# ---- block 1 ----
**Block 1: clock network drawn from the DEF**

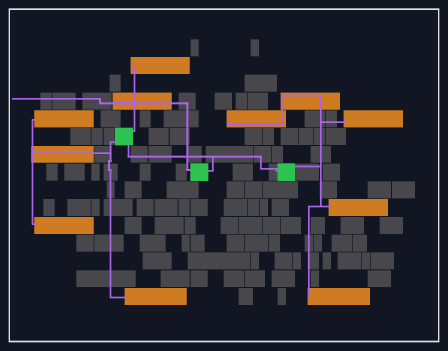

$ cat config.mk
export PLATFORM = sky130hd
export DESIGN_NAME = traffic_phase_scheduler
export DESIGN_NICKNAME = d
export VERILOG_FILES = /design/src/rtl/traffic_pkg.sv /design/src/rtl/traffic_phase_timer.sv /design/src/rtl/traffic_phase_scheduler.sv
export SDC_FILE = /design/constraint.sdc
export NUM_CORES = 1
export LEC_CHECK = 0
export CORE_ASPECT_RATIO = 0.75
export CORE_MARGIN = 3
export CORE_UTILIZATION = 35
export CTS_CLUSTER_DIAMETER = 80
export DETAILED_ROUTE_END_ITERATION = 8
export REMOVE_ABC_BUFFERS = 1
export SLEW_MARGIN = 20
export SYNTH_ARGS = -nofsm -noshare
export SYNTH_HDL_FRONTEND = slang
export SYNTH_SLANG_ARGS = --single-unit
$ cat constraint.sdc
create_clock -name clk -period 2.1 [get_ports clk]
set_clock_uncertainty 0.05 [all_clocks]
set_input_delay 0.21 -clock clk [delete_from_list [all_inputs] [get_ports clk]]
set_output_delay 0.21 -clock clk [all_outputs]
set_load 0.005 [all_outputs]
$ cat src/rtl/traffic_pkg.sv
// Shared types and light codes for the traffic phase scheduler.
// TRAFFIC_PED_EN adds the pedestrian walk phase to the state set.
package traffic_pkg;

  localparam logic [2:0] LIGHT_RED    = 3'b100;
  localparam logic [2:0] LIGHT_YELLOW = 3'b010;
  localparam logic [2:0] LIGHT_GREEN  = 3'b001;

  typedef enum logic [2:0] {
    A_GREEN,
    A_YELLOW,
    AR_AB,
    B_GREEN,
    B_YELLOW,
    AR_BA
`ifdef TRAFFIC_PED_EN
    , PED_WALK
`endif
  } phase_e;

endpackage

$ cat src/rtl/traffic_phase_timer.sv
// Per-phase tick counter: cleared on phase change, optionally saturating
// at SAT so a resting green never wraps.
module phase_timer #(
  parameter int CNT_W = 8,
  parameter int SAT   = 29
) (
  input  logic             clk,
  input  logic             rst_n,
  input  logic             clr,
  input  logic             tick,
  input  logic             sat_en,
  output logic [CNT_W-1:0] cnt
);

  localparam logic [CNT_W-1:0] SAT_V = CNT_W'(SAT);

  // NOTE: sequential state uses non-blocking assignments so every register
  // samples pre-edge values, independent of block ordering.
  always_ff @(posedge clk or negedge rst_n) begin
    if (!rst_n) begin
      cnt <= '0;
    end else if (clr) begin
      cnt <= '0;
    end else if (tick && !(sat_en && cnt == SAT_V)) begin
      cnt <= cnt + 1'b1;
    end
  end

endmodule

$ cat src/rtl/traffic_phase_scheduler.sv
// Actuated two-street phase scheduler: sensor-driven green termination, yellow
// and all-red sequencing, optional pedestrian walk (macro TRAFFIC_PED_EN).
module traffic_phase_scheduler
  import traffic_pkg::*;
#(
  parameter int G_MIN    = 5,
  parameter int G_MAX    = 30,
  parameter int Y_TIME   = 3,
  parameter int AR_TIME  = 1,
  parameter int PED_TIME = 10,
  parameter int CNT_W    = 8
) (
  input  logic       clk,
  input  logic       rst_n,
  input  logic       tick,
  input  logic       sensor_a,
  input  logic       sensor_b,
  input  logic       ped_req,
  output logic [2:0] street_a,
  output logic [2:0] street_b,
  output logic       walk,
  output logic       ped_wait
);

  localparam longint CNT_SPAN = longint'(1) << CNT_W;

  if (G_MIN < 1 || G_MAX < 1 || Y_TIME < 1 || AR_TIME < 1 || PED_TIME < 1 ||
      G_MIN > CNT_SPAN || G_MAX > CNT_SPAN || Y_TIME > CNT_SPAN ||
      AR_TIME > CNT_SPAN || PED_TIME > CNT_SPAN || G_MIN > G_MAX) begin : g_bad_params
    $error("traffic_phase_scheduler: illegal timing parameters");
  end

  localparam logic [CNT_W-1:0] GMIN_LAST = CNT_W'(G_MIN - 1);
  localparam logic [CNT_W-1:0] GMAX_LAST = CNT_W'(G_MAX - 1);
  localparam logic [CNT_W-1:0] Y_LAST    = CNT_W'(Y_TIME - 1);
  localparam logic [CNT_W-1:0] AR_LAST   = CNT_W'(AR_TIME - 1);

  phase_e           state, state_nx;
  phase_e           exit_ab, exit_ba;
  logic [CNT_W-1:0] cnt;
  logic             green, min_done, max_done, ped_pending;

  assign green    = (state == A_GREEN) || (state == B_GREEN);
  assign min_done = cnt >= GMIN_LAST;
  assign max_done = cnt == GMAX_LAST;

  phase_timer #(
    .CNT_W (CNT_W),
    .SAT   (G_MAX - 1)
  ) u_timer (
    .clk    (clk),
    .rst_n  (rst_n),
    .clr    (state_nx != state),
    .tick   (tick),
    .sat_en (green),
    .cnt    (cnt)
  );

`ifdef TRAFFIC_PED_EN
  localparam logic [CNT_W-1:0] PED_LAST = CNT_W'(PED_TIME - 1);

  logic ped_now, ped_go, next_is_b;

  // A request arriving on the all-red exit tick still diverts into the walk.
  assign ped_now = ped_req && (state != PED_WALK);
  assign ped_go  = ped_pending || ped_now;
  assign exit_ab = ped_go ? PED_WALK : B_GREEN;
  assign exit_ba = ped_go ? PED_WALK : A_GREEN;

  always_ff @(posedge clk or negedge rst_n) begin
    if (!rst_n) begin
      ped_pending <= 1'b0;
      next_is_b   <= 1'b0;
    end else if (state_nx == PED_WALK && state != PED_WALK) begin
      ped_pending <= 1'b0;
      next_is_b   <= (state == AR_AB);
    end else if (ped_now) begin
      ped_pending <= 1'b1;
    end
  end

  assign walk     = (state == PED_WALK);
  assign ped_wait = ped_pending;
`else
  logic ped_req_unused;

  assign ped_req_unused = ped_req;
  assign ped_pending    = 1'b0;
  assign exit_ab        = B_GREEN;
  assign exit_ba        = A_GREEN;
  assign walk           = 1'b0;
  assign ped_wait       = 1'b0;
`endif

  always_ff @(posedge clk or negedge rst_n) begin
    if (!rst_n) state <= A_GREEN;
    else        state <= state_nx;
  end

  // NOTE: state_nx is defaulted first so no path through the case infers a latch.
  always_comb begin
    state_nx = state;
    if (tick) begin
      case (state)
        A_GREEN:  if ((sensor_b || ped_pending) && min_done && (!sensor_a || max_done))
                    state_nx = A_YELLOW;
        A_YELLOW: if (cnt == Y_LAST)  state_nx = AR_AB;
        AR_AB:    if (cnt == AR_LAST) state_nx = exit_ab;
        B_GREEN:  if ((sensor_a || ped_pending) && min_done && (!sensor_b || max_done))
                    state_nx = B_YELLOW;
        B_YELLOW: if (cnt == Y_LAST)  state_nx = AR_BA;
        AR_BA:    if (cnt == AR_LAST) state_nx = exit_ba;
`ifdef TRAFFIC_PED_EN
        PED_WALK: if (cnt == PED_LAST) state_nx = next_is_b ? B_GREEN : A_GREEN;
`endif
        default:  state_nx = A_GREEN;
      endcase
    end
  end

  always_comb begin
    street_a = LIGHT_RED;
    street_b = LIGHT_RED;
    case (state)
      A_GREEN:  street_a = LIGHT_GREEN;
      A_YELLOW: street_a = LIGHT_YELLOW;
      B_GREEN:  street_b = LIGHT_GREEN;
      B_YELLOW: street_b = LIGHT_YELLOW;
      default:  ;
    endcase
  end

endmodule

# ---- block 2 ----
==> src/rtl/text_buffer_pkg.sv <==
// Shared character codes and writer FSM states for the text buffer writer.
package text_buffer_pkg;

    localparam logic [7:0] CHAR_SPACE = 8'h20;
    localparam logic [7:0] CHAR_LF    = 8'h0A;
    localparam logic [7:0] CHAR_CR    = 8'h0D;
    localparam logic [7:0] CHAR_BS    = 8'h08;
    localparam logic [7:0] CHAR_HT    = 8'h09;

    typedef enum logic [1:0] {
        CLEAR_ALL  = 2'd0,
        IDLE       = 2'd1,
        CLEAR_LINE = 2'd2,
        TAB        = 2'd3
    } wr_state_t;

endpackage

==> src/rtl/text_cursor.sv <==
// Text cursor column/row counters; the writer FSM issues one command set per cycle.
module text_cursor #(
    parameter int ROWS  = 30,
    parameter int COL_W = 7,
    parameter int ROW_W = 5
) (
    input  logic             clk,
    input  logic             rst,
    input  logic             inc,
    input  logic             dec,
    input  logic             home,
    input  logic             adv,
    output logic [COL_W-1:0] col,
    output logic [ROW_W-1:0] row,
    output logic             wrap
);

    // Pulses in the cycle the row advance is committed, so the FSM can start the line clear.
    assign wrap = adv;

    always_ff @(posedge clk or posedge rst) begin
        if (rst) begin
            col <= '0;
            row <= '0;
        end else begin
            if (home)
                col <= '0;
            else if (inc)
                col <= col + 1'b1;
            else if (dec)
                col <= col - 1'b1;
            if (adv)
                row <= (row == ROW_W'(ROWS - 1)) ? '0 : row + 1'b1;
        end
    end

endmodule

==> src/rtl/text_buffer_writer.sv <==
// Character buffer writer: cursor tracking, control codes, screen/line clears.
// Define TEXT_BUFFER_WRITER_TAB_EN to expand HT to spaces up to the next 8-column stop.
module text_buffer_writer
    import text_buffer_pkg::*;
#(
    parameter int SCREEN_COLS = 80,
    parameter int SCREEN_ROWS = 30,
    parameter int COL_W       = $clog2(SCREEN_COLS),
    parameter int ROW_W       = $clog2(SCREEN_ROWS),
    parameter int ADDR_W      = $clog2(SCREEN_COLS * SCREEN_ROWS)
) (
    input  logic              clk,
    input  logic              rst,
    input  logic              in_valid,
    input  logic [7:0]        in_char,
    output logic              in_ready,
    output logic              wr_en,
    output logic [ADDR_W-1:0] wr_addr,
    output logic [7:0]        wr_data,
    output logic [COL_W-1:0]  cursor_col,
    output logic [ROW_W-1:0]  cursor_row,
    output logic              busy
);

    localparam logic [ADDR_W-1:0] LAST_ALL  = ADDR_W'(SCREEN_COLS * SCREEN_ROWS - 1);
    localparam logic [ADDR_W-1:0] LAST_LINE = ADDR_W'(SCREEN_COLS - 1);

    wr_state_t         state;
    logic [ADDR_W-1:0] clr_cnt;
    logic [ADDR_W-1:0] row_base;
    logic              xfer, last_col, row_wrap;
    logic              c_inc, c_dec, c_home, c_adv;

    assign xfer     = in_valid & in_ready;
    assign last_col = (cursor_col == COL_W'(SCREEN_COLS - 1));
    assign row_base = ADDR_W'(cursor_row) * ADDR_W'(SCREEN_COLS);

`ifdef TEXT_BUFFER_WRITER_TAB_EN
    logic tab_stop;
    assign tab_stop = (((32'(cursor_col) + 32'd1) & 32'd7) == 32'd0);
`endif

    always_comb begin
        c_inc  = 1'b0;
        c_dec  = 1'b0;
        c_home = 1'b0;
        c_adv  = 1'b0;
        if (state == IDLE && xfer) begin
            case (in_char)
                CHAR_LF: begin c_home = 1'b1; c_adv = 1'b1; end
                CHAR_CR: c_home = 1'b1;
                CHAR_BS: c_dec = (cursor_col != '0);
`ifdef TEXT_BUFFER_WRITER_TAB_EN
                CHAR_HT: ;
`endif
                default: begin
                    if (last_col) begin c_home = 1'b1; c_adv = 1'b1; end
                    else c_inc = 1'b1;
                end
            endcase
        end
`ifdef TEXT_BUFFER_WRITER_TAB_EN
        if (state == TAB) begin
            if (last_col) begin c_home = 1'b1; c_adv = 1'b1; end
            else c_inc = 1'b1;
        end
`endif
    end

    text_cursor #(
        .ROWS  (SCREEN_ROWS),
        .COL_W (COL_W),
        .ROW_W (ROW_W)
    ) u_cursor (
        .clk  (clk),
        .rst  (rst),
        .inc  (c_inc),
        .dec  (c_dec),
        .home (c_home),
        .adv  (c_adv),
        .col  (cursor_col),
        .row  (cursor_row),
        .wrap (row_wrap)
    );

    always_ff @(posedge clk or posedge rst) begin
        if (rst) begin
            state    <= CLEAR_ALL;
            clr_cnt  <= '0;
            wr_en    <= 1'b0;
            wr_addr  <= '0;
            wr_data  <= '0;
            in_ready <= 1'b0;
            busy     <= 1'b1;
        end else begin
            wr_en <= 1'b0;
            case (state)
                CLEAR_ALL: begin
                    wr_en   <= 1'b1;
                    wr_addr <= clr_cnt;
                    wr_data <= CHAR_SPACE;
                    if (clr_cnt == LAST_ALL) begin
                        state    <= IDLE;
                        clr_cnt  <= '0;
                        in_ready <= 1'b1;
                        busy     <= 1'b0;
                    end else begin
                        clr_cnt <= clr_cnt + 1'b1;
                    end
                end
                IDLE: begin
                    if (xfer) begin
                        case (in_char)
                            CHAR_LF, CHAR_CR: ;
                            CHAR_BS: begin
                                if (c_dec) begin
                                    wr_en   <= 1'b1;
                                    wr_addr <= row_base + ADDR_W'(cursor_col) - ADDR_W'(1);
                                    wr_data <= CHAR_SPACE;
                                end
                            end
`ifdef TEXT_BUFFER_WRITER_TAB_EN
                            CHAR_HT: begin
                                state    <= TAB;
                                in_ready <= 1'b0;
                                busy     <= 1'b1;
                            end
`endif
                            default: begin
                                wr_en   <= 1'b1;
                                wr_addr <= row_base + ADDR_W'(cursor_col);
                                wr_data <= in_char;
                            end
                        endcase
                    end
                end
                CLEAR_LINE: begin
                    // cursor_row already points at the new row here
                    wr_en   <= 1'b1;
                    wr_addr <= row_base + clr_cnt;
                    wr_data <= CHAR_SPACE;
                    if (clr_cnt == LAST_LINE) begin
                        state    <= IDLE;
                        clr_cnt  <= '0;
                        in_ready <= 1'b1;
                        busy     <= 1'b0;
                    end else begin
                        clr_cnt <= clr_cnt + 1'b1;
                    end
                end
`ifdef TEXT_BUFFER_WRITER_TAB_EN
                TAB: begin
                    wr_en   <= 1'b1;
                    wr_addr <= row_base + ADDR_W'(cursor_col);
                    wr_data <= CHAR_SPACE;
                    if (!last_col && tab_stop) begin
                        state    <= IDLE;
                        in_ready <= 1'b1;
                        busy     <= 1'b0;
                    end
                end
`endif
                default: begin
                    state   <= CLEAR_ALL;
                    clr_cnt <= '0;
                end
            endcase
            // A row advance from any state hands over to the line clear.
            if (row_wrap) begin
                state    <= CLEAR_LINE;
                clr_cnt  <= '0;
                in_ready <= 1'b0;
                busy     <= 1'b1;
            end
        end
    end

endmodule

==> config.mk <==
export PLATFORM = sky130hd
export DESIGN_NAME = text_buffer_writer
export DESIGN_NICKNAME = d
export VERILOG_FILES = /design/src/rtl/text_buffer_pkg.sv /design/src/rtl/text_cursor.sv /design/src/rtl/text_buffer_writer.sv
export SDC_FILE = /design/constraint.sdc
export NUM_CORES = 1
export LEC_CHECK = 0
export ABC_AREA = 1
export ABC_CLOCK_PERIOD_IN_PS = 3900
export CAP_MARGIN = 5
export CELL_PAD_IN_SITES_DETAIL_PLACEMENT = 2
export CELL_PAD_IN_SITES_GLOBAL_PLACEMENT = 2
export CORE_MARGIN = 4
export CORE_UTILIZATION = 33
export CTS_CLUSTER_DIAMETER = 80
export DETAILED_ROUTE_END_ITERATION = 8
export PLACE_DENSITY = 0.83
export RECOVER_POWER = 25
export SLEW_MARGIN = 20
export SYNTH_ARGS = -nofsm -noshare
export SYNTH_HDL_FRONTEND = slang
export SYNTH_SLANG_ARGS = --single-unit
==> constraint.sdc <==
create_clock -name clk -period 3.9 [get_ports clk]
set_clock_uncertainty 0.2 [all_clocks]
set_input_delay 0.78 -clock clk [delete_from_list [all_inputs] [get_ports clk]]
set_output_delay 0.78 -clock clk [all_outputs]
set_load 0.02 [all_outputs]
**Block 2: PDN straps and rails**

Scale bar: 20 um. Pins as bars on the die edge. Tap cells in grey.
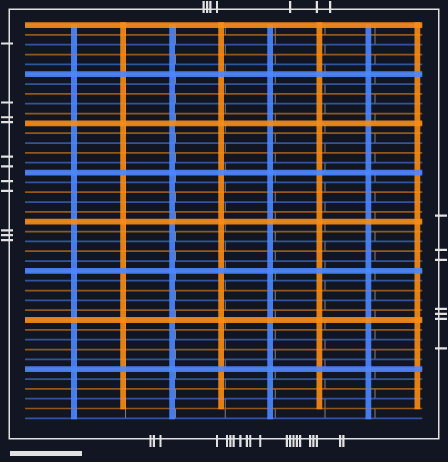
legend:
  blue:
    net: VSS
  orange:
    net: VDD
met5 straps: 8
met4 straps: 8
tap cells: 147
met1 rails: 41

==> notes.md, block 2 <==
Figures from the flow reports.

Synth:
- The run puts the synthesized area divided by synthesized cell count at ~7.3 um^2.
- The run gives the number of storage elements in the synthesis netlist as about 50.
- After synthesis, the cell types taking the most area are sky130_fd_sc_hd__dfrtp_1 30%, sky130_fd_sc_hd__nand2_1 10%, sky130_fd_sc_hd__ha_1 10%.
- Yosys reported that registers with async set or reset make up 100%.
- The run puts the net count of the mapped netlist at 600.
- The run gives the number of warnings reported in the yosys synthesis log as 0.
- The run puts the total standard cell area after synthesis at a little over 4000 um^2.
- After Yosys synthesis, XOR and XNOR cells account for around 3% of the synthesized area.

Final layout:
- The run gives the number of fillers in the final layout as between 1000 and 1500.
- The run puts the multi-input combinational area share at roughly half.
- Clock tree buffers and inverters occupy under 10% of the routed design's cell area.
- Looking at the area split, the leading class of cells is combinational gates.
- The run puts the fraction of standard cell area that is sequential at 25.6%.
- The run puts the layout overhead on the synthesized area at 19.0%.

Power:
- The run gives the largest power group as sequential cells.
- VDD sags by at most roughly 0.00014 V.
- The run puts the clock network power at ~0.47 mW.
- The run puts the fraction of power spent switching nets at a little over a quarter.

Final timing:
- The run puts the maximum frequency from static timing analysis at slightly below 300 MHz.
- Post-route period utilization is reported as 86.7%.
- Per the slew report, the remaining headroom to the max-slew limit stands at around 11%.
- At the pin with the least slew margin, the transition time is 1.34 ns.

Placement:
- The run gives the placement-stage cell area as about 4600 um^2.

Floorplanning:
- The run gives the number of well taps as between 100 and 150.
- In the floorplan report the effective utilization is between 30% and 40%.
- The floorplan step set the die width to approximately 120 um.
- The run puts the I/O pin total at about 46.

Setup path:
- The run gives the nature of the critical path endpoint as a register.

Clocking:
- As reported, the later end of the worst-skew pair has a clock insertion delay of 0.31 ns.

GRT:
- The number of global-route vias before repair came to 4599.

Status:
- The flow ran to the end, and the final reports show no timing, DRC or antenna violations.
**Block 1: PDN straps and rails**

Scale bar: 20 um. Pins as bars on the die edge. Tap cells in grey.
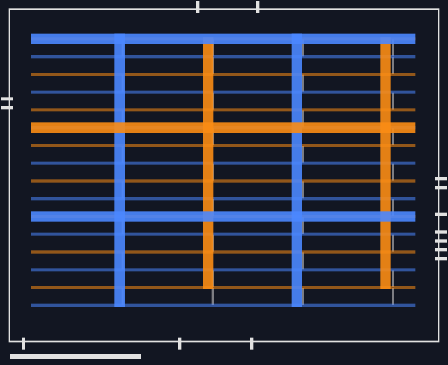
legend:
  orange:
    net: VDD
  blue:
    net: VSS
met5 straps: 3
met1 rails: 16
tap cells: 34

**Block 1: wiring by layer**

Scale bar: 20 um. Two of the layers only.
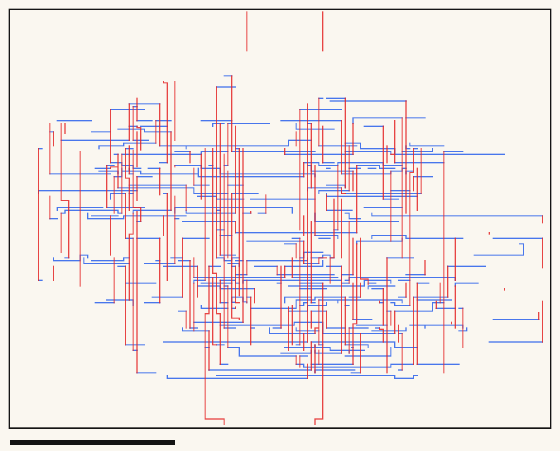
legend:
  blue:
    layer: metal 1
    wire_length: 1100 um
  red:
    layer: metal 2
    wire_length: 1080 um

About 'clock network drawn from the DEF' of block 1:
legend:
  green:
    item: clock drivers
    count: 3
  purple:
    item: clock wires
    length: 210 um
  orange:
    item: flip-flops
    count: 11
routed clock nets: 4

==> notes.md, block 1 <==
Figures from the flow reports.

Status:
- The flow ran to the end, and the final reports show no timing, DRC or antenna violations.

Final timing:
- Counting endpoints that fail hold in the final report gives 0.
- The final timing report gives a worst setup slack of 0.0314 ns.

Setup path:
- Data on the critical path is required at its endpoint by 2.20 ns.
- The run puts the number of cell instances on the worst register-to-register path at 8.

Route:
- The run gives the final routed DRC violation total as 0.

Final layout:
- The run gives the register bank with the most flops as u_timer.cnt.
- The run puts the number of fillers in the final layout at approximately 240.
- The library cell used most frequently in the layout, excluding fill and tap cells, is sky130_fd_sc_hd__buf_4.

Placement:
- The run puts the placement-stage cell area at around 1100 um^2.
- The final weighted congestion recorded by global placement is 0.782.

Floorplanning:
- Before placement the cells fill 38.8% of the core.

Power:
- The run gives the power consumption as between 1.5 and 2 mW.

Synth:
- Per the Yosys statistics, synthesis produced roughly 100 cells.

GRT:
- The first global-routing pass estimated between 3000 and 4000 um of wire.

# ---- block 3 ----
**config.mk**
```make
export PLATFORM = sky130hd
export DESIGN_NAME = popcount_weight_enumerator
export DESIGN_NICKNAME = d
export VERILOG_FILES = /design/src/rtl/popcount_weight_enumerator.sv
export SDC_FILE = /design/constraint.sdc
export NUM_CORES = 1
export LEC_CHECK = 0
export CAP_MARGIN = 40
export CORE_MARGIN = 5
export CORE_UTILIZATION = 30
export CTS_CLUSTER_DIAMETER = 50
export DETAILED_ROUTE_END_ITERATION = 7
export PLACE_DENSITY = 0.43
export SETUP_SLACK_MARGIN = 0.2
export SLEW_MARGIN = 25
export SYNTH_ARGS = -nofsm -noshare
export SYNTH_HDL_FRONTEND = slang
export SYNTH_SLANG_ARGS = --single-unit
```
**constraint.sdc**
```tcl
create_clock -name clk -period 5.2 [get_ports clk]
set_clock_uncertainty 0.15 [all_clocks]
set_input_delay 1.3 -clock clk [delete_from_list [all_inputs] [get_ports clk]]
set_output_delay 1.3 -clock clk [all_outputs]
set_load 0.03 [all_outputs]
```
**src/rtl/popcount_weight_enumerator.sv**
```systemverilog
// popcount_weight_enumerator
// Streams every N-bit vector of Hamming weight k, in ascending numeric order,
// over a valid/ready handshake. Successors are produced by Gosper's hack so the
// stream runs at one vector per cycle.
// Optional build macro ENUM_VECTOR_COUNT_EN adds a handshake counter and a
// registered check of that count against C(N,k).

module popcount_weight_enumerator #(
   parameter int N = 23,  // vector width, 2..31
   parameter int W = 5    // weight port width, 2^W > N
) (
   input  logic         clk,
   input  logic         rst_n,
   input  logic         start,
   input  logic [W-1:0] weight,
   output logic         busy,
   output logic [N-1:0] out_vector,
   output logic         out_valid,
   input  logic         out_ready,
   output logic         out_last,
   output logic         done,
   output logic         error
`ifdef ENUM_VECTOR_COUNT_EN
   ,
   output logic [24:0]  emit_count,
   output logic         count_ok
`endif
);

   localparam int CW = $clog2(N + 1);
   localparam logic [W-1:0] N_W = W'(N);

   typedef enum logic [1:0] {
      IDLE = 2'd0,
      EMIT = 2'd1,
      FIN  = 2'd2
   } state_e;

   state_e         state_q, state_d;
   logic [N-1:0]   vec_q, vec_d;
   logic [W-1:0]   k_q, k_d;
   logic           valid_q, valid_d;
   logic           busy_q, busy_d;
   logic           done_q, done_d;
   logic           error_q, error_d;

   // Gosper successor datapath, one bit wider than the vector so the carry
   // out of v + c is kept until the final truncation.
   logic [N:0]     v_ext;
   logic [N:0]     c_ext;
   logic [N:0]     r_ext;
   logic [N:0]     x_ext;
   logic [CW-1:0]  ctz;
   logic [N-1:0]   succ_vec;

   logic [N-1:0]   first_vec;
   logic [N-1:0]   last_vec;
   logic [W-1:0]   low_zeros;
   logic           is_last;
   logic           accept;
   logic           reject;
   logic           handshake;

   // Request decode and handshake detection shared by the FSM and the counter.
   always_comb begin
      accept    = (state_q == IDLE) && start && (weight <= N_W);
      reject    = (state_q == IDLE) && start && (weight >  N_W);
      handshake = (state_q == EMIT) && valid_q && out_ready;
   end

   // Lowest set bit, its sum with v, and the shifted-down ripple pattern.
   always_comb begin
      v_ext = {1'b0, vec_q};
      c_ext = v_ext & (~v_ext + (N+1)'(1));
      r_ext = v_ext + c_ext;
      x_ext = (v_ext ^ r_ext) >> 2;
   end

   // Priority encoder for ctz(c); scanning downward leaves the lowest set bit.
   always_comb begin
      ctz = '0;
      for (int i = N; i >= 0; i--) begin
         if (c_ext[i]) begin
            ctz = CW'(i);
         end
      end
   end

   // Successor vector, truncated back to N bits.
   always_comb begin
      succ_vec = N'(r_ext | (x_ext >> ctz));
   end

   // First vector (k low ones) for the requested weight, and the final vector
   // (k high ones) for the weight being enumerated. The final vector is the
   // complement of N-k low ones, which handles k=0 and k=N without special cases.
   always_comb begin
      first_vec = N'(((N+1)'(1) << weight) - (N+1)'(1));
      low_zeros = N_W - k_q;
      last_vec  = ~N'(((N+1)'(1) << low_zeros) - (N+1)'(1));
      is_last   = valid_q && (vec_q == last_vec);
   end

   // Next-state and next-output logic for the IDLE/EMIT/FIN controller.
   always_comb begin
      // NOTE: every variable gets a default before the case so no path leaves
      // it unassigned, which would otherwise infer a latch.
      state_d = state_q;
      vec_d   = vec_q;
      k_d     = k_q;
      valid_d = valid_q;
      busy_d  = busy_q;
      done_d  = 1'b0;
      error_d = 1'b0;

      unique case (state_q)
         IDLE: begin
            if (accept) begin
               vec_d   = first_vec;
               k_d     = weight;
               valid_d = 1'b1;
               busy_d  = 1'b1;
               state_d = EMIT;
            end else if (reject) begin
               error_d = 1'b1;
            end
         end

         EMIT: begin
            // Without a handshake everything holds, so valid never drops early.
            if (handshake) begin
               if (is_last) begin
                  valid_d = 1'b0;
                  busy_d  = 1'b0;
                  done_d  = 1'b1;
                  state_d = FIN;
               end else begin
                  vec_d = succ_vec;
               end
            end
         end

         FIN: begin
            state_d = IDLE;
         end

         default: begin
            state_d = IDLE;
            valid_d = 1'b0;
            busy_d  = 1'b0;
         end
      endcase
   end

   // State and output registers; reset aborts any enumeration in progress.
   always_ff @(posedge clk or negedge rst_n) begin
      if (!rst_n) begin
         state_q <= IDLE;
         vec_q   <= '0;
         k_q     <= '0;
         valid_q <= 1'b0;
         busy_q  <= 1'b0;
         done_q  <= 1'b0;
         error_q <= 1'b0;
      end else begin
         // NOTE: non-blocking assignments so every flop samples the values
         // from before this edge, regardless of statement order.
         state_q <= state_d;
         vec_q   <= vec_d;
         k_q     <= k_d;
         valid_q <= valid_d;
         busy_q  <= busy_d;
         done_q  <= done_d;
         error_q <= error_d;
      end
   end

   assign out_vector = vec_q;
   assign out_valid  = valid_q;
   assign out_last   = is_last;
   assign busy       = busy_q;
   assign done       = done_q;
   assign error      = error_q;

`ifdef ENUM_VECTOR_COUNT_EN
   // Binomial coefficient evaluated at elaboration to fill the lookup table.
   function automatic longint binom(input int n, input int k);
      longint acc;
      acc = 1;
      if (k > n) begin
         return 0;
      end
      for (int i = 0; i < k; i++) begin
         acc = acc * longint'(n - i) / longint'(i + 1);
      end
      return acc;
   endfunction

   // NOTE: the table is constant wiring, not storage, so it needs no reset.
   // Sized to the full weight range so k_q indexes it without width games;
   // entries above N are never consulted.
   logic [24:0] binom_tab [0:(1<<W)-1];

   for (genvar gi = 0; gi < (1 << W); gi++) begin : g_binom
      assign binom_tab[gi] = 25'(binom(N, gi));
   end

   logic [24:0] emit_count_q, emit_count_d;
   logic        count_ok_q, count_ok_d;

   // Handshake counter; the final-count check is captured on the same edge
   // that raises done.
   always_comb begin
      emit_count_d = emit_count_q;
      count_ok_d   = count_ok_q;
      if (accept) begin
         emit_count_d = '0;
         count_ok_d   = 1'b0;
      end else if (handshake) begin
         emit_count_d = emit_count_q + 25'd1;
         if (is_last) begin
            count_ok_d = ((emit_count_q + 25'd1) == binom_tab[k_q]);
         end
      end
   end

   // Counter registers.
   always_ff @(posedge clk or negedge rst_n) begin
      if (!rst_n) begin
         emit_count_q <= '0;
         count_ok_q   <= 1'b0;
      end else begin
         emit_count_q <= emit_count_d;
         count_ok_q   <= count_ok_d;
      end
   end

   assign emit_count = emit_count_q;
   assign count_ok   = count_ok_q;
`endif

endmodule

```
# ---- block 4 ----
--- config.mk ---
export PLATFORM = sky130hd
export DESIGN_NAME = face_erode
export DESIGN_NICKNAME = d
export VERILOG_FILES = /design/src/rtl/face_erode.sv
export SDC_FILE = /design/constraint.sdc
export NUM_CORES = 2
export LEC_CHECK = 0
export ABC_AREA = 1
export CAP_MARGIN = 10
export CORE_AREA = 5 5 471 473
export DETAILED_ROUTE_END_ITERATION = 10
export DIE_AREA = 0 0 476 478
export RECOVER_POWER = 100
export SLEW_MARGIN = 20
export SYNTH_ARGS = -nofsm -noshare
export SYNTH_HDL_FRONTEND = slang
export SYNTH_SLANG_ARGS = --single-unit
--- constraint.sdc ---
create_clock -name clk -period 44 [get_ports clk]
set_clock_uncertainty 0.15 [all_clocks]
set_input_delay 4.4 -clock clk [delete_from_list [all_inputs] [get_ports clk]]
set_output_delay 4.4 -clock clk [all_outputs]
set_load 0.01 [all_outputs]
--- src/rtl/face_erode.sv ---
// 3x3 binary erosion between skin binarisation and the bounding-box stage.
// Optional macro FACE_PIXCNT_EN adds pix_cnt, a per-frame eroded-foreground count.
module face_erode #(
   parameter logic [11:0] H_DISP = 12'd480,
   parameter logic [11:0] V_DISP = 12'd272
) (
   input  logic        clk,
   input  logic        rst,
   input  logic        face_hsync,
   input  logic        face_vsync,
   input  logic [7:0]  face_data,
   input  logic        face_de,
   output logic        ero_hsync,
   output logic        ero_vsync,
   output logic [7:0]  ero_data,
   output logic        ero_de
`ifdef FACE_PIXCNT_EN
   ,
   output logic [18:0] pix_cnt
`endif
);

   logic [11:0]       r_col;
   logic [11:0]       r_row;
   logic              r_wr_done;
   logic [H_DISP-1:0] r_lb1;
   logic [H_DISP-1:0] r_lb2;
   logic [2:0]        r_win_c1;
   logic [2:0]        r_win_c0;
   logic              r_e;
   logic              r_hs_d1;
   logic              r_vs_d1;
   logic              r_de_d1;

   logic              w_b;
   logic              w_r1;
   logic              w_r2;
   logic              w_de_fall;
   logic              w_vs_rise;
   logic              w_wr;
   logic              w_e;

   assign w_b       = |face_data;
   assign w_de_fall = r_de_d1 & ~face_de;
   assign w_vs_rise = face_vsync & ~r_vs_d1;
   assign w_wr      = face_de & ~r_wr_done;

   // Line-buffer read at the current column: r2 = row y-2, r1 = row y-1
   always_comb begin
      w_r1 = 1'b0;
      w_r2 = 1'b0;
      for (int i = 0; i < int'(H_DISP); i++) begin
         if (r_col == 12'(i)) begin
            w_r1 = r_lb1[i];
            w_r2 = r_lb2[i];
         end else begin
            w_r1 = w_r1;
            w_r2 = w_r2;
         end
      end
   end

   // Erosion of the two held columns plus the incoming one, masked at the top/left borders
   always_comb begin
      if ((r_row >= 12'd2) && (r_col >= 12'd2)) begin
         w_e = &{r_win_c1, r_win_c0, w_r2, w_r1, w_b};
      end else begin
         w_e = 1'b0;
      end
   end

   // Column/row counters and the once-per-line saturation flag
   always_ff @(posedge clk or posedge rst) begin
      if (rst) begin
         r_col     <= 12'd0;
         r_row     <= 12'd0;
         r_wr_done <= 1'b0;
      end else begin
         if (face_de) begin
            if (r_col != H_DISP - 12'd1) begin
               r_col <= r_col + 12'd1;
            end else begin
               r_wr_done <= 1'b1;
            end
         end else if (w_de_fall) begin
            r_col     <= 12'd0;
            r_wr_done <= 1'b0;
         end
         if (w_vs_rise) begin
            r_row <= 12'd0;
         end else if (w_de_fall && (r_row != V_DISP - 12'd1)) begin
            r_row <= r_row + 12'd1;
         end
      end
   end

   // Line buffers shift one row down at the current column
   always_ff @(posedge clk or posedge rst) begin
      if (rst) begin
         r_lb1 <= '0;
         r_lb2 <= '0;
      end else begin
         for (int i = 0; i < int'(H_DISP); i++) begin
            if (w_wr && (r_col == 12'(i))) begin
               r_lb2[i] <= r_lb1[i];
               r_lb1[i] <= w_b;
            end
         end
      end
   end

   // Window holds the two previous column vectors; stage-1 erosion and sync delay
   always_ff @(posedge clk or posedge rst) begin
      if (rst) begin
         r_win_c1 <= 3'd0;
         r_win_c0 <= 3'd0;
         r_e      <= 1'b0;
         r_hs_d1  <= 1'b0;
         r_vs_d1  <= 1'b0;
         r_de_d1  <= 1'b0;
      end else begin
         if (face_de) begin
            r_win_c1 <= r_win_c0;
            r_win_c0 <= {w_r2, w_r1, w_b};
         end
         r_e     <= face_de & w_e;
         r_hs_d1 <= face_hsync;
         r_vs_d1 <= face_vsync;
         r_de_d1 <= face_de;
      end
   end

   // Output stage: second delay tap and byte expansion
   always_ff @(posedge clk or posedge rst) begin
      if (rst) begin
         ero_hsync <= 1'b0;
         ero_vsync <= 1'b0;
         ero_de    <= 1'b0;
         ero_data  <= 8'h00;
      end else begin
         ero_hsync <= r_hs_d1;
         ero_vsync <= r_vs_d1;
         ero_de    <= r_de_d1;
         ero_data  <= (r_e & r_de_d1) ? 8'hFF : 8'h00;
      end
   end

`ifdef FACE_PIXCNT_EN
   logic [18:0] r_pix_acc;

   // Per-frame foreground count, published at each frame start
   always_ff @(posedge clk or posedge rst) begin
      if (rst) begin
         r_pix_acc <= 19'd0;
         pix_cnt   <= 19'd0;
      end else if (w_vs_rise) begin
         pix_cnt   <= r_pix_acc;
         r_pix_acc <= 19'd0;
      end else if (face_de && w_e && (r_pix_acc != 19'h7FFFF)) begin
         r_pix_acc <= r_pix_acc + 19'd1;
      end
   end
`endif

endmodule

# ---- block 5 ----
==> src/rtl/sdram_pkg.sv <==
// rtl/sdram_pkg.sv - shared SDRAM command encodings, widths and arbiter state encoding
package sdram_pkg;

  localparam int CMD_W = 18;

  // Opcode nibble is {cs_n, ras_n, cas_n, we_n}; it sits in bits [17:14] of a command.
  localparam logic [3:0] OP_NOP = 4'b0111;
  localparam logic [3:0] OP_PRE = 4'b0010;
  localparam logic [3:0] OP_REF = 4'b0001;
  localparam logic [3:0] OP_ACT = 4'b0011;
  localparam logic [3:0] OP_WR  = 4'b0100;
  localparam logic [3:0] OP_RD  = 4'b0101;
  localparam logic [3:0] OP_MRS = 4'b0000;

  localparam logic [CMD_W-1:0] NOP_CMD = 18'h1c000;
  localparam logic [CMD_W-1:0] PRE_CMD = {OP_PRE, 14'h0};
  localparam logic [CMD_W-1:0] REF_CMD = {OP_REF, 14'h0};
  localparam logic [CMD_W-1:0] ACT_CMD = {OP_ACT, 14'h0};
  localparam logic [CMD_W-1:0] WR_CMD  = {OP_WR, 14'h0};
  localparam logic [CMD_W-1:0] RD_CMD  = {OP_RD, 14'h0};
  localparam logic [CMD_W-1:0] MRS_CMD = {OP_MRS, 14'h0};

  typedef enum logic [2:0] {
    S_INIT  = 3'd0,
    S_ARBIT = 3'd1,
    S_AREF  = 3'd2,
    S_WRITE = 3'd3,
    S_READ  = 3'd4
  } state_t;

  function automatic logic [CMD_W-1:0] make_cmd(input logic [3:0] op,
                                                input logic [1:0] ba,
                                                input logic [11:0] addr);
    return {op, ba, addr};
  endfunction

endpackage

==> src/rtl/sdram_arbit.sv <==
// rtl/sdram_arbit.sv - SDRAM command arbiter: init/refresh/write/read grant FSM, command mux and pin register
// Optional feature: RW_ROUND_ROBIN_EN alternates write/read grants when both are pending.
module sdram_arbit
  import sdram_pkg::*;
#(
  parameter int GRANT_TMO = 1023
) (
  input  logic             clk,
  input  logic             rst_n,
  input  logic [CMD_W-1:0] ini_cmd,
  input  logic             ini_end,
  input  logic             ref_req,
  input  logic [CMD_W-1:0] ref_cmd,
  input  logic             ref_end,
  output logic             ref_en,
  input  logic             wr_req,
  input  logic [CMD_W-1:0] wr_cmd,
  input  logic             wr_end,
  output logic             wr_en,
  input  logic             rd_req,
  input  logic [CMD_W-1:0] rd_cmd,
  input  logic             rd_end,
  output logic             rd_en,
  output logic             sdram_cke,
  output logic             sdram_cs_n,
  output logic             sdram_ras_n,
  output logic             sdram_cas_n,
  output logic             sdram_we_n,
  output logic [1:0]       sdram_ba,
  output logic [11:0]      sdram_addr,
  output logic             tmo_err
);

  localparam int CNT_W = $clog2(GRANT_TMO + 1);
  localparam logic [CNT_W-1:0] TMO_VAL = CNT_W'(GRANT_TMO);

  state_t           state;
  state_t           state_nxt;
  logic [CNT_W-1:0] grant_cnt;
  logic [CMD_W-1:0] mux_cmd;
  logic [CMD_W-1:0] pin_cmd;
  logic             in_grant;
  logic             grant_end;
  logic             tmo_hit;
  logic             rw_pick_wr;

`ifdef RW_ROUND_ROBIN_EN
  // 1 = read was served last, so write wins the next write/read tie.
  logic last_rw_rd;

  always_ff @(posedge clk or negedge rst_n) begin
    if (!rst_n) begin
      last_rw_rd <= 1'b1;
    end else if (state == S_ARBIT && state_nxt == S_WRITE) begin
      last_rw_rd <= 1'b0;
    end else if (state == S_ARBIT && state_nxt == S_READ) begin
      last_rw_rd <= 1'b1;
    end
  end

  assign rw_pick_wr = last_rw_rd;
`else
  assign rw_pick_wr = 1'b1;
`endif

  always_ff @(posedge clk or negedge rst_n) begin
    if (!rst_n) begin
      state <= S_INIT;
    end else begin
      state <= state_nxt;
    end
  end

  assign in_grant = (state == S_AREF) || (state == S_WRITE) || (state == S_READ);

  always_comb begin
    state_nxt = state;
    mux_cmd   = NOP_CMD;
    grant_end = 1'b0;
    case (state)
      S_INIT: begin
        mux_cmd = ini_cmd;
        if (ini_end) state_nxt = S_ARBIT;
      end
      S_ARBIT: begin
        if (ref_req)                state_nxt = S_AREF;
        else if (wr_req && rd_req)  state_nxt = rw_pick_wr ? S_WRITE : S_READ;
        else if (wr_req)            state_nxt = S_WRITE;
        else if (rd_req)            state_nxt = S_READ;
      end
      S_AREF: begin
        mux_cmd   = ref_cmd;
        grant_end = ref_end;
      end
      S_WRITE: begin
        mux_cmd   = wr_cmd;
        grant_end = wr_end;
      end
      S_READ: begin
        mux_cmd   = rd_cmd;
        grant_end = rd_end;
      end
      default: state_nxt = S_INIT;
    endcase
    // Only the owner's end pulse or the timeout releases the bus.
    if (in_grant && (grant_end || tmo_hit)) state_nxt = S_ARBIT;
  end

  assign tmo_hit = in_grant && !grant_end && (grant_cnt == TMO_VAL);

  // Held at zero outside grants, so it reads 0 on the first grant cycle.
  always_ff @(posedge clk or negedge rst_n) begin
    if (!rst_n) begin
      grant_cnt <= '0;
    end else if (!in_grant) begin
      grant_cnt <= '0;
    end else begin
      grant_cnt <= grant_cnt + 1'b1;
    end
  end

  always_ff @(posedge clk or negedge rst_n) begin
    if (!rst_n) begin
      tmo_err   <= 1'b0;
      pin_cmd   <= NOP_CMD;
      sdram_cke <= 1'b0;
    end else begin
      tmo_err   <= tmo_err | tmo_hit;
      pin_cmd   <= mux_cmd;
      sdram_cke <= 1'b1;
    end
  end

  assign ref_en = (state == S_AREF);
  assign wr_en  = (state == S_WRITE);
  assign rd_en  = (state == S_READ);

  assign {sdram_cs_n, sdram_ras_n, sdram_cas_n, sdram_we_n, sdram_ba, sdram_addr} = pin_cmd;

endmodule

==> config.mk <==
export PLATFORM = sky130hd
export DESIGN_NAME = sdram_arbit
export DESIGN_NICKNAME = d
export VERILOG_FILES = /design/src/rtl/sdram_pkg.sv /design/src/rtl/sdram_arbit.sv
export SDC_FILE = /design/constraint.sdc
export NUM_CORES = 1
export LEC_CHECK = 0
export CAP_MARGIN = 20
export CORE_UTILIZATION = 23
export DETAILED_ROUTE_END_ITERATION = 10
export HOLD_SLACK_MARGIN = 0.02
export SYNTH_ARGS = -nofsm -noshare
export SYNTH_HDL_FRONTEND = slang
export SYNTH_SLANG_ARGS = --single-unit
==> constraint.sdc <==
create_clock -name clk -period 1.3 [get_ports clk]
set_input_delay 0.26 -clock clk [delete_from_list [all_inputs] [get_ports clk]]
set_output_delay 0.26 -clock clk [all_outputs]
set_load 0.005 [all_outputs]
# ---- block 6 ----
`src/rtl/arbiter_rr_encoded_if.sv`:
```
// Grant handshake bundle between the round-robin arbiter and its consumer.
interface arbiter_rr_encoded_if #(
    parameter int unsigned M = 4,
    parameter int unsigned N = 2**M
);
    logic [N-1:0] i_req;
    logic         i_gnt_ack;
    logic         o_gnt_valid;
    logic [M-1:0] o_gnt_id;

    // Arbiter side: consumes requests/ack, produces the encoded grant.
    modport master (
        input  i_req,
        input  i_gnt_ack,
        output o_gnt_valid,
        output o_gnt_id
    );

    // Requester/consumer side.
    modport slave (
        output i_req,
        output i_gnt_ack,
        input  o_gnt_valid,
        input  o_gnt_id
    );
endinterface

```
`src/rtl/arbiter_rr_encoded.sv`:
```
// Round-robin arbiter with a registered binary-encoded grant under valid/ack.
// The acknowledged requester drops to lowest priority; the grant is held
// stable (never retracted) until the consumer acknowledges it.
module arbiter_rr_encoded #(
    parameter int unsigned M = 4,
    parameter int unsigned N = 2**M
) (
    input  logic                  i_clk,
    input  logic                  i_rst_n,
    arbiter_rr_encoded_if.master  bus
);
    localparam logic [M-1:0] LAST_ID = M'(N - 1);

    typedef enum logic {
        IDLE  = 1'b0,
        GRANT = 1'b1
    } state_t;

    state_t       state;
    logic [M-1:0] ptr;
    logic [M-1:0] gnt_id;

    logic         handshake;
    logic         load;
    logic [M-1:0] next_id;
    logic [M-1:0] ptr_eff;
    logic [M-1:0] winner;
    logic [M-1:0] idx;
    logic         any_req;

    // Handshake frees the current grant; a new one may be loaded on the same edge.
    assign handshake = (state == GRANT) && bus.i_gnt_ack;
    assign load      = (state == IDLE) || handshake;
    assign next_id   = (gnt_id == LAST_ID) ? '0 : gnt_id + M'(1);
    assign ptr_eff   = handshake ? next_id : ptr;

    // Cyclic priority search starting at ptr_eff, wrapping at N (not 2**M).
    always_comb begin
        winner  = '0;
        any_req = 1'b0;
        idx     = '0;
        for (int unsigned k = 0; k < N; k++) begin
            idx = M'((32'(ptr_eff) + k) % N);
            if (!any_req && bus.i_req[idx]) begin
                any_req = 1'b1;
                winner  = idx;
            end
        end
    end

    // Grant FSM, rotating pointer and registered grant index.
    always_ff @(posedge i_clk or negedge i_rst_n) begin
        if (!i_rst_n) begin
            state  <= IDLE;
            ptr    <= '0;
            gnt_id <= '0;
        end else begin
            if (handshake) begin
                ptr <= next_id;
            end
            if (load) begin
                if (any_req) begin
                    gnt_id <= winner;
                    state  <= GRANT;
                end else begin
                    state  <= IDLE;
                end
            end
        end
    end

    // Outputs come straight from flops: 1-bit state encoding and gnt_id.
    assign bus.o_gnt_valid = (state == GRANT);
    assign bus.o_gnt_id    = gnt_id;

endmodule

```
`src/flat_wrapper.sv`:
```
// flat-port wrapper written by rule: the top's interface ports become plain ports
module arbiter_rr_encoded_flat 
#(
    parameter int unsigned M = 4,
    parameter int unsigned N = 2**M
)
  (i_clk, i_rst_n, bus_i_req, bus_i_gnt_ack, bus_o_gnt_valid, bus_o_gnt_id);
  arbiter_rr_encoded_if #(.M(M), .N(N)) bus_i ();
  input  logic i_clk;
  input  logic i_rst_n;
  input wire logic [$bits(bus_i.i_req)-1:0] bus_i_req;
  input wire logic [$bits(bus_i.i_gnt_ack)-1:0] bus_i_gnt_ack;
  output wire logic [$bits(bus_i.o_gnt_valid)-1:0] bus_o_gnt_valid;
  output wire logic [$bits(bus_i.o_gnt_id)-1:0] bus_o_gnt_id;
  assign bus_i.i_req = bus_i_req;
  assign bus_i.i_gnt_ack = bus_i_gnt_ack;
  assign bus_o_gnt_valid = bus_i.o_gnt_valid;
  assign bus_o_gnt_id = bus_i.o_gnt_id;
  arbiter_rr_encoded #(.M(M), .N(N)) u_core (.i_clk(i_clk), .i_rst_n(i_rst_n), .bus(bus_i));
endmodule
```
`config.mk`:
```
export PLATFORM = sky130hd
export DESIGN_NAME = arbiter_rr_encoded_flat
export DESIGN_NICKNAME = d
export VERILOG_FILES = /design/src/rtl/arbiter_rr_encoded_if.sv /design/src/rtl/arbiter_rr_encoded.sv /design/src/flat_wrapper.sv
export SDC_FILE = /design/constraint.sdc
export NUM_CORES = 1
export LEC_CHECK = 0
export ABC_CLOCK_PERIOD_IN_PS = 5050
export CORE_ASPECT_RATIO = 1.75
export CORE_MARGIN = 2
export CORE_UTILIZATION = 60
export CTS_CLUSTER_DIAMETER = 50
export DETAILED_ROUTE_END_ITERATION = 16
export GPL_ROUTABILITY_DRIVEN = 0
export GPL_TIMING_DRIVEN = 0
export PLACE_DENSITY_LB_ADDON = 0.25
export SYNTH_ARGS = -nofsm -noshare
export SYNTH_HDL_FRONTEND = slang
export SYNTH_SLANG_ARGS = --single-unit
```
`constraint.sdc`:
```
create_clock -name i_clk -period 5.05 [get_ports i_clk]
set_clock_uncertainty 0.05 [all_clocks]
set_input_delay 0.505 -clock i_clk [delete_from_list [all_inputs] [get_ports i_clk]]
set_output_delay 0.505 -clock i_clk [all_outputs]
set_load 0.02 [all_outputs]
```
# ---- block 7 ----
[src/rtl/program_counter.sv]
// -----------------------------------------------------------------------------
// Module   : program_counter
// Purpose  : Instruction-fetch PC register with hold / increment / jump select.
// Revision : 1.0 - initial release
// -----------------------------------------------------------------------------
`default_nettype none

module program_counter #(
  parameter int                ADDR_W     = 14,
  parameter int                STEP       = 1,
  parameter logic [ADDR_W-1:0] RESET_ADDR = '0
) (
  input  logic              clk,
  input  logic              reset,
  input  logic              jump_en,
  input  logic              inc_en,
  input  logic [ADDR_W-1:0] in_addr,
  output logic [ADDR_W-1:0] out_addr
);

  localparam logic [ADDR_W-1:0] c_STEP = ADDR_W'(STEP);

  logic [ADDR_W-1:0] pc_q;
  logic [ADDR_W-1:0] pc_d;

  // Jump outranks increment; in_addr is only looked at when a jump is taken.
  always_comb begin
    pc_d = pc_q;
    if (jump_en) begin
      pc_d = in_addr;
    end else if (inc_en) begin
      pc_d = pc_q + c_STEP;
    end
  end

  always_ff @(posedge clk or negedge reset) begin
    if (!reset) begin
      pc_q <= RESET_ADDR;
    end else begin
      pc_q <= pc_d;
    end
  end

  assign out_addr = pc_q;

endmodule

`default_nettype wire

[config.mk]
export PLATFORM = sky130hd
export DESIGN_NAME = program_counter
export DESIGN_NICKNAME = d
export VERILOG_FILES = /design/src/rtl/program_counter.sv
export SDC_FILE = /design/constraint.sdc
export NUM_CORES = 1
export LEC_CHECK = 0
export CORE_MARGIN = 4
export CORE_UTILIZATION = 38
export DETAILED_ROUTE_END_ITERATION = 16
export PLACE_DENSITY = 0.78
export SYNTH_ARGS = -nofsm -noshare
export SYNTH_HDL_FRONTEND = slang
export SYNTH_SLANG_ARGS = --single-unit
[constraint.sdc]
create_clock -name clk -period 1.6 [get_ports clk]
set_clock_uncertainty 0.15 [all_clocks]
set_input_delay 0.24 -clock clk [delete_from_list [all_inputs] [get_ports clk]]
set_output_delay 0.24 -clock clk [all_outputs]
set_load 0.02 [all_outputs]
**Block 4: cells coloured by class**

Scale bar: 100 um.
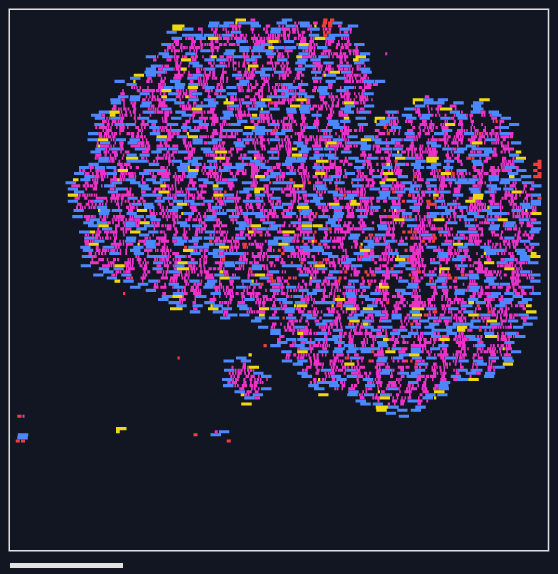
legend:
  red:
    class: remaining buffers and delay cells
    cells: 134
  blue:
    class: sequential cells
    cells: 999
  magenta:
    class: combinational and other logic
    cells: 6255
  yellow:
    class: clock drivers and dummy loads
    cells: 197

**Block 4: cell outlines without signal wires**

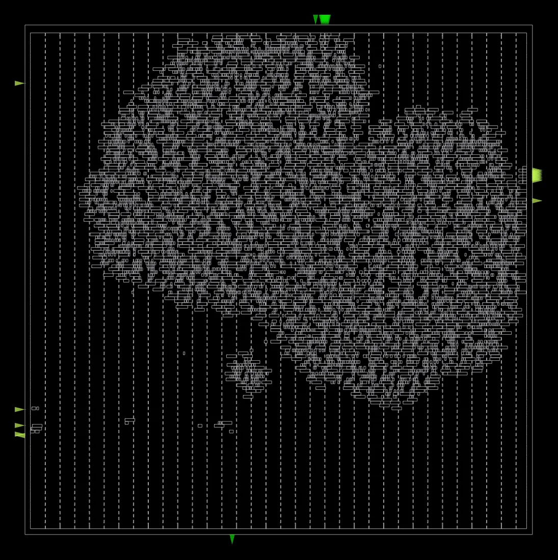
fraction of standard cell area that is sequential: 40.7%
final cell utilization of the core: 28.4%
tapcell count: 2854
number of inserted filler cells in the final layout: 23300

==> notes.md, block 4 <==
Figures from the flow reports.

Final timing:
- The run puts the number of pins exceeding their max-slew limit in the final report at 2080.
- OpenROAD reports that the post-layout worst path occupies between 70% and 80% of the period.
- The run puts the worst hold slack after final layout at roughly 0.21 ns.

Clocking:
- The run gives the CTS root buffer as sky130_fd_sc_hd__clkbuf_16.

Status:
- The checks that failed: capacitance limit, slew limit.
- The flow ran to the end, but the final reports show violations.

Job:
- The run puts the number of maximum-capacitance constraint violations at 28.

Synth:
- The run gives the number of storage elements in the synthesis netlist as between 900 and 1000.
- The run gives the area fraction in compound gates after synthesis as between 10% and 20%.

GRT:
- The run gives the number of global-route vias before repair as around 46000.

Route:
- The run gives the detailed-route wire length on metal 1 as about 75000 um.

Placement:
- The run puts the final weighted congestion in routability-driven placement at slightly below 0.9.

Min path:
- The worst hold path belongs to the class register to register.

Floorplanning:
- The run gives the number of standard-cell rows in the floorplan as around 170.

Final layout:
- In the final layout, the registers with the most flip-flops are r_lb1 x480, r_lb2 x480.
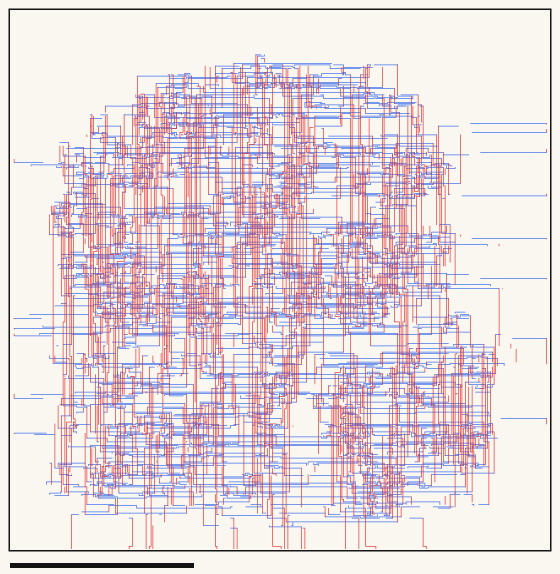
**Above:** block 3 (wiring by layer).
Scale bar: 50 um. Two of the layers only.
legend:
  red:
    layer: metal 2
    wire_length: 11700 um
  blue:
    layer: metal 1
    wire_length: 11700 um

==> notes.md, block 3 <==
Figures from the flow reports.

Status:
- The flow ran to the end, and the final reports show no timing, DRC or antenna violations.

Synth:
- The run gives the total standard cell area after synthesis as about 5600 um^2.
- The run puts the net count of the mapped netlist at approximately 830.
- Multiplexer cells account for ~6.0% of the synthesized area.
- The gate-level netlist out of Yosys references about 85 unique cell types.

Final timing:
- The run gives the minimum clock period as between 4 and 5 ns.
- The run gives the maximum frequency from static timing analysis as 207 MHz.

Clocking:
- The run puts the insertion delay at the late pin of the worst-skew pair at about 0.3 ns.
- The run gives the clock sink total as 33.

Final layout:
- The run gives the tally of clock buffers in the finished layout as 5.
- The run puts the clock-cell share of area at under 10%.

Floorplanning:
- The run puts the number of well taps at 234.

Setup path:
- Per STA, the endpoint of the critical path is out_last.

Job:
- The run gives the number of warning messages in the logs as 26.

Route:
- The detailed router reports a met3 wire length of about 1900 um.
- Per the detail_route report, routed wire per instance is 24.8 um.
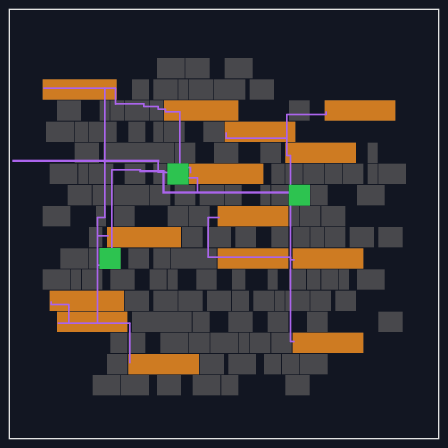
**Above:** block 7 (clock network drawn from the DEF).
legend:
  green:
    item: clock drivers
    count: 3
  orange:
    item: flip-flops
    count: 14
  purple:
    item: clock wires
    length: 213 um
routed clock nets: 4

==> notes.md, block 7 <==
Figures from the flow reports.

Synth:
- Per the synthesis report, the AND-OR/OR-AND share of the synthesized area is 18.8%.
- Warnings reported by Yosys during synthesis add up to 0.
- Among all cell types in the netlist, the one instantiated most often is sky130_fd_sc_hd__dfrtp_1.
- Per the post-synthesis stats, the area per cell is about 9.6 um^2.
- The run puts the sequential cell area fraction in the yosys report at ~42%.
- The run gives the leading register cell type out of synthesis as sky130_fd_sc_hd__dfrtp_1.
- The run gives the synthesized instance count as 88.
- The post-synth register bit count is 14.
- By count the netlist is led by 14 x sky130_fd_sc_hd__dfrtp_1, 12 x sky130_fd_sc_hd__nand2_1, 6 x sky130_fd_sc_hd__o21ai_0, 6 x sky130_fd_sc_hd__o31a_1.
- Counting flops with an async set or reset pin after synthesis yields a share of 100%.

Setup path:
- The run gives the number of cell instances on the worst register-to-register path as 3.
- In this run the critical register-to-register path is launched from out_addr[0].
- The run gives the largest incremental delay on the critical path as approximately 0.57 ns.
- The cell sequence reported for the critical path is nand2_2, or4_1, o211ai_1.
- Together, buffers and inverters on the worst path number 0.
- The worst setup path is captured at a register.

Final layout:
- The run gives the multi-input combinational area share as a little over a third.
- The run gives the number of multi-input combinational cells as between 60 and 70.
- The run gives the most numerous logic cell after layout as sky130_fd_sc_hd__buf_4.
- The run gives the final-layout non-clock buffer area share as 33.6%.
- The run puts the non-clock buffer instance count of the final layout at between 50 and 60.

Job:
- The number of maximum-capacitance violations recorded for the run is 0.

Status:
- The run finished with clean final reports.

GRT:
- The run puts the global-route track usage on met1 at around a fifth.
- The run gives the remaining global-route overflow as 0.
- The run gives the routing usage on met3 as under 10%.
- The run gives the routing usage on met2 as between 30 and 40%.
- The run puts the number of global-route vias before repair at slightly below 900.

Placement:
- The run puts the worst setup timing slack at the placement stage at -0.276 ns.
- The run puts the total half-perimeter wirelength after legalization and detailed placement at around 1800 um.

Clocking:
- The clock drives 14 sinks.
- TritonCTS built the clock tree.
- The number of setup buffers added after CTS is 1.
- Once the clock tree was built, the resizer swapped 14 gates to a different size.

Route:
- Per the detail_route log, met2 wirelength is 1290 um.
- The run gives the first-pass iteration count of the detailed router as 4.
- The run gives the number of nets with antenna violations after routing as 0.

Final timing:
- The run puts the post-layout period usage of the worst path at a little over nine tenths.
- The run gives the post-route worst setup slack as around 0.023 ns.

Floorplanning:
- In this run the core area contains 16 standard-cell rows.
- The floorplan step records an initial core utilization of 41.3%.
**Block 6: clock network drawn from the DEF**

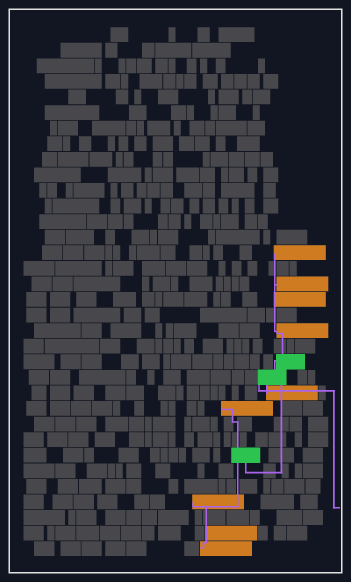
legend:
  orange:
    item: flip-flops
    count: 9
  purple:
    item: clock wires
    length: 139 um
  green:
    item: clock drivers
    count: 3
routed clock nets: 4

==> notes.md, block 6 <==
Figures from the flow reports.

Setup path:
- For this design, the slowest cell found on the critical path is sky130_fd_sc_hd__mux4_2.
- Broken down by cell family, the worst path's largest delay share belongs to buffers and inverters.
- The startpoint identified for the worst register-to-register timing path is u_core.bus.o_gnt_id[0].
- The STA report counts the stages on the worst setup path as 16.
- The run gives the setup slack of the most critical reg-to-reg path as approximately 0.28 ns.

Route:
- The run gives the detailed-routed wire length on met3 as between 600 and 700 um.
- In this run the remaining antenna-violating nets after routing total 0.
- For this block, wires on met1 add up to between 3000 and 4000 um.
- The run puts the met2 routed wirelength at 5240 um.
- Routed signal wires occupy layers up through met4.

Placement:
- The run gives the number of placed instances, taps included as 444.

Synth:
- The run puts the async set-or-reset flop fraction in the synthesized netlist at 100%.
- The synthesized design contains 9 register bits.
- During synthesis, Yosys emitted a total of 0 warnings.
- Sorting the synthesized cells by how often they occur yields 50 x sky130_fd_sc_hd__mux2i_1, 42 x sky130_fd_sc_hd__nor2_1, 30 x sky130_fd_sc_hd__nand2_1.
- The run gives the net count of the mapped netlist as slightly below 400.
- The run puts the synthesized area divided by synthesized cell count at 8.28 um^2.
- The run gives the biggest area consumer among synthesized cells as sky130_fd_sc_hd__mux2i_1.

Final layout:
- The run gives the filler-free cell count of the finished design as approximately 450.
- The run puts the sequential cell count of the final layout at 9.
- The run gives the layout net count as 416.
- The run puts the footprint of the flip-flops and latches at 225 um^2.
- After layout the signal buffers, clock cells excluded, come to 11.1% of cell area.
- The run puts the fraction of standard cell area that is sequential at under 10%.

Floorplanning:
- The run puts the die extent in y at a little under 100 um.

Job:
- The run puts the number of maximum-capacitance constraint violations at 0.

Final timing:
- The run gives the slew at the pin closest to its max-slew limit as between 0.6 and 0.7 ns.
- The worst path needs ~4.8 ns of the cycle, external delays included.
- The run puts the worst hold slack after final layout at between 0.5 and 0.6 ns.

GRT:
- Looking at the global route congestion table, the highest-usage layer is met2.

Clocking:
- For reference, the clock transition at the flip-flops on the worst setup and hold paths is 0.04 ns.
- CTS built an H-tree with a depth of 1.
- The run gives the CTS root buffer as sky130_fd_sc_hd__clkbuf_8.

Status:
- The run finished with clean final reports.
**Block 5: cell outlines without signal wires**

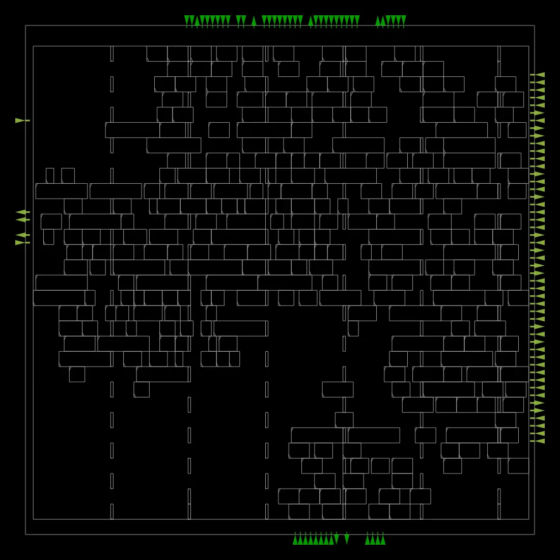
number of inserted filler cells in the final layout: 697
final standard cell count with taps included and fillers excluded: 401
std cell rows: 31
standard cell core area: 7450 um^2

**Block 5: wiring by layer**

Scale bar: 20 um. Two of the layers only.
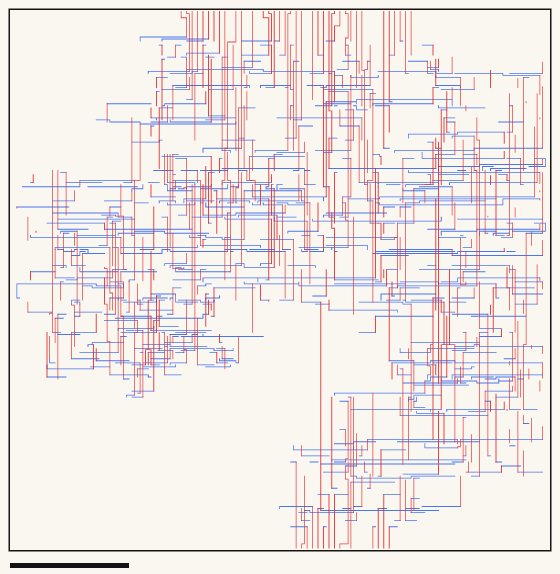
legend:
  red:
    layer: metal 2
    wire_length: 2990 um
  blue:
    layer: metal 1
    wire_length: 2720 um

==> notes.md, block 5 <==
Figures from the flow reports.

Status:
- The run finished, with violations left.
- The final reports fail on setup timing.

Final layout:
- In the final layout, the clock buffer count is 6.
- Per the final report, the share of cell area in clock cells is under 10%.
- For this run, the post-layout net count is about 380.

Clocking:
- The run gives the total of cells resized after clock tree synthesis as slightly above 60.

Route:
- The run gives the initial DRC count as 28.
- Per the detail_route log, met3 wirelength is 357 um.

Final timing:
- The run puts the post-route worst setup slack at -0.144 ns.
- From the final report, the count of setup violators was given as 32.

Setup path:
- The worst setup path is launched from a register.
- The script reports the combined buffer and inverter count of the critical path as 2.
- The run gives the cell type group with the largest total delay on the critical path as flip-flops.
- The launch point of the critical path was reported as state[0].

Synth:
- Yosys mapped a number of flops with a built-in enable equal to 0.
- Sequential elements use roughly 46% of the synthesized area.

==> screenshots <==
PDN straps and rails.
Plate I
Scale bar: 20 um. Pins as bars on the die edge. Tap cells in grey.
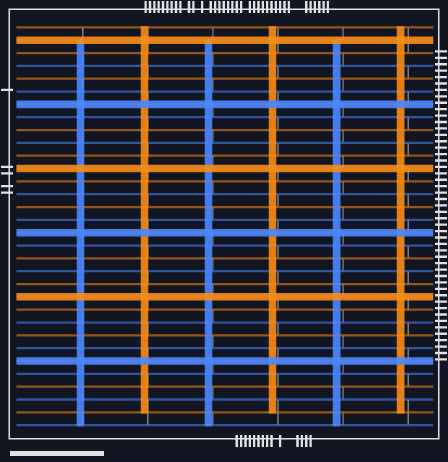
Plate II
Scale bar: 100 um. Pins as bars on the die edge. Tap cells in grey.
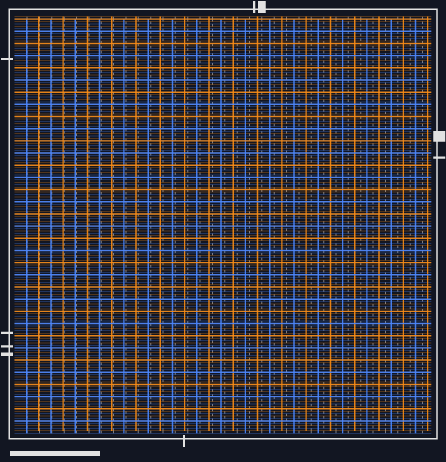
Plate III
Scale bar: 50 um. Pins as bars on the die edge. Tap cells in grey.
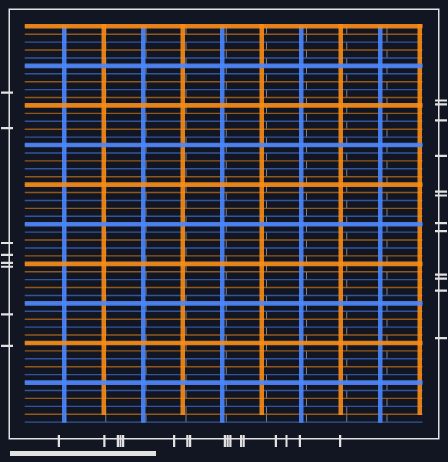
Plate IV
Scale bar: 20 um. Pins as bars on the die edge. Tap cells in grey.
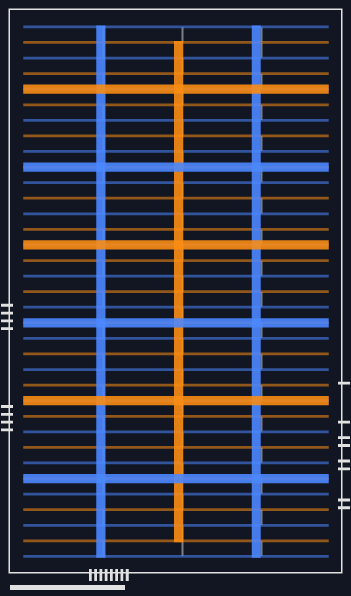
Plate V
Scale bar: 20 um. Pins as bars on the die edge. Tap cells in grey.
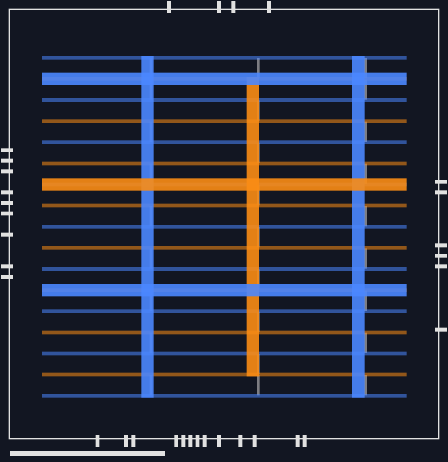
block 4 -> Plate II
block 3 -> Plate III
block 6 -> Plate IV
block 5 -> Plate I
block 7 -> Plate V
The one with the largest die is Plate II.
The one with the smallest die is Plate V.

Key to Plate V:
legend:
  blue:
    net: VSS
  orange:
    net: VDD
tap cells: 27
met1 rails: 17
rows: 16
signal pins: 32
met5 straps: 3


# ---- block 8 ----
--- src/rtl/ticket_vend_pkg.sv ---
// Shared types and constants for the multi-destination ticket vending controller.
package ticket_vend_pkg;

    typedef enum logic [1:0] {
        ST_IDLE    = 2'd0,
        ST_COLLECT = 2'd1,
        ST_VEND    = 2'd2,
        ST_CHANGE  = 2'd3
    } vend_state_e;

    localparam int unsigned DFLT_N_DEST   = 4;
    localparam int unsigned DFLT_CREDIT_W = 8;

    // Destination 0 sits in the low byte: {40, 25, 15, 10}
    localparam logic [DFLT_N_DEST*DFLT_CREDIT_W-1:0] DFLT_PRICE_TBL =
        {8'd40, 8'd25, 8'd15, 8'd10};

endpackage

--- src/rtl/vend_timeout_ctr.sv ---
// Idle-cycle counter: counts enabled cycles, pulses expire_c_o on the enabled
// cycle where the count has reached TIMEOUT_CYC-1, then starts over.
module vend_timeout_ctr
    import ticket_vend_pkg::*;
#(
    parameter int unsigned TIMEOUT_CYC = 1024
) (
    input  logic clk,
    input  logic rst,
    input  logic clr_i,
    input  logic en_i,
    output logic expire_c_o
);

    localparam int unsigned CNT_W = (TIMEOUT_CYC > 2) ? $clog2(TIMEOUT_CYC) : 1;

    logic [CNT_W-1:0] cnt_q;
    logic [CNT_W-1:0] cnt_d;

    assign expire_c_o = en_i && (cnt_q == CNT_W'(TIMEOUT_CYC - 1));

    always_comb begin
        cnt_d = cnt_q;
        if (clr_i || expire_c_o) begin
            cnt_d = '0;
        end else if (en_i) begin
            cnt_d = cnt_q + CNT_W'(1);
        end
    end

    always_ff @(posedge clk) begin
        if (rst) begin
            cnt_q <= '0;
        end else begin
            cnt_q <= cnt_d;
        end
    end

endmodule

--- src/rtl/ticket_vend_fsm.sv ---
// Ticket vending controller: collects coin credit, sells one ticket against a
// runtime price table, then pays out remaining credit as change.
module ticket_vend_fsm
    import ticket_vend_pkg::*;
#(
    parameter int unsigned N_DEST      = 4,
    parameter int unsigned CREDIT_W    = 8,
    parameter int unsigned MAX_CREDIT  = 200,
    parameter int unsigned TIMEOUT_CYC = 1024,
    parameter int unsigned SEL_W       = $clog2(N_DEST)
) (
    input  logic                       clk,
    input  logic                       rst,
    input  logic                       coin_valid,
    input  logic [CREDIT_W-1:0]        coin_val,
    input  logic                       sel_valid,
    input  logic [SEL_W-1:0]           sel_dest,
    input  logic                       cancel,
    input  logic [N_DEST*CREDIT_W-1:0] price_tbl,
    output logic                       coin_reject,
    output logic                       sel_err,
    output logic                       ticket_valid,
    output logic [SEL_W-1:0]           ticket_dest,
    input  logic                       ticket_ready,
    output logic                       change_valid,
    output logic [CREDIT_W-1:0]        change_amt,
    input  logic                       change_ready,
    output logic [CREDIT_W-1:0]        credit,
    output logic                       busy
);

    localparam int unsigned SUM_W = CREDIT_W + 1;
    localparam int unsigned IDX_W = SEL_W + $clog2(CREDIT_W) + 1;

    vend_state_e         state_q, state_d;
    logic [CREDIT_W-1:0] credit_q, credit_d;
    logic [CREDIT_W-1:0] change_amt_q, change_amt_d;
    logic [SEL_W-1:0]    ticket_dest_q, ticket_dest_d;
    logic                coin_reject_q, coin_reject_d;
    logic                sel_err_q, sel_err_d;
    logic                ticket_valid_q, ticket_valid_d;
    logic                change_valid_q, change_valid_d;
    logic                busy_q, busy_d;

    logic                accepting;
    logic                in_collect;
    logic [SUM_W-1:0]    coin_sum;
    logic                coin_ok;
    logic [CREDIT_W-1:0] eff_credit;
    logic                sel_idx_ok;
    logic [IDX_W-1:0]    price_base;
    logic [CREDIT_W-1:0] price;
    logic                strobe;
    logic                tmo_expire;
    logic                cancel_now;
    logic                sel_bad;

    assign accepting  = (state_q == ST_IDLE) || (state_q == ST_COLLECT);
    assign in_collect = (state_q == ST_COLLECT);

    // Coin acceptance uses one extra bit so an overflowing sum is caught, not wrapped
    assign coin_sum   = SUM_W'(credit_q) + SUM_W'(coin_val);
    assign coin_ok    = coin_valid && accepting && (coin_val != '0)
                        && (coin_sum <= SUM_W'(MAX_CREDIT));
    assign eff_credit = coin_ok ? coin_sum[CREDIT_W-1:0] : credit_q;

    assign sel_idx_ok = (32'(sel_dest) < N_DEST);
    assign price_base = IDX_W'(sel_dest) * IDX_W'(CREDIT_W);
    assign price      = sel_idx_ok ? price_tbl[price_base +: CREDIT_W] : '0;

    assign strobe     = coin_valid || sel_valid || cancel;
    assign cancel_now = in_collect && (cancel || tmo_expire);
    assign sel_bad    = sel_valid && accepting && !cancel_now
                        && (!sel_idx_ok || (eff_credit < price));

    vend_timeout_ctr #(
        .TIMEOUT_CYC (TIMEOUT_CYC)
    ) u_timeout (
        .clk        (clk),
        .rst        (rst),
        .clr_i      (!in_collect || strobe),
        .en_i       (in_collect && !strobe),
        .expire_c_o (tmo_expire)
    );

    // State and output registers
    always_ff @(posedge clk) begin
        if (rst) begin
            state_q        <= ST_IDLE;
            credit_q       <= '0;
            change_amt_q   <= '0;
            ticket_dest_q  <= '0;
            coin_reject_q  <= 1'b0;
            sel_err_q      <= 1'b0;
            ticket_valid_q <= 1'b0;
            change_valid_q <= 1'b0;
            busy_q         <= 1'b0;
        end else begin
            state_q        <= state_d;
            credit_q       <= credit_d;
            change_amt_q   <= change_amt_d;
            ticket_dest_q  <= ticket_dest_d;
            coin_reject_q  <= coin_reject_d;
            sel_err_q      <= sel_err_d;
            ticket_valid_q <= ticket_valid_d;
            change_valid_q <= change_valid_d;
            busy_q         <= busy_d;
        end
    end

    // Next state and datapath updates
    always_comb begin
        state_d       = state_q;
        credit_d      = credit_q;
        change_amt_d  = change_amt_q;
        ticket_dest_d = ticket_dest_q;
        case (state_q)
            ST_IDLE, ST_COLLECT: begin
                credit_d = eff_credit;
                if (cancel_now) begin
                    if (eff_credit != '0) begin
                        state_d      = ST_CHANGE;
                        change_amt_d = eff_credit;
                    end else begin
                        state_d = ST_IDLE;
                    end
                end else if (sel_valid && !sel_bad) begin
                    state_d       = ST_VEND;
                    ticket_dest_d = sel_dest;
                    credit_d      = eff_credit - price;
                end else if (coin_ok) begin
                    state_d = ST_COLLECT;
                end
            end
            ST_VEND: begin
                if (ticket_ready) begin
                    if (credit_q != '0) begin
                        state_d      = ST_CHANGE;
                        change_amt_d = credit_q;
                    end else begin
                        state_d = ST_IDLE;
                    end
                end
            end
            ST_CHANGE: begin
                if (change_ready) begin
                    state_d  = ST_IDLE;
                    credit_d = '0;
                end
            end
            default: state_d = ST_IDLE;
        endcase
    end

    // Registered output values for the coming cycle
    always_comb begin
        coin_reject_d  = coin_valid && !coin_ok;
        sel_err_d      = sel_bad;
        ticket_valid_d = (state_d == ST_VEND);
        change_valid_d = (state_d == ST_CHANGE);
        busy_d         = (state_d == ST_VEND) || (state_d == ST_CHANGE);
    end

    assign coin_reject  = coin_reject_q;
    assign sel_err      = sel_err_q;
    assign ticket_valid = ticket_valid_q;
    assign ticket_dest  = ticket_dest_q;
    assign change_valid = change_valid_q;
    assign change_amt   = change_amt_q;
    assign credit       = credit_q;
    assign busy         = busy_q;

endmodule
--- config.mk ---
export PLATFORM = sky130hd
export DESIGN_NAME = ticket_vend_fsm
export DESIGN_NICKNAME = d
export VERILOG_FILES = /design/src/rtl/ticket_vend_pkg.sv /design/src/rtl/vend_timeout_ctr.sv /design/src/rtl/ticket_vend_fsm.sv
export SDC_FILE = /design/constraint.sdc
export NUM_CORES = 1
export LEC_CHECK = 0
export CAP_MARGIN = 40
export CELL_PAD_IN_SITES_DETAIL_PLACEMENT = 1
export CELL_PAD_IN_SITES_GLOBAL_PLACEMENT = 2
export CORE_UTILIZATION = 28
export DETAILED_ROUTE_END_ITERATION = 7
export HOLD_SLACK_MARGIN = 0.06
export PLACE_DENSITY_LB_ADDON = 0.1
export SYNTH_ARGS = -nofsm -noshare
export SYNTH_HDL_FRONTEND = slang
export SYNTH_SLANG_ARGS = --single-unit
--- constraint.sdc ---
create_clock -name clk -period 7.37 [get_ports clk]
set_clock_uncertainty 0.1 [all_clocks]
set_input_delay 1.474 -clock clk [delete_from_list [all_inputs] [get_ports clk]]
set_output_delay 1.474 -clock clk [all_outputs]
set_load 0.005 [all_outputs]
# ---- block 9 ----
[src/rtl/multi_cycle_ctrl.sv]
// Main control FSM for the multi-cycle CPU: sequences FETCH/DECODE/EXEC/MEM/WB
// and drives every datapath select, write enable and ALU op from the state register.
module multi_cycle_ctrl #(
  parameter bit ILLEGAL_TRAP = 1'b0
) (
  input  logic       clk,
  input  logic       rst,
  input  logic [5:0] opcode,
  input  logic [5:0] funct,
  input  logic       zero,
  output logic       pc_en,
  output logic       ior,
  output logic       mem_read,
  output logic       mem_write,
  output logic       ir_write,
  output logic       reg_dst,
  output logic       mem_to_reg,
  output logic       reg_write,
  output logic       alu_src_a,
  output logic [1:0] alu_src_b,
  output logic [2:0] alu_ctrl,
  output logic [1:0] pc_source,
  output logic [3:0] state,
  output logic       illegal,
  output logic       halted
);

  typedef enum logic [3:0] {
    FETCH  = 4'd0,
    DECODE = 4'd1,
    MEMADR = 4'd2,
    MEMRD  = 4'd3,
    MEMWB  = 4'd4,
    MEMWR  = 4'd5,
    REX    = 4'd6,
    RWB    = 4'd7,
    BEQ    = 4'd8,
    AIEX   = 4'd9,
    AIWB   = 4'd10,
    JMP    = 4'd11,
    HALT   = 4'd12
  } state_t;

  localparam logic [5:0] OP_RTYPE = 6'b000000;
  localparam logic [5:0] OP_LW    = 6'b100011;
  localparam logic [5:0] OP_SW    = 6'b101011;
  localparam logic [5:0] OP_BEQ   = 6'b000100;
  localparam logic [5:0] OP_ADDI  = 6'b001000;
  localparam logic [5:0] OP_J     = 6'b000010;

  state_t     state_q, state_d;
  logic       illegal_q, illegal_d;
  logic [2:0] rtype_op;
  logic       rtype_ok;
  logic       pc_write, branch;

  always_comb begin
    rtype_ok = 1'b1;
    rtype_op = 3'b010;
    case (funct)
      6'b100000: rtype_op = 3'b010;
      6'b100010: rtype_op = 3'b110;
      6'b100100: rtype_op = 3'b000;
      6'b100101: rtype_op = 3'b001;
      6'b101010: rtype_op = 3'b111;
      default:   rtype_ok = 1'b0;
    endcase
  end

  always_comb begin
    state_d   = FETCH;
    illegal_d = 1'b0;
    case (state_q)
      FETCH:  state_d = DECODE;
      DECODE: begin
        if (opcode == OP_LW || opcode == OP_SW)         state_d = MEMADR;
        else if (opcode == OP_RTYPE && rtype_ok)        state_d = REX;
        else if (opcode == OP_BEQ)                      state_d = BEQ;
        else if (opcode == OP_ADDI)                     state_d = AIEX;
        else if (opcode == OP_J)                        state_d = JMP;
        else begin
          illegal_d = 1'b1;
          state_d   = ILLEGAL_TRAP ? HALT : FETCH;
        end
      end
      MEMADR: state_d = (opcode == OP_SW) ? MEMWR : MEMRD;
      MEMRD:  state_d = MEMWB;
      REX:    state_d = RWB;
      AIEX:   state_d = AIWB;
      HALT:   state_d = HALT;
      default: state_d = FETCH;  // terminal states and unused encodings 13-15
    endcase
  end

  always_ff @(posedge clk) begin
    if (rst) begin
      state_q   <= FETCH;
      illegal_q <= 1'b0;
    end else begin
      state_q   <= state_d;
      illegal_q <= illegal_d;
    end
  end

  always_comb begin
    pc_write   = 1'b0;
    branch     = 1'b0;
    ior        = 1'b0;
    mem_read   = 1'b0;
    mem_write  = 1'b0;
    ir_write   = 1'b0;
    reg_dst    = 1'b0;
    mem_to_reg = 1'b0;
    reg_write  = 1'b0;
    alu_src_a  = 1'b0;
    alu_src_b  = 2'b00;
    alu_ctrl   = 3'b010;
    pc_source  = 2'b00;
    case (state_q)
      FETCH: begin
        mem_read  = 1'b1;
        ir_write  = 1'b1;
        alu_src_b = 2'b01;
        pc_write  = 1'b1;
      end
      DECODE: alu_src_b = 2'b11;
      MEMADR, AIEX: begin
        alu_src_a = 1'b1;
        alu_src_b = 2'b10;
      end
      MEMRD: begin
        ior      = 1'b1;
        mem_read = 1'b1;
      end
      MEMWB: begin
        mem_to_reg = 1'b1;
        reg_write  = 1'b1;
      end
      MEMWR: begin
        ior       = 1'b1;
        mem_write = 1'b1;
      end
      REX: begin
        alu_src_a = 1'b1;
        alu_ctrl  = rtype_op;
      end
      RWB: begin
        reg_dst   = 1'b1;
        reg_write = 1'b1;
      end
      BEQ: begin
        alu_src_a = 1'b1;
        alu_ctrl  = 3'b110;
        pc_source = 2'b01;
        branch    = 1'b1;
      end
      AIWB: reg_write = 1'b1;
      JMP: begin
        pc_source = 2'b10;
        pc_write  = 1'b1;
      end
      default: ;
    endcase
    pc_en = pc_write | (branch & zero);
    // Reset abandons the instruction in flight: no architectural write may land.
    if (rst) begin
      pc_en     = 1'b0;
      mem_read  = 1'b0;
      mem_write = 1'b0;
      ir_write  = 1'b0;
      reg_write = 1'b0;
    end
  end

  assign state   = state_q;
  assign illegal = illegal_q;
  assign halted  = (state_q == HALT);

endmodule

[config.mk]
export PLATFORM = sky130hd
export DESIGN_NAME = multi_cycle_ctrl
export DESIGN_NICKNAME = d
export VERILOG_FILES = /design/src/rtl/multi_cycle_ctrl.sv
export SDC_FILE = /design/constraint.sdc
export NUM_CORES = 1
export LEC_CHECK = 0
export ABC_AREA = 1
export CAP_MARGIN = 20
export CORE_MARGIN = 2
export CORE_UTILIZATION = 39
export DETAILED_ROUTE_END_ITERATION = 6
export PLACE_DENSITY = 0.85
export SKIP_LAST_GASP = 1
export SLEW_MARGIN = 10
export SYNTH_ARGS = -nofsm -noshare
export SYNTH_HDL_FRONTEND = slang
export SYNTH_SLANG_ARGS = --single-unit
[constraint.sdc]
create_clock -name clk -period 2.4 [get_ports clk]
set_input_delay 0.72 -clock clk [delete_from_list [all_inputs] [get_ports clk]]
set_output_delay 0.72 -clock clk [all_outputs]
set_load 0.1 [all_outputs]
# ---- block 10 ----
`src/rtl/mips_ext_pkg.sv`:
```
// Shared types and default widths for the MIPS load/immediate extender.
package mips_ext_pkg;

  localparam int DATA_W_DEF = 32;
  localparam int IMM_W_DEF  = 16;

  typedef enum logic [3:0] {
    EXT_SIMM = 4'd0,
    EXT_ZIMM = 4'd1,
    EXT_LUI  = 4'd2,
    EXT_LB   = 4'd3,
    EXT_LBU  = 4'd4,
    EXT_LH   = 4'd5,
    EXT_LHU  = 4'd6,
    EXT_LW   = 4'd7,
    EXT_LWL  = 4'd8,
    EXT_LWR  = 4'd9
  } ext_mode_t;

endpackage

```
`src/rtl/ext_datapath.sv`:
```
// Combinational immediate/load extension and LWL/LWR merge; zero latency, no flow control.
module ext_datapath
  import mips_ext_pkg::*;
#(
  parameter int DATA_W = DATA_W_DEF,
  parameter int IMM_W  = IMM_W_DEF
) (
  input  logic [3:0]                    in_mode,
  input  logic [IMM_W-1:0]              in_imm,
  input  logic [DATA_W-1:0]             in_word,
  input  logic [$clog2(DATA_W/8)-1:0]   in_offset,
  input  logic [DATA_W-1:0]             in_rt_old,
  output logic [DATA_W-1:0]             res_data,
  output logic                          res_err
);

  localparam int LANES = DATA_W / 8;
  localparam int OFF_W = $clog2(LANES);

  // lo_sh = 8*k (LWR / lane select), hi_sh = 8*(L-1-k) (LWL)
  logic [OFF_W+2:0]  lo_sh;
  logic [OFF_W+2:0]  hi_sh;
  logic [DATA_W-1:0] shr;
  logic [7:0]        lane_b;
  logic [15:0]       lane_h;

  assign lo_sh  = {in_offset, 3'b000};
  assign hi_sh  = {OFF_W'(LANES - 1) - in_offset, 3'b000};
  assign shr    = in_word >> lo_sh;
  assign lane_b = shr[7:0];
  assign lane_h = shr[15:0];

  always_comb begin
    res_data = '0;
    res_err  = 1'b0;
    case (in_mode)
      EXT_SIMM: res_data = {{(DATA_W-IMM_W){in_imm[IMM_W-1]}}, in_imm};
      EXT_ZIMM: res_data = {{(DATA_W-IMM_W){1'b0}}, in_imm};
      EXT_LUI:  res_data = {{(DATA_W-IMM_W){1'b0}}, in_imm} << IMM_W;
      EXT_LB:   res_data = {{(DATA_W-8){lane_b[7]}}, lane_b};
      EXT_LBU:  res_data = {{(DATA_W-8){1'b0}}, lane_b};
      EXT_LH, EXT_LHU: begin
        if (in_offset[0]) res_err = 1'b1;
        else res_data = {{(DATA_W-16){lane_h[15] & (in_mode == EXT_LH)}}, lane_h};
      end
      EXT_LW: begin
        if (in_offset != '0) res_err = 1'b1;
        else res_data = in_word;
      end
      EXT_LWL:  res_data = (in_word << hi_sh) | (in_rt_old & ~({DATA_W{1'b1}} << hi_sh));
      EXT_LWR:  res_data = shr | (in_rt_old & ~({DATA_W{1'b1}} >> lo_sh));
      default:  res_err = 1'b1;
    endcase
    if (res_err) res_data = '0;
  end

endmodule

```
`src/rtl/data_extender.sv`:
```
// Extender with a registered 2-entry skid buffer: 1-cycle latency;
// in_ready depends only on skid occupancy, never on out_ready.
module data_extender
  import mips_ext_pkg::*;
#(
  parameter int DATA_W = DATA_W_DEF,
  parameter int IMM_W  = IMM_W_DEF
) (
  input  logic                          clk,
  input  logic                          rst_n,
  input  logic                          in_valid,
  output logic                          in_ready,
  input  logic [3:0]                    in_mode,
  input  logic [IMM_W-1:0]              in_imm,
  input  logic [DATA_W-1:0]             in_word,
  input  logic [$clog2(DATA_W/8)-1:0]   in_offset,
  input  logic [DATA_W-1:0]             in_rt_old,
  output logic                          out_valid,
  input  logic                          out_ready,
  output logic [DATA_W-1:0]             out_data,
  output logic                          out_err
);

  logic [DATA_W-1:0] dp_data;
  logic              dp_err;

  logic              main_vld;
  logic [DATA_W-1:0] main_data;
  logic              main_err;
  logic              skid_vld;
  logic [DATA_W-1:0] skid_data;
  logic              skid_err;

  ext_datapath #(.DATA_W(DATA_W), .IMM_W(IMM_W)) u_dp (
    .in_mode   (in_mode),
    .in_imm    (in_imm),
    .in_word   (in_word),
    .in_offset (in_offset),
    .in_rt_old (in_rt_old),
    .res_data  (dp_data),
    .res_err   (dp_err)
  );

  assign in_ready  = !skid_vld;
  assign out_valid = main_vld;
  assign out_data  = main_data;
  assign out_err   = main_err;

  // Skid is only ever full while main is full, so refilling main from skid
  // never coincides with an input transfer (in_ready is low then).
  always_ff @(posedge clk or negedge rst_n) begin
    if (!rst_n) begin
      main_vld  <= 1'b0;
      main_data <= '0;
      main_err  <= 1'b0;
      skid_vld  <= 1'b0;
      skid_data <= '0;
      skid_err  <= 1'b0;
    end else if (!main_vld || out_ready) begin
      if (skid_vld) begin
        main_vld  <= 1'b1;
        main_data <= skid_data;
        main_err  <= skid_err;
        skid_vld  <= 1'b0;
      end else if (in_valid) begin
        main_vld  <= 1'b1;
        main_data <= dp_data;
        main_err  <= dp_err;
      end else begin
        main_vld  <= 1'b0;
      end
    end else if (in_valid && !skid_vld) begin
      skid_vld  <= 1'b1;
      skid_data <= dp_data;
      skid_err  <= dp_err;
    end
  end

endmodule

```
`config.mk`:
```
export PLATFORM = sky130hd
export DESIGN_NAME = data_extender
export DESIGN_NICKNAME = d
export VERILOG_FILES = /design/src/rtl/mips_ext_pkg.sv /design/src/rtl/ext_datapath.sv /design/src/rtl/data_extender.sv
export SDC_FILE = /design/constraint.sdc
export NUM_CORES = 1
export LEC_CHECK = 0
export ABC_AREA = 0
export CAP_MARGIN = 20
export CORE_ASPECT_RATIO = 1.5
export CORE_MARGIN = 1
export CORE_UTILIZATION = 40
export DETAILED_ROUTE_END_ITERATION = 16
export GPL_TIMING_DRIVEN = 0
export PLACE_DENSITY_LB_ADDON = 0.05
export SLEW_MARGIN = 20
export SYNTH_ARGS = -nofsm -noshare
export SYNTH_HDL_FRONTEND = slang
export SYNTH_SLANG_ARGS = --single-unit
```
`constraint.sdc`:
```
create_clock -name clk -period 2.1 [get_ports clk]
set_clock_uncertainty 0.1 [all_clocks]
set_input_delay 0.42 -clock clk [delete_from_list [all_inputs] [get_ports clk]]
set_output_delay 0.42 -clock clk [all_outputs]
set_load 0.05 [all_outputs]
```
# ---- block 11 ----
## src/rtl/mem_bus_pkg.sv

```systemverilog
// mem_bus_pkg: arbiter states, host command codes and default widths shared by the memory bus arbiter
package mem_bus_pkg;
    localparam int AW_DEF     = 10;
    localparam int DW_DEF     = 12;
    localparam int RD_LAT_DEF = 1;

    typedef enum logic [3:0] {
        CPU_RUN, SWITCH, HOST_IDLE, W_AL, W_DL, W_AU, W_DU, R_ADDR, R_WAIT, CLR
    } state_t;

    typedef enum logic [1:0] {
        CMD_READ  = 2'd0,
        CMD_WRITE = 2'd1,
        CMD_CLEAR = 2'd2,
        CMD_RSVD  = 2'd3
    } host_cmd_t;
endpackage

```

## src/rtl/mem_write_seq.sv

```systemverilog
// mem_write_seq: drives one word onto memory_fpga as addr/low-half then addr/high-half write beats
module mem_write_seq
    import mem_bus_pkg::*;
#(
    parameter int AW = AW_DEF,
    parameter int DW = DW_DEF
) (
    input  logic          clk,
    input  logic          rst,
    input  logic          start,
    input  logic [AW-1:0] addr,
    input  logic [DW-1:0] data,
    output logic [AW-1:0] addr_data,
    output logic          commit,
    output logic          active,
    output logic          done
);
    localparam int HW = DW / 2;

    logic [1:0] beat;

    // a start in the done cycle chains the next word with no gap
    always_ff @(posedge clk or posedge rst) begin
        if (rst) begin
            active <= 1'b0;
            beat   <= 2'd0;
        end else begin
            active <= start || (active && !done);
            beat   <= active ? beat + 2'd1 : 2'd0;
        end
    end

    assign done      = active && beat == 2'd3;
    assign commit    = active && beat[0];
    assign addr_data = !active ? '0 : !beat[0] ? addr : beat[1] ? AW'(data[DW-1:HW]) : AW'(data[HW-1:0]);
endmodule

```

## src/rtl/mem_bus_arbiter.sv

```systemverilog
// mem_bus_arbiter: shares memory_fpga between the CPU and the UART host loader, holding the CPU in reset while the host owns the bus
module mem_bus_arbiter
    import mem_bus_pkg::*;
#(
    parameter int AW     = AW_DEF,
    parameter int DW     = DW_DEF,
    parameter int RD_LAT = RD_LAT_DEF
) (
    input  logic          clk,
    input  logic          rst,
    input  logic [AW-1:0] cpu_addr_data,
    input  logic          cpu_read_write,
    input  logic          cpu_write_commit,
    output logic          cpu_hold,
    input  logic          host_req,
    input  logic          host_cmd_valid,
    input  logic [1:0]    host_cmd,
    input  logic [AW-1:0] host_addr,
    input  logic [DW-1:0] host_wdata,
    output logic          host_cmd_ready,
    output logic [DW-1:0] host_rdata,
    output logic          host_rvalid,
    output logic          host_busy,
    output logic [AW-1:0] mem_addr_data,
    output logic          mem_read_write,
    output logic          mem_write_commit,
    input  logic [DW-1:0] mem_result
);
    localparam int LW = RD_LAT > 1 ? $clog2(RD_LAT) : 1;

    state_t        state, state_nxt;
    logic [AW-1:0] addr_q, clr_cnt, seq_addr, seq_addr_data;
    logic [DW-1:0] wdata_q, seq_data;
    logic [LW-1:0] wait_cnt;
    logic          accept, start, rd_done, clr_last;
    logic          seq_commit, seq_active, seq_done;

    assign accept   = state == HOST_IDLE && host_req && host_cmd_valid && host_cmd != CMD_RSVD;
    assign rd_done  = wait_cnt == LW'(RD_LAT - 1);
    assign clr_last = clr_cnt == '1;
    assign seq_addr = state == CLR ? clr_cnt : addr_q;
    assign seq_data = state == CLR ? {DW{1'b0}} : wdata_q;

    mem_write_seq #(.AW(AW), .DW(DW)) u_seq (
        .clk      (clk),
        .rst      (rst),
        .start    (start),
        .addr     (seq_addr),
        .data     (seq_data),
        .addr_data(seq_addr_data),
        .commit   (seq_commit),
        .active   (seq_active),
        .done     (seq_done)
    );

    always_comb begin
        state_nxt = state;
        start     = 1'b0;
        unique case (state)
            CPU_RUN:   state_nxt = host_req ? SWITCH : CPU_RUN;
            SWITCH:    state_nxt = HOST_IDLE;
            HOST_IDLE: begin
                state_nxt = !host_req ? CPU_RUN : !accept ? HOST_IDLE :
                            host_cmd == CMD_READ ? R_ADDR : host_cmd == CMD_WRITE ? W_AL : CLR;
                start     = accept && host_cmd != CMD_READ;
            end
            W_AL:      state_nxt = W_DL;
            W_DL:      state_nxt = W_AU;
            W_AU:      state_nxt = W_DU;
            W_DU:      state_nxt = HOST_IDLE;
            R_ADDR:    state_nxt = R_WAIT;
            R_WAIT:    state_nxt = rd_done ? HOST_IDLE : R_WAIT;
            CLR: begin
                state_nxt = seq_done && clr_last ? HOST_IDLE : CLR;
                start     = seq_done && !clr_last;
            end
            default:   state_nxt = CPU_RUN;
        endcase
    end

    always_ff @(posedge clk or posedge rst) begin
        if (rst) begin
            state       <= CPU_RUN;
            addr_q      <= '0;
            wdata_q     <= '0;
            clr_cnt     <= '0;
            wait_cnt    <= '0;
            host_rdata  <= '0;
            host_rvalid <= 1'b0;
        end else begin
            state <= state_nxt;
            if (accept) begin
                addr_q  <= host_addr;
                wdata_q <= host_wdata;
            end
            if (state == CLR && seq_done)
                clr_cnt <= clr_cnt + AW'(1);
            wait_cnt    <= state == R_WAIT ? wait_cnt + LW'(1) : '0;
            host_rvalid <= state == R_WAIT && rd_done;
            if (state == R_WAIT && rd_done)
                host_rdata <= mem_result;
        end
    end

    // rst gates the CPU path combinationally so a held CPU can never reach the memory
    assign cpu_hold         = rst || state != CPU_RUN;
    assign host_cmd_ready   = state == HOST_IDLE;
    assign host_busy        = !(state inside {CPU_RUN, SWITCH, HOST_IDLE});
    assign mem_addr_data    = !cpu_hold ? cpu_addr_data : state == R_ADDR ? addr_q : seq_addr_data;
    assign mem_read_write   = !cpu_hold ? cpu_read_write : seq_active;
    assign mem_write_commit = !cpu_hold ? cpu_write_commit : seq_commit;
endmodule

```

## config.mk

```make
export PLATFORM = sky130hd
export DESIGN_NAME = mem_bus_arbiter
export DESIGN_NICKNAME = d
export VERILOG_FILES = /design/src/rtl/mem_bus_pkg.sv /design/src/rtl/mem_write_seq.sv /design/src/rtl/mem_bus_arbiter.sv
export SDC_FILE = /design/constraint.sdc
export NUM_CORES = 1
export LEC_CHECK = 0
export CAP_MARGIN = 10
export CORE_UTILIZATION = 52
export CTS_BUF_LIST = sky130_fd_sc_hd__clkbuf_8 sky130_fd_sc_hd__clkbuf_16
export CTS_CLUSTER_DIAMETER = 40
export CTS_CLUSTER_SIZE = 8
export DETAILED_ROUTE_END_ITERATION = 10
export GPL_ROUTABILITY_DRIVEN = 0
export GPL_TIMING_DRIVEN = 0
export MAX_ROUTING_LAYER = met4
export PLACE_DENSITY = 0.95
export SYNTH_ARGS = -nofsm -noshare
export SYNTH_HDL_FRONTEND = slang
export SYNTH_HIERARCHICAL = 1
export SYNTH_SLANG_ARGS = --single-unit
export TNS_END_PERCENT = 100
```

## constraint.sdc

```tcl
create_clock -name clk -period 7.1 [get_ports clk]
set_input_delay 1.775 -clock clk [delete_from_list [all_inputs] [get_ports clk]]
set_output_delay 1.775 -clock clk [all_outputs]
set_load 0.005 [all_outputs]
```

**Block 10: wiring by layer**

Scale bar: 20 um. Two of the layers only.
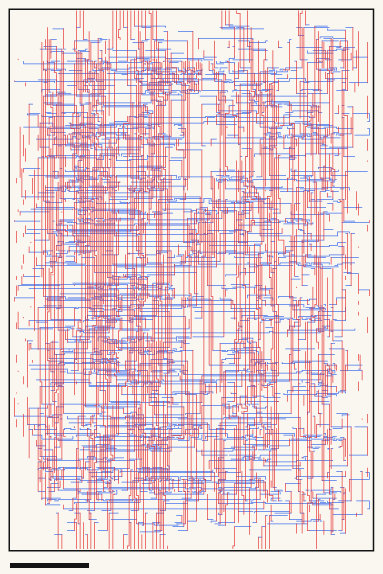
legend:
  blue:
    layer: metal 1
    wire_length: 7380 um
  red:
    layer: metal 2
    wire_length: 10300 um

==> notes.md, block 10 <==
Figures from the flow reports.

Status:
- The run finished with clean final reports.

Clocking:
- Post-CTS repair ended up resizing about 110 cells.
- The run puts the CTS clock-pin slew for the worst setup and hold paths at approximately 0.050 ns.
- The tree is rooted in a sky130_fd_sc_hd__clkbuf_16.
- The run gives the TritonCTS clock tree as built.

Floorplanning:
- The run gives the die span in x as 91.7 um.
- The core region is around 12000 um^2.
- In this run the full chip footprint comes out at 12500 um^2.

Route:
- The run puts the wire length per cell at 23.1 um.
- The run puts the first-pass iteration count of the detailed router at 5.
- The run gives the uppermost metal layer occupied by signal nets as met4.
- The run puts the overall routed net length at approximately 20000 um.

Setup path:
- On the critical path, the stage with the largest delay is an instance of sky130_fd_sc_hd__or4b_4.
- OpenSTA lists the critical path endpoint as skid_data[13].
- The cell family contributing the most delay on the critical path is simple AND/OR/NAND/NOR gates.
- Looking at the reg2reg group, the worst path ends at skid_data[13].
- The run puts the cell depth of the worst setup path at 5.
- The run gives the cell repeated most along the worst path as sky130_fd_sc_hd__mux2_2.
- In this run the critical path is formed by clkdlybuf4s50_1, mux2_2, and3_1, or4b_4, mux2_2.
- According to the timing report, the data required time at the worst endpoint equals around 2.2 ns.

Final layout:
- Excluding fillers, the count of instances in the completed layout stands at between 800 and 900.
- The run gives the layout net count as a little under 800.
- The run puts the multi-input combinational area share at between 40% and 50%.
- The run gives the most numerous logic cell after layout as sky130_fd_sc_hd__clkdlybuf4s50_1.
- By area, combinational gates come first.
- Compared with the post-synthesis result, the final layout area differs by 47.8%.
- The design has 68 sequential cells.
- The run puts the final-layout non-clock buffer area share at 24.9%.
- The run gives the finished layout cell area as roughly 7100 um^2.

Power:
- In this run, flip-flops and latches consume 33.1% of the power.
- Per the breakdown, switching nets consume roughly 36% of all power.
- Looking at the VDD voltage map, the peak drop is about 0.00045 V.
- In this run, power in the clock network comes to 1.43 mW.
- The run gives the combinational share of power as between 30% and 40%.

Final timing:
- The run puts the slew at the pin closest to its max-slew limit at between 0.5 and 0.6 ns.
- Setup repair after global routing could not meet its margin everywhere.
- The run puts the post-route worst setup slack at 0.00969 ns.
- The run gives the minimum clock period as 2.09 ns.
- Per the final timing report, the hold violations number 0.
- The run puts the worst hold slack after final layout at 0.366 ns.
- The run puts the total negative slack for setup checks at 0 ns.

GRT:
- The run puts the largest net degree at the start of global routing at around 60.
- The run puts the routing usage on met3 at 4.89%.
- The run puts the number of global-route vias before repair at 5319.
- The first global-routing pass estimated just under 30000 um of wire.

Placement:
- The run puts the total half-perimeter wirelength after legalization and detailed placement at 15200 um.
- The run puts the worst setup timing slack at the placement stage at -1.26 ns.

Synth:
- Each instance of the synthesized netlist takes up on average slightly below 9 um^2.
- After synthesis, flip-flops and latches occupy about a third of the total area.
- The run gives the main logic family after synthesis as AND-OR/OR-AND gates.
- The net count after synthesis is between 600 and 700.
- The run gives the leading register cell type out of synthesis as sky130_fd_sc_hd__dfrtp_1.
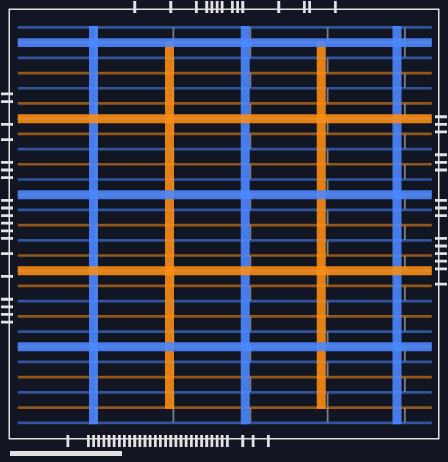
**Above:** block 11 (PDN straps and rails).
Scale bar: 20 um. Pins as bars on the die edge. Tap cells in grey.
legend:
  blue:
    net: VSS
  orange:
    net: VDD
met4 straps: 5
met1 rails: 27
met5 straps: 5
rows: 26

==> notes.md, block 11 <==
Figures from the flow reports.

Synth:
- Sorting the Yosys area breakdown by cell type puts at the top sky130_fd_sc_hd__dfrtp_1.
- Looking at the cell usage after synthesis, the top flip-flop cell is sky130_fd_sc_hd__dfrtp_1.
- The run puts the total standard cell area after synthesis at 2890 um^2.
- The synthesized netlist devotes between 5 and 6% of its cell area to compound gates.
- After synthesis, the design contains 248 cells according to Yosys.
- After synthesis, the mean cell area works out to 11.7 um^2.

Setup path:
- The kind of cell with the highest combined delay along the critical path is buffers and inverters.
- Walking the critical path from launch to capture passes 8 cell instances.
- The run gives the setup slack of the most critical reg-to-reg path as ~5.2 ns.
- The run gives the critical path data arrival time as 4.20 ns.
- The run gives the data required time of the critical path as between 5 and 6 ns.
- According to the timing report, the critical path is captured at mem_addr_data[0].

GRT:
- The first global-routing pass estimated about 11000 um of wire.
- The run gives the most used routing layer as met2.
- The run puts the remaining global-route overflow at 0.
- The number of global-route vias before repair came to ~2200.
- The run puts the largest net degree at the start of global routing at 35.

Route:
- The run puts the number of nets with antenna violations after routing at 0.

Final timing:
- The run puts the number of pins exceeding their max-slew limit in the final report at 0.
- Derived from the worst setup path, the maximum achievable clock frequency is 167 MHz.
- The final timing report gives a worst setup slack of between 1 and 1.5 ns.
- The run gives the minimum clock period as between 5 and 6 ns.
- The run gives the relative slew slack as 64.9%.

Clocking:
- In this run the post-CTS setup repair buffer count came out at 0.
- The run puts the CTS clock-pin slew for the worst setup and hold paths at about 0.090 ns.
- The clock tree synthesis step divided the H-tree into 2 levels.
- The run gives the insertion delay at the late pin of the worst-skew pair as 0.31 ns.
- The run gives the count of hold-fix buffers inserted at cts as 0.
- The run puts the number of buffers inserted during clock tree synthesis at 5.
- TritonCTS built the clock tree.

Floorplanning:
- The run gives the I/O pin total as ~80.
- The region available for standard cell placement spans about 5200 um^2.
- For this floorplan the total number of well-tap instances is about 70.
- The run gives the die extent in y as 76.6 um.

Power:
- Internal power comes to 0.857 mW.
- The run puts the combinational share of power at between 40% and 50%.
- The run gives the clock network power as 0.180 mW.
- Net switching is 32.0% of the power.
- The run puts the relative contribution of sequential cells to total power at a little under two fifths.
- The run puts the power of the combinational group at 0.605 mW.

Min path:
- In this run the most critical hold path is launched from wdata_q[2].
- The most critical min-delay path falls under register to register.

Job:
- The run reported a max-capacitance violation count of 0.

Final layout:
- The run puts the non-clock inverter count in the final layout at 4.
- The most common logic cell in the final layout is sky130_fd_sc_hd__clkdlybuf4s50_1.
- The run gives the tally of clock buffers in the finished layout as 5.
- The class occupying the most area after layout is reported as combinational gates.
- The run puts the multi-input combinational area share at a little under two fifths.
- The run puts the fraction of standard cell area that is sequential at ~33%.
- The final report gives the core utilization as 74.2%.

Placement:
- The run puts the total half-perimeter wirelength after legalization and detailed placement at about 4900 um.
- The run puts the number of placed instances, taps included at 398.

Status:
- The run finished with clean final reports.
**Block 8: cell outlines without signal wires**

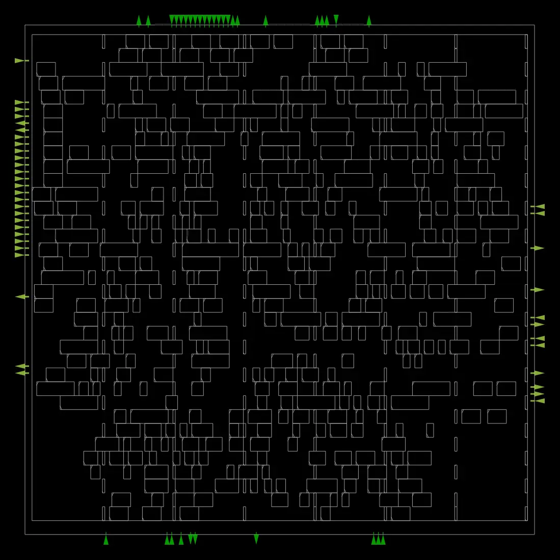
number of inserted filler cells in the final layout: 1112
final standard cell count with taps included and fillers excluded: 517
sequential cell count: 35

==> notes.md, block 8 <==
Figures from the flow reports.

Floorplanning:
- The run gives the I/O pin total as slightly above 70.

Clocking:
- Per the CTS log, the buffer count on the longest clock path is 2.
- The run puts the depth of the CTS H-tree at 2.
- The run gives the total of cells resized after clock tree synthesis as 0.

Status:
- The run finished with clean final reports.

Synth:
- Yosys reports that the most numerous cell types are 35 x sky130_fd_sc_hd__dfxtp_1, 34 x sky130_fd_sc_hd__nor2_1, 26 x sky130_fd_sc_hd__inv_1.
- The run gives the async set-or-reset flop fraction in the synthesized netlist as 0%.
- The run gives the chip area line of the yosys report as ~2700 um^2.
- Synthesis inferred 35 register bits.
- The run gives the net count of the mapped netlist as 384.

Min path:
- The run gives the worst min-delay path endpoint as change_amt[2].

Setup path:
- The run puts the number of cell instances on the worst register-to-register path at 21.
- Looking at the setup timing report, the critical path kind is primary input to register.
- For reference, the critical path cell chain is clkdlybuf4s50_1, ha_1, inv_1, fa_1, nand2b_1, a2111oi_0, mux2_2, a21oi_1, o31ai_2, o21ai_2, mux2i_1, inv_1, fa_1, nor2b_1, o21ai_0, a21boi_0, o21ai_0, a21oi_1, o211ai_1, nor2_1, mux2i_1, nor2_1.
- The cell family contributing the most delay on the critical path is AND-OR/OR-AND gates.

Final layout:
- Per the final report, the share of cell area in clock cells is under 10%.
- The run gives the layout overhead on the synthesized area as 36.1%.
- The run gives the non-clock buffer instance count of the final layout as between 70 and 80.
- The run gives the footprint of the flip-flops and latches as about 700 um^2.

Power:
- The power report lists the sequential group at 0.288 mW.
- Combinational cells consume a total of 0.968 mW.
- The run gives the share of power burned in the clock network as ~12%.

Final timing:
- The final timing report derives a shortest allowable period of 6.72 ns.
- The run puts the relative slew slack at between 50% and 60%.
**Block 9: wiring by layer**

Scale bar: 10 um. Two of the layers only.
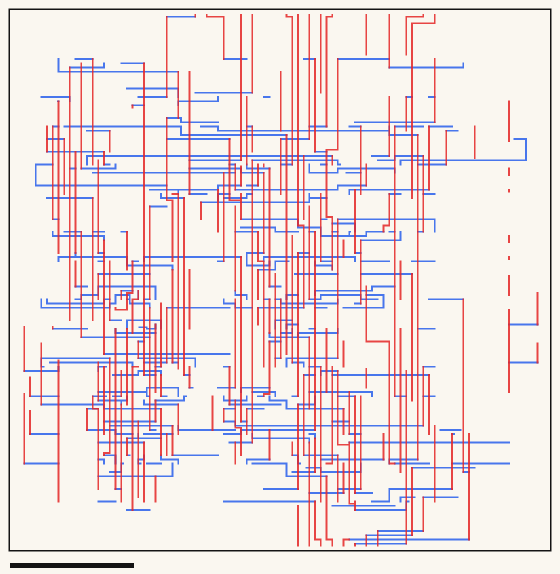
legend:
  blue:
    layer: metal 1
    wire_length: 827 um
  red:
    layer: metal 2
    wire_length: 1110 um

==> notes.md, block 9 <==
Figures from the flow reports.

Setup path:
- Per STA, the highest per-stage delay on the worst path measures 0.26 ns.
- Per STA, the startpoint of the critical path is funct[1].
- The run gives the data required time of the critical path as between 1.5 and 2 ns.
- The capture point of the worst register-to-register path is recorded as illegal.
- The run puts the total buffers and inverters traversed by the critical path at 2.

Route:
- For this run, the detailed router's first-pass iteration total came to 4.
- The run puts the final routed DRC violation total at 0.
- The run puts the detailed-routed wire length on met3 at ~56 um.
- The script logs the mean routed wire length per placed instance as 12.4 um.

Clocking:
- The run puts the clock sink total at 5.
- The run gives the depth of the CTS H-tree as 1.
- Once the clock tree was built, the resizer swapped 13 gates to a different size.
- Looking at the post-CTS report, the setup buffer insertion count equals 0.

Floorplanning:
- In this run the horizontal extent of the chip is roughly 44 um.
- The run gives the placeable core region as around 1500 um^2.
- The run gives the number of well taps as 16.
- The run puts the I/O pin total at 37.

Power:
- The run puts the fraction of power spent switching nets at 45.1%.
- Combinational logic burns 54.1% of the power.
- The leakage component of the power was reported as approximately 0.57 nW.
- The largest share of the power goes to combinational cells.

Min path:
- The path with the worst hold slack has its endpoint at state[0].

GRT:
- The run gives the remaining global-route overflow as 0.
- The run gives the routing usage on met3 as 4.17%.
- Entering global routing, the biggest net connects 9 pins.
- The run puts the global-route wire length before repair at about 3300 um.

Synth:
- Sequential elements use about 16% of the synthesized area.
- In this run, the synthesized area fraction spent on AND-OR/OR-AND gates is recorded as between 10% and 20%.
- The synthesized design contains 5 register bits.
- The run puts the total standard cell area after synthesis at around 610 um^2.

Final timing:
- Dividing the final minimum period by the clock period gives a little over nine tenths.
- The run gives the maximum frequency from static timing analysis as about 420 MHz.

Final layout:
- The run gives the footprint of the multi-input gates as roughly 530 um^2.
- The run puts the number of diodes added for antenna fixing at 0.
- Measured on the final layout, the clock distribution area share stands at roughly 2%.
- The run gives the fraction of standard cell area that is sequential as between 8 and 9%.

Status:
- The run finished with clean final reports.

Placement:
- The count of buffers added on input and output ports is 36.

# ---- block 12 ----
**Block 12: PDN straps and rails**

Scale bar: 20 um. Pins as bars on the die edge. Tap cells in grey.
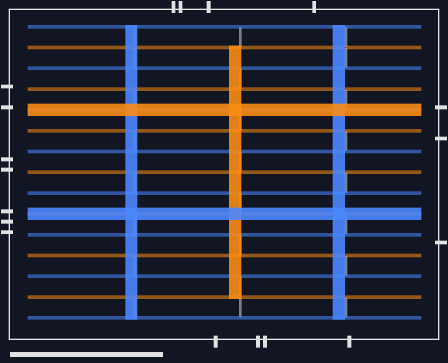
**Block 12: cells coloured by class**

Scale bar: 20 um.
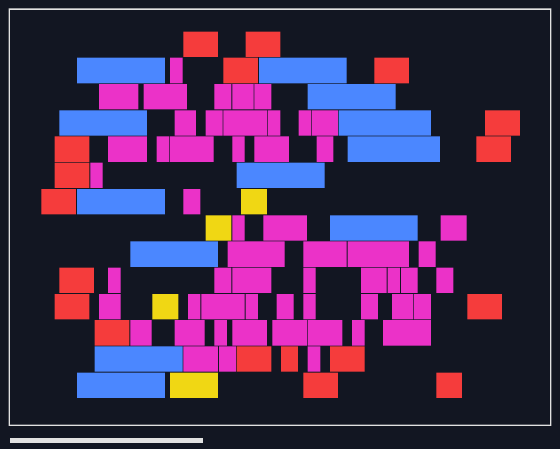
--- src/rtl/fifo_level_tracker_pkg.sv ---
// fifo_pkg: shared FIFO widths, default thresholds and status flag bundle.
package fifo_pkg;

  localparam int DEF_DEPTH     = 4;
  localparam int DEF_AE_THRESH = 1;

  function automatic int cnt_width(input int depth);
    return $clog2(depth + 1);
  endfunction

  function automatic int def_af_thresh(input int depth);
    return depth - 1;
  endfunction

  typedef struct packed {
    logic full;
    logic empty;
    logic almost_full;
    logic almost_empty;
    logic overflow;
    logic underflow;
  } fifo_status_t;

endpackage

--- src/rtl/fifo_level_tracker_if.sv ---
// fifo_level_tracker_if: push/pop strobes and occupancy status between FIFO control and the tracker.
interface fifo_level_tracker_if #(
  parameter int CNT_W = fifo_pkg::cnt_width(fifo_pkg::DEF_DEPTH)
) ();
  logic             increment;
  logic             decrement;
  logic             clear_errors;
  logic             clear_peak;
  logic [CNT_W-1:0] count;
  logic             full;
  logic             empty;
  logic             almost_full;
  logic             almost_empty;
  logic             overflow;
  logic             underflow;
  logic [CNT_W-1:0] peak;

  modport master (
    output increment, decrement, clear_errors, clear_peak,
    input  count, full, empty, almost_full, almost_empty, overflow, underflow, peak
  );

  modport slave (
    input  increment, decrement, clear_errors, clear_peak,
    output count, full, empty, almost_full, almost_empty, overflow, underflow, peak
  );
endinterface

--- src/rtl/fifo_peak_tracker.sv ---
// fifo_peak_tracker: high-water mark of the next occupancy, reloadable on clear_peak.
module fifo_peak_tracker #(
  parameter int CNT_W = 3
) (
  input  logic             clk,
  input  logic             reset,
  input  logic [CNT_W-1:0] count_next,
  input  logic             clear_peak,
  output logic [CNT_W-1:0] peak
);
  always_ff @(posedge clk or posedge reset) begin
    if (reset) peak <= '0;
    else if (clear_peak || count_next > peak) peak <= count_next;
  end
endmodule

--- src/rtl/fifo_level_tracker.sv ---
// fifo_level_tracker: saturating FIFO occupancy counter with registered flags,
// sticky overflow/underflow and a clearable high-water mark.
module fifo_level_tracker
  import fifo_pkg::*;
#(
  parameter int  DEPTH     = DEF_DEPTH,
  parameter int  AF_THRESH = def_af_thresh(DEPTH),
  parameter int  AE_THRESH = DEF_AE_THRESH,
  localparam int CNT_W     = cnt_width(DEPTH)
) (
  input logic clk,
  input logic reset,
  fifo_level_tracker_if.slave bus
);
  if (DEPTH < 1 || AE_THRESH < 0 || AE_THRESH >= AF_THRESH || AF_THRESH > DEPTH) begin : g_bad_params
    $fatal(1, "fifo_level_tracker: illegal DEPTH/AF_THRESH/AE_THRESH");
  end

  localparam logic [CNT_W-1:0] FULL_C = CNT_W'(DEPTH);
  localparam logic [CNT_W-1:0] AF_C   = CNT_W'(AF_THRESH);
  localparam logic [CNT_W-1:0] AE_C   = CNT_W'(AE_THRESH);

  logic [CNT_W-1:0] count, count_next, peak;
  logic             push, pop, ovf_evt, unf_evt;
  fifo_status_t     st, st_next;

  // Simultaneous push and pop is a pass-through: level holds and no error is raised.
  always_comb begin
    push       = bus.increment & ~bus.decrement;
    pop        = bus.decrement & ~bus.increment;
    ovf_evt    = push & (count == FULL_C);
    unf_evt    = pop & (count == '0);
    count_next = (push & ~ovf_evt) ? count + 1'b1 : (pop & ~unf_evt) ? count - 1'b1 : count;
    st_next    = '{
      full:         count_next == FULL_C,
      empty:        count_next == '0,
      almost_full:  count_next >= AF_C,
      almost_empty: count_next <= AE_C,
      overflow:     ovf_evt | (st.overflow & ~bus.clear_errors),
      underflow:    unf_evt | (st.underflow & ~bus.clear_errors)
    };
  end

  always_ff @(posedge clk or posedge reset) begin
    if (reset) begin
      count <= '0;
      st    <= '{full: 1'b0, empty: 1'b1, almost_full: 1'b0, almost_empty: 1'b1,
                 overflow: 1'b0, underflow: 1'b0};
    end else begin
      count <= count_next;
      st    <= st_next;
    end
  end

  fifo_peak_tracker #(.CNT_W(CNT_W)) u_peak (
    .clk        (clk),
    .reset      (reset),
    .count_next (count_next),
    .clear_peak (bus.clear_peak),
    .peak       (peak)
  );

  assign bus.count        = count;
  assign bus.peak         = peak;
  assign bus.full         = st.full;
  assign bus.empty        = st.empty;
  assign bus.almost_full  = st.almost_full;
  assign bus.almost_empty = st.almost_empty;
  assign bus.overflow     = st.overflow;
  assign bus.underflow    = st.underflow;
endmodule

--- src/flat_wrapper.sv ---
// flat-port wrapper written by rule: the top's interface ports become plain ports
module fifo_level_tracker_flat import fifo_pkg::*;
#(
  parameter int  DEPTH     = DEF_DEPTH,
  parameter int  AF_THRESH = def_af_thresh(DEPTH),
  parameter int  AE_THRESH = DEF_AE_THRESH,
  localparam int CNT_W     = cnt_width(DEPTH)
)
  (clk, reset, bus_increment, bus_decrement, bus_clear_errors, bus_clear_peak, bus_count, bus_full, bus_empty, bus_almost_full, bus_almost_empty, bus_overflow, bus_underflow, bus_peak);
  fifo_level_tracker_if #(.CNT_W(3)) bus_i ();
  input logic clk;
  input logic reset;
  input wire logic [$bits(bus_i.increment)-1:0] bus_increment;
  input wire logic [$bits(bus_i.decrement)-1:0] bus_decrement;
  input wire logic [$bits(bus_i.clear_errors)-1:0] bus_clear_errors;
  input wire logic [$bits(bus_i.clear_peak)-1:0] bus_clear_peak;
  output wire logic [$bits(bus_i.count)-1:0] bus_count;
  output wire logic [$bits(bus_i.full)-1:0] bus_full;
  output wire logic [$bits(bus_i.empty)-1:0] bus_empty;
  output wire logic [$bits(bus_i.almost_full)-1:0] bus_almost_full;
  output wire logic [$bits(bus_i.almost_empty)-1:0] bus_almost_empty;
  output wire logic [$bits(bus_i.overflow)-1:0] bus_overflow;
  output wire logic [$bits(bus_i.underflow)-1:0] bus_underflow;
  output wire logic [$bits(bus_i.peak)-1:0] bus_peak;
  assign bus_i.increment = bus_increment;
  assign bus_i.decrement = bus_decrement;
  assign bus_i.clear_errors = bus_clear_errors;
  assign bus_i.clear_peak = bus_clear_peak;
  assign bus_count = bus_i.count;
  assign bus_full = bus_i.full;
  assign bus_empty = bus_i.empty;
  assign bus_almost_full = bus_i.almost_full;
  assign bus_almost_empty = bus_i.almost_empty;
  assign bus_overflow = bus_i.overflow;
  assign bus_underflow = bus_i.underflow;
  assign bus_peak = bus_i.peak;
  fifo_level_tracker #(.DEPTH(DEPTH), .AF_THRESH(AF_THRESH), .AE_THRESH(AE_THRESH)) u_core (.clk(clk), .reset(reset), .bus(bus_i));
endmodule
--- config.mk ---
export PLATFORM = sky130hd
export DESIGN_NAME = fifo_level_tracker_flat
export DESIGN_NICKNAME = d
export VERILOG_FILES = /design/src/rtl/fifo_level_tracker_pkg.sv /design/src/rtl/fifo_level_tracker_if.sv /design/src/rtl/fifo_peak_tracker.sv /design/src/rtl/fifo_level_tracker.sv /design/src/flat_wrapper.sv
export SDC_FILE = /design/constraint.sdc
export NUM_CORES = 1
export LEC_CHECK = 0
export CAP_MARGIN = 10
export CORE_ASPECT_RATIO = 0.75
export CORE_MARGIN = 2
export CORE_UTILIZATION = 35
export DETAILED_ROUTE_END_ITERATION = 10
export GPL_TIMING_DRIVEN = 0
export SYNTH_ARGS = -nofsm -noshare
export SYNTH_HDL_FRONTEND = slang
export SYNTH_SLANG_ARGS = --single-unit
--- constraint.sdc ---
create_clock -name clk -period 6.9 [get_ports clk]
set_input_delay 1.035 -clock clk [delete_from_list [all_inputs] [get_ports clk]]
set_output_delay 1.035 -clock clk [all_outputs]
set_load 0.01 [all_outputs]
==> notes.md <==
Figures from the flow reports.

Status:
- The flow ran to the end, and the final reports show no timing, DRC or antenna violations.

Placement:
- After detailed placement, the total cell area comes to about 900 um^2.
- The run gives the final weighted congestion in routability-driven placement as 0.787.
- The run gives the worst setup timing slack at the placement stage as roughly 3.2 ns.

GRT:
- The number of global-route vias before repair was between 400 and 500.
- The first global-routing pass estimated between 2000 and 2500 um of wire.
- The initial antenna violation count is 0.
- The run puts the remaining global-route overflow at 0.
- The run gives the all-layer global routing usage as approximately an eighth.

Final timing:
- Setup repair after global routing left no endpoint under its margin.
- The critical path in the final layout is reported with a setup slack of 3.51 ns.
- Checking max transition, the worst relative margin is 69.8%.
- The final timing report lists clock skew as 0.00343 ns.
- The run gives the number of failing hold endpoints at the final stage as 0.
- The run gives the total negative slack for setup checks as 0 ns.
- Hold is met by 0.507 ns.

Floorplanning:
- The run gives the die footprint as 2410 um^2.
- The run gives the I/O pin total as 18.
- The run gives the placeable core region as a little under 2000 um^2.

Min path:
- For the worst min-delay path, the startpoint reported by OpenROAD is u_core.bus.underflow.

Clocking:
- The run puts the number of buffers inserted during clock tree synthesis at 3.
- The run gives the clock sink total as 12.
- The run puts the depth of the CTS H-tree at 1.
- The skew report gives the latency at the later pin of the worst-skew pair as between 0.2 and 0.3 ns.
- After clock tree synthesis, the repair step resized 0 gates.
- The run gives the number of setup buffers added after CTS as 0.
- After clock tree synthesis, the flow added hold-fix buffers numbering 0.

Setup path:
- The cell that appears most often on the critical path is sky130_fd_sc_hd__o21ai_0.
- The run puts the number of cell instances on the worst register-to-register path at 12.
- The run gives the worst setup path endpoint as u_core.u_peak.peak[1].
- Per the timing report, the most critical flop-to-flop path finishes at u_core.u_peak.peak[1].
- According to the timing report, the critical path is launched from bus_decrement.
- The run gives the largest incremental delay on the critical path as 0.56 ns.
- The run gives the critical path data arrival time as between 3 and 4 ns.
- The worst setup path is captured at a register.

Synth:
- The run gives the net count of the mapped netlist as between 80 and 90.
- The number of different library cells used by synthesis comes to 28.
- For this run, the leading register cell type out of synthesis is sky130_fd_sc_hd__dfrtp_1.
- The run gives the synthesized instance count as between 60 and 70.
- The run puts the async set-or-reset flop fraction in the synthesized netlist at 100%.
- For reference, the top cells by count after synthesis are 10 x sky130_fd_sc_hd__dfrtp_1, 8 x sky130_fd_sc_hd__inv_1, 7 x sky130_fd_sc_hd__o21ai_0.
- The run gives the number of flops mapped to enable cells by yosys as 0.
- Summed over all instances, the cell type with the most area after synthesis is sky130_fd_sc_hd__dfrtp_1.
- The run puts the chip area line of the yosys report at between 700 and 800 um^2.
- The run gives the sequential cell area fraction in the yosys report as ~43%.
- The run gives the main logic family after synthesis as AND-OR/OR-AND gates.
- The run gives the number of warnings reported in the yosys synthesis log as 0.

Final layout:
- The run gives the non-clock buffer instance count of the final layout as 18.
- Looking at the area split, the leading class of cells is combinational gates.
- The final design was reported to hold multi-input combinational gates totalling approximately 45.
- Per the final report, the share of cell area in clock cells is approximately 3.9%.
- The run gives the tally of clock buffers in the finished layout as 4.
- The run gives the non-clock inverter count in the final layout as 10.
- The run puts the multi-input combinational area share at 38.1%.

Power:
- For this design the static power due to leakage is around 0.43 nW.
- The run gives the power consumption as roughly 0.46 mW.
- The run puts the power per unit of standard cell area at around 500 nW/um^2.
- The run puts the net switching power at 0.180 mW.
- The run puts the power drawn by the sequential cells at 0.124 mW.
- The run puts the power of the combinational group at 0.279 mW.
- The run gives the combinational share of power as 60.8%.

Route:
- The final layout contains routed wiring with a total length of between 1000 and 1500 um.
- The run puts the initial DRC count at 5.
- Signal nets in the final route climb as high as met4.
- The detailed router put a total of around 740 um of wire on met1.
- The routed layout reports a DRC error count of 0.
- For this run, the detailed router reports a per-instance via density of slightly below 5.
- The run puts the met2 routed wirelength at 528 um.

Job:
- The run gives the number of maximum-capacitance constraint violations as 0.
## Picture notes: 'PDN straps and rails' of block 12
legend:
  orange:
    net: VDD
  blue:
    net: VSS
rows: 14
tap cells: 24
met1 rails: 15
met5 straps: 2
met4 straps: 3

## Picture notes: 'cells coloured by class' of block 12
legend:
  red:
    class: remaining buffers and delay cells
    cells: 18
  blue:
    class: sequential cells
    cells: 12
  yellow:
    class: clock drivers and dummy loads
    cells: 4
  magenta:
    class: combinational and other logic
    cells: 55



## Gallery

Cell outlines without signal wires.
picture 1
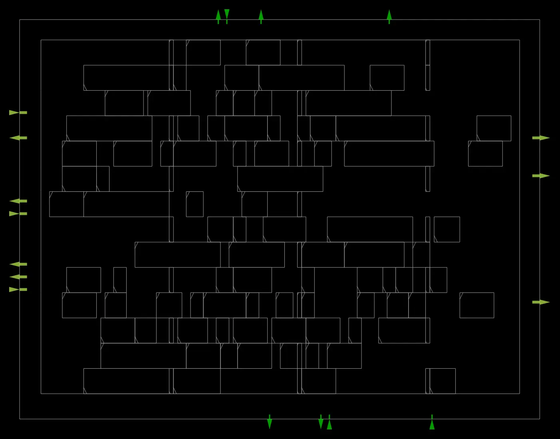
picture 2
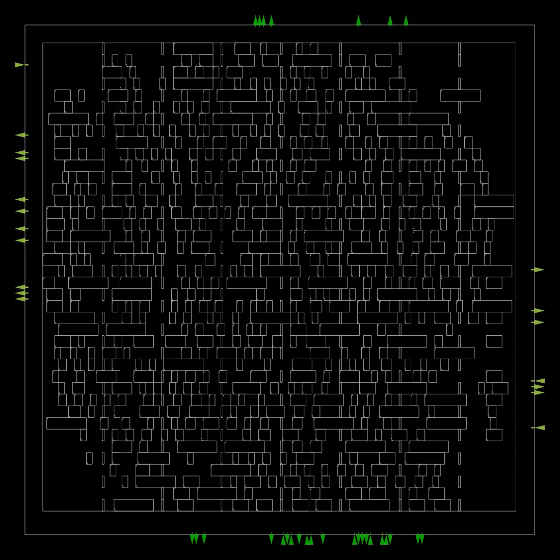
picture 3
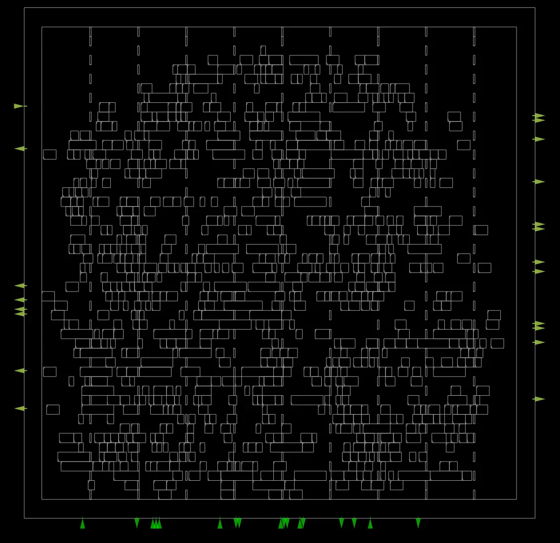
picture 4
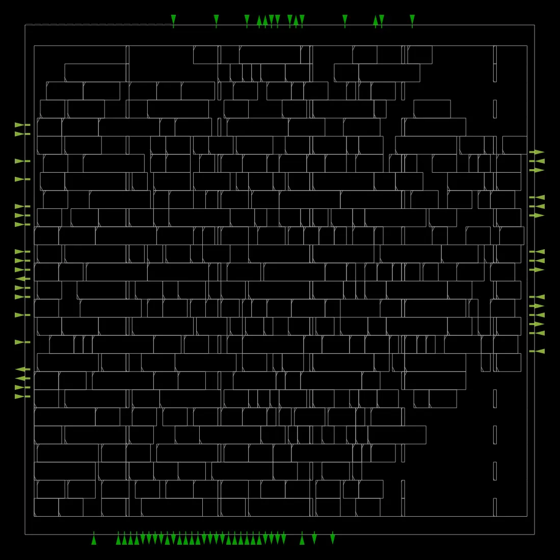
picture 5
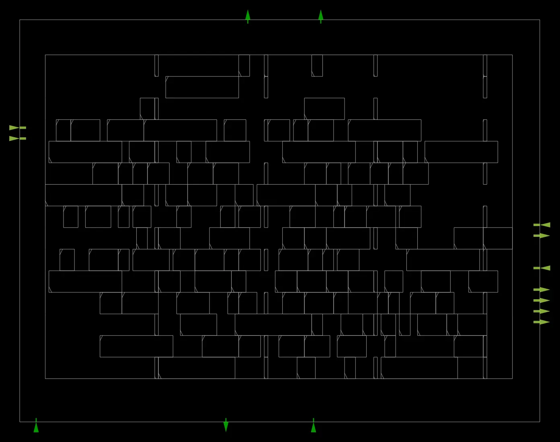
picture 6
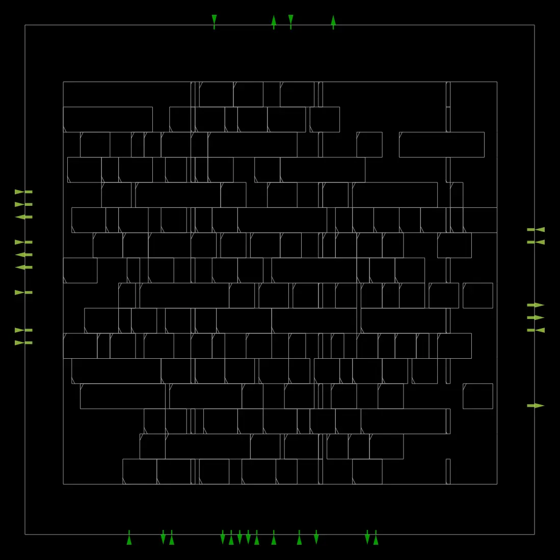
Of these, most cells: picture 3
Of these, lowest utilization: picture 3
picture 6: block 7
picture 4: block 11
picture 3: block 3
picture 2: block 2
picture 5: block 1
picture 1: block 12


## Gallery

Cells coloured by class.
(a)
Scale bar: 20 um.
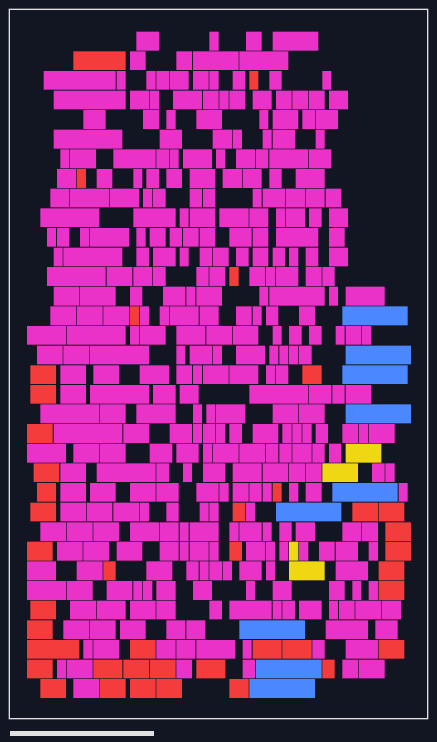
(b)
Scale bar: 20 um.
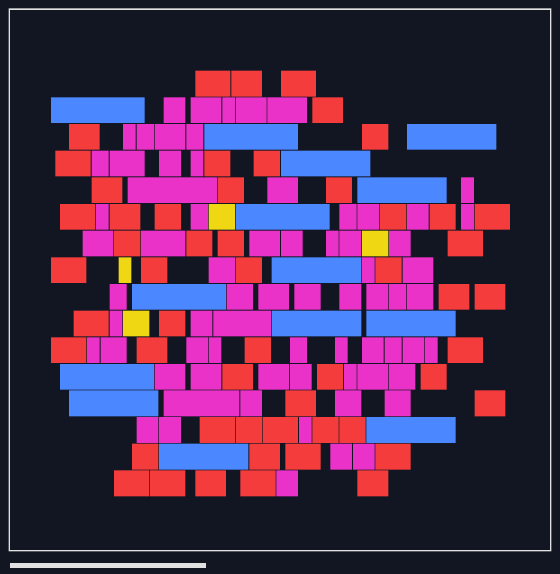
(c)
Scale bar: 20 um.
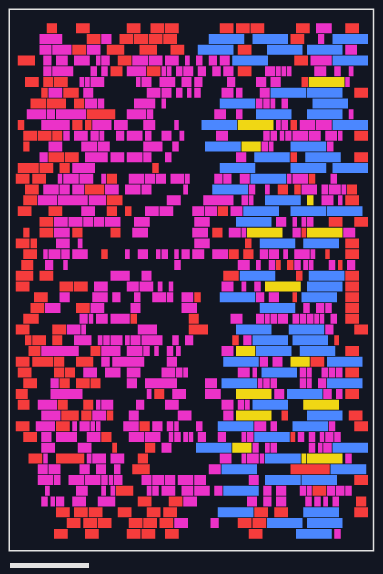
(d)
Scale bar: 20 um.
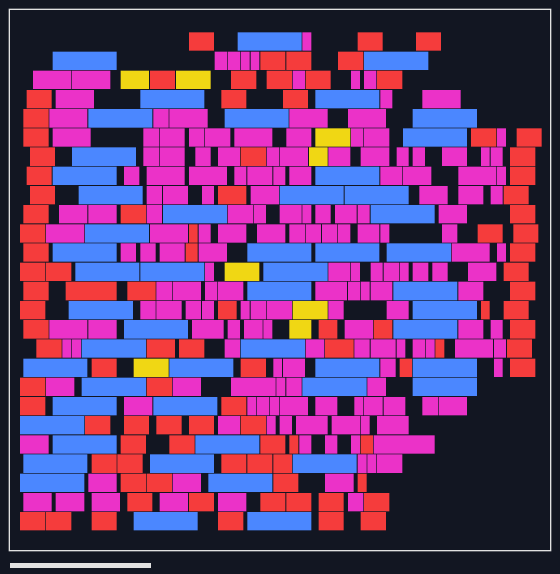
(e)
Scale bar: 20 um.
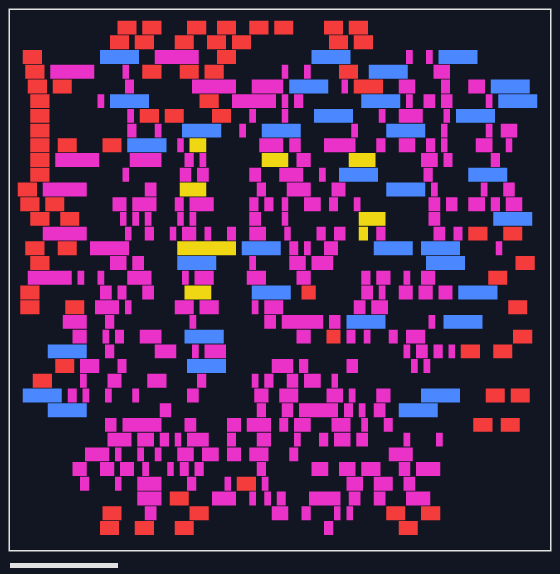
(f)
Scale bar: 10 um.
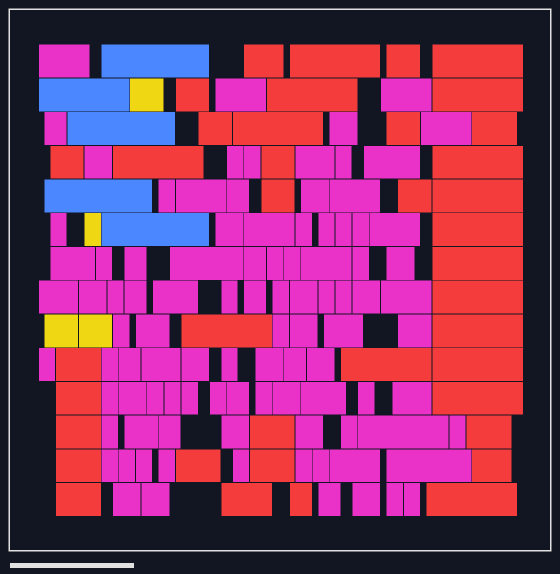
- most cells: (c)
- fewest sequential cells: (f)
| picture | from |
|---|---|
| (e) | block 8 |
| (a) | block 6 |
| (c) | block 10 |
| (b) | block 7 |
| (d) | block 11 |
| (f) | block 9 |

Power and IR drop assume default switching activity.
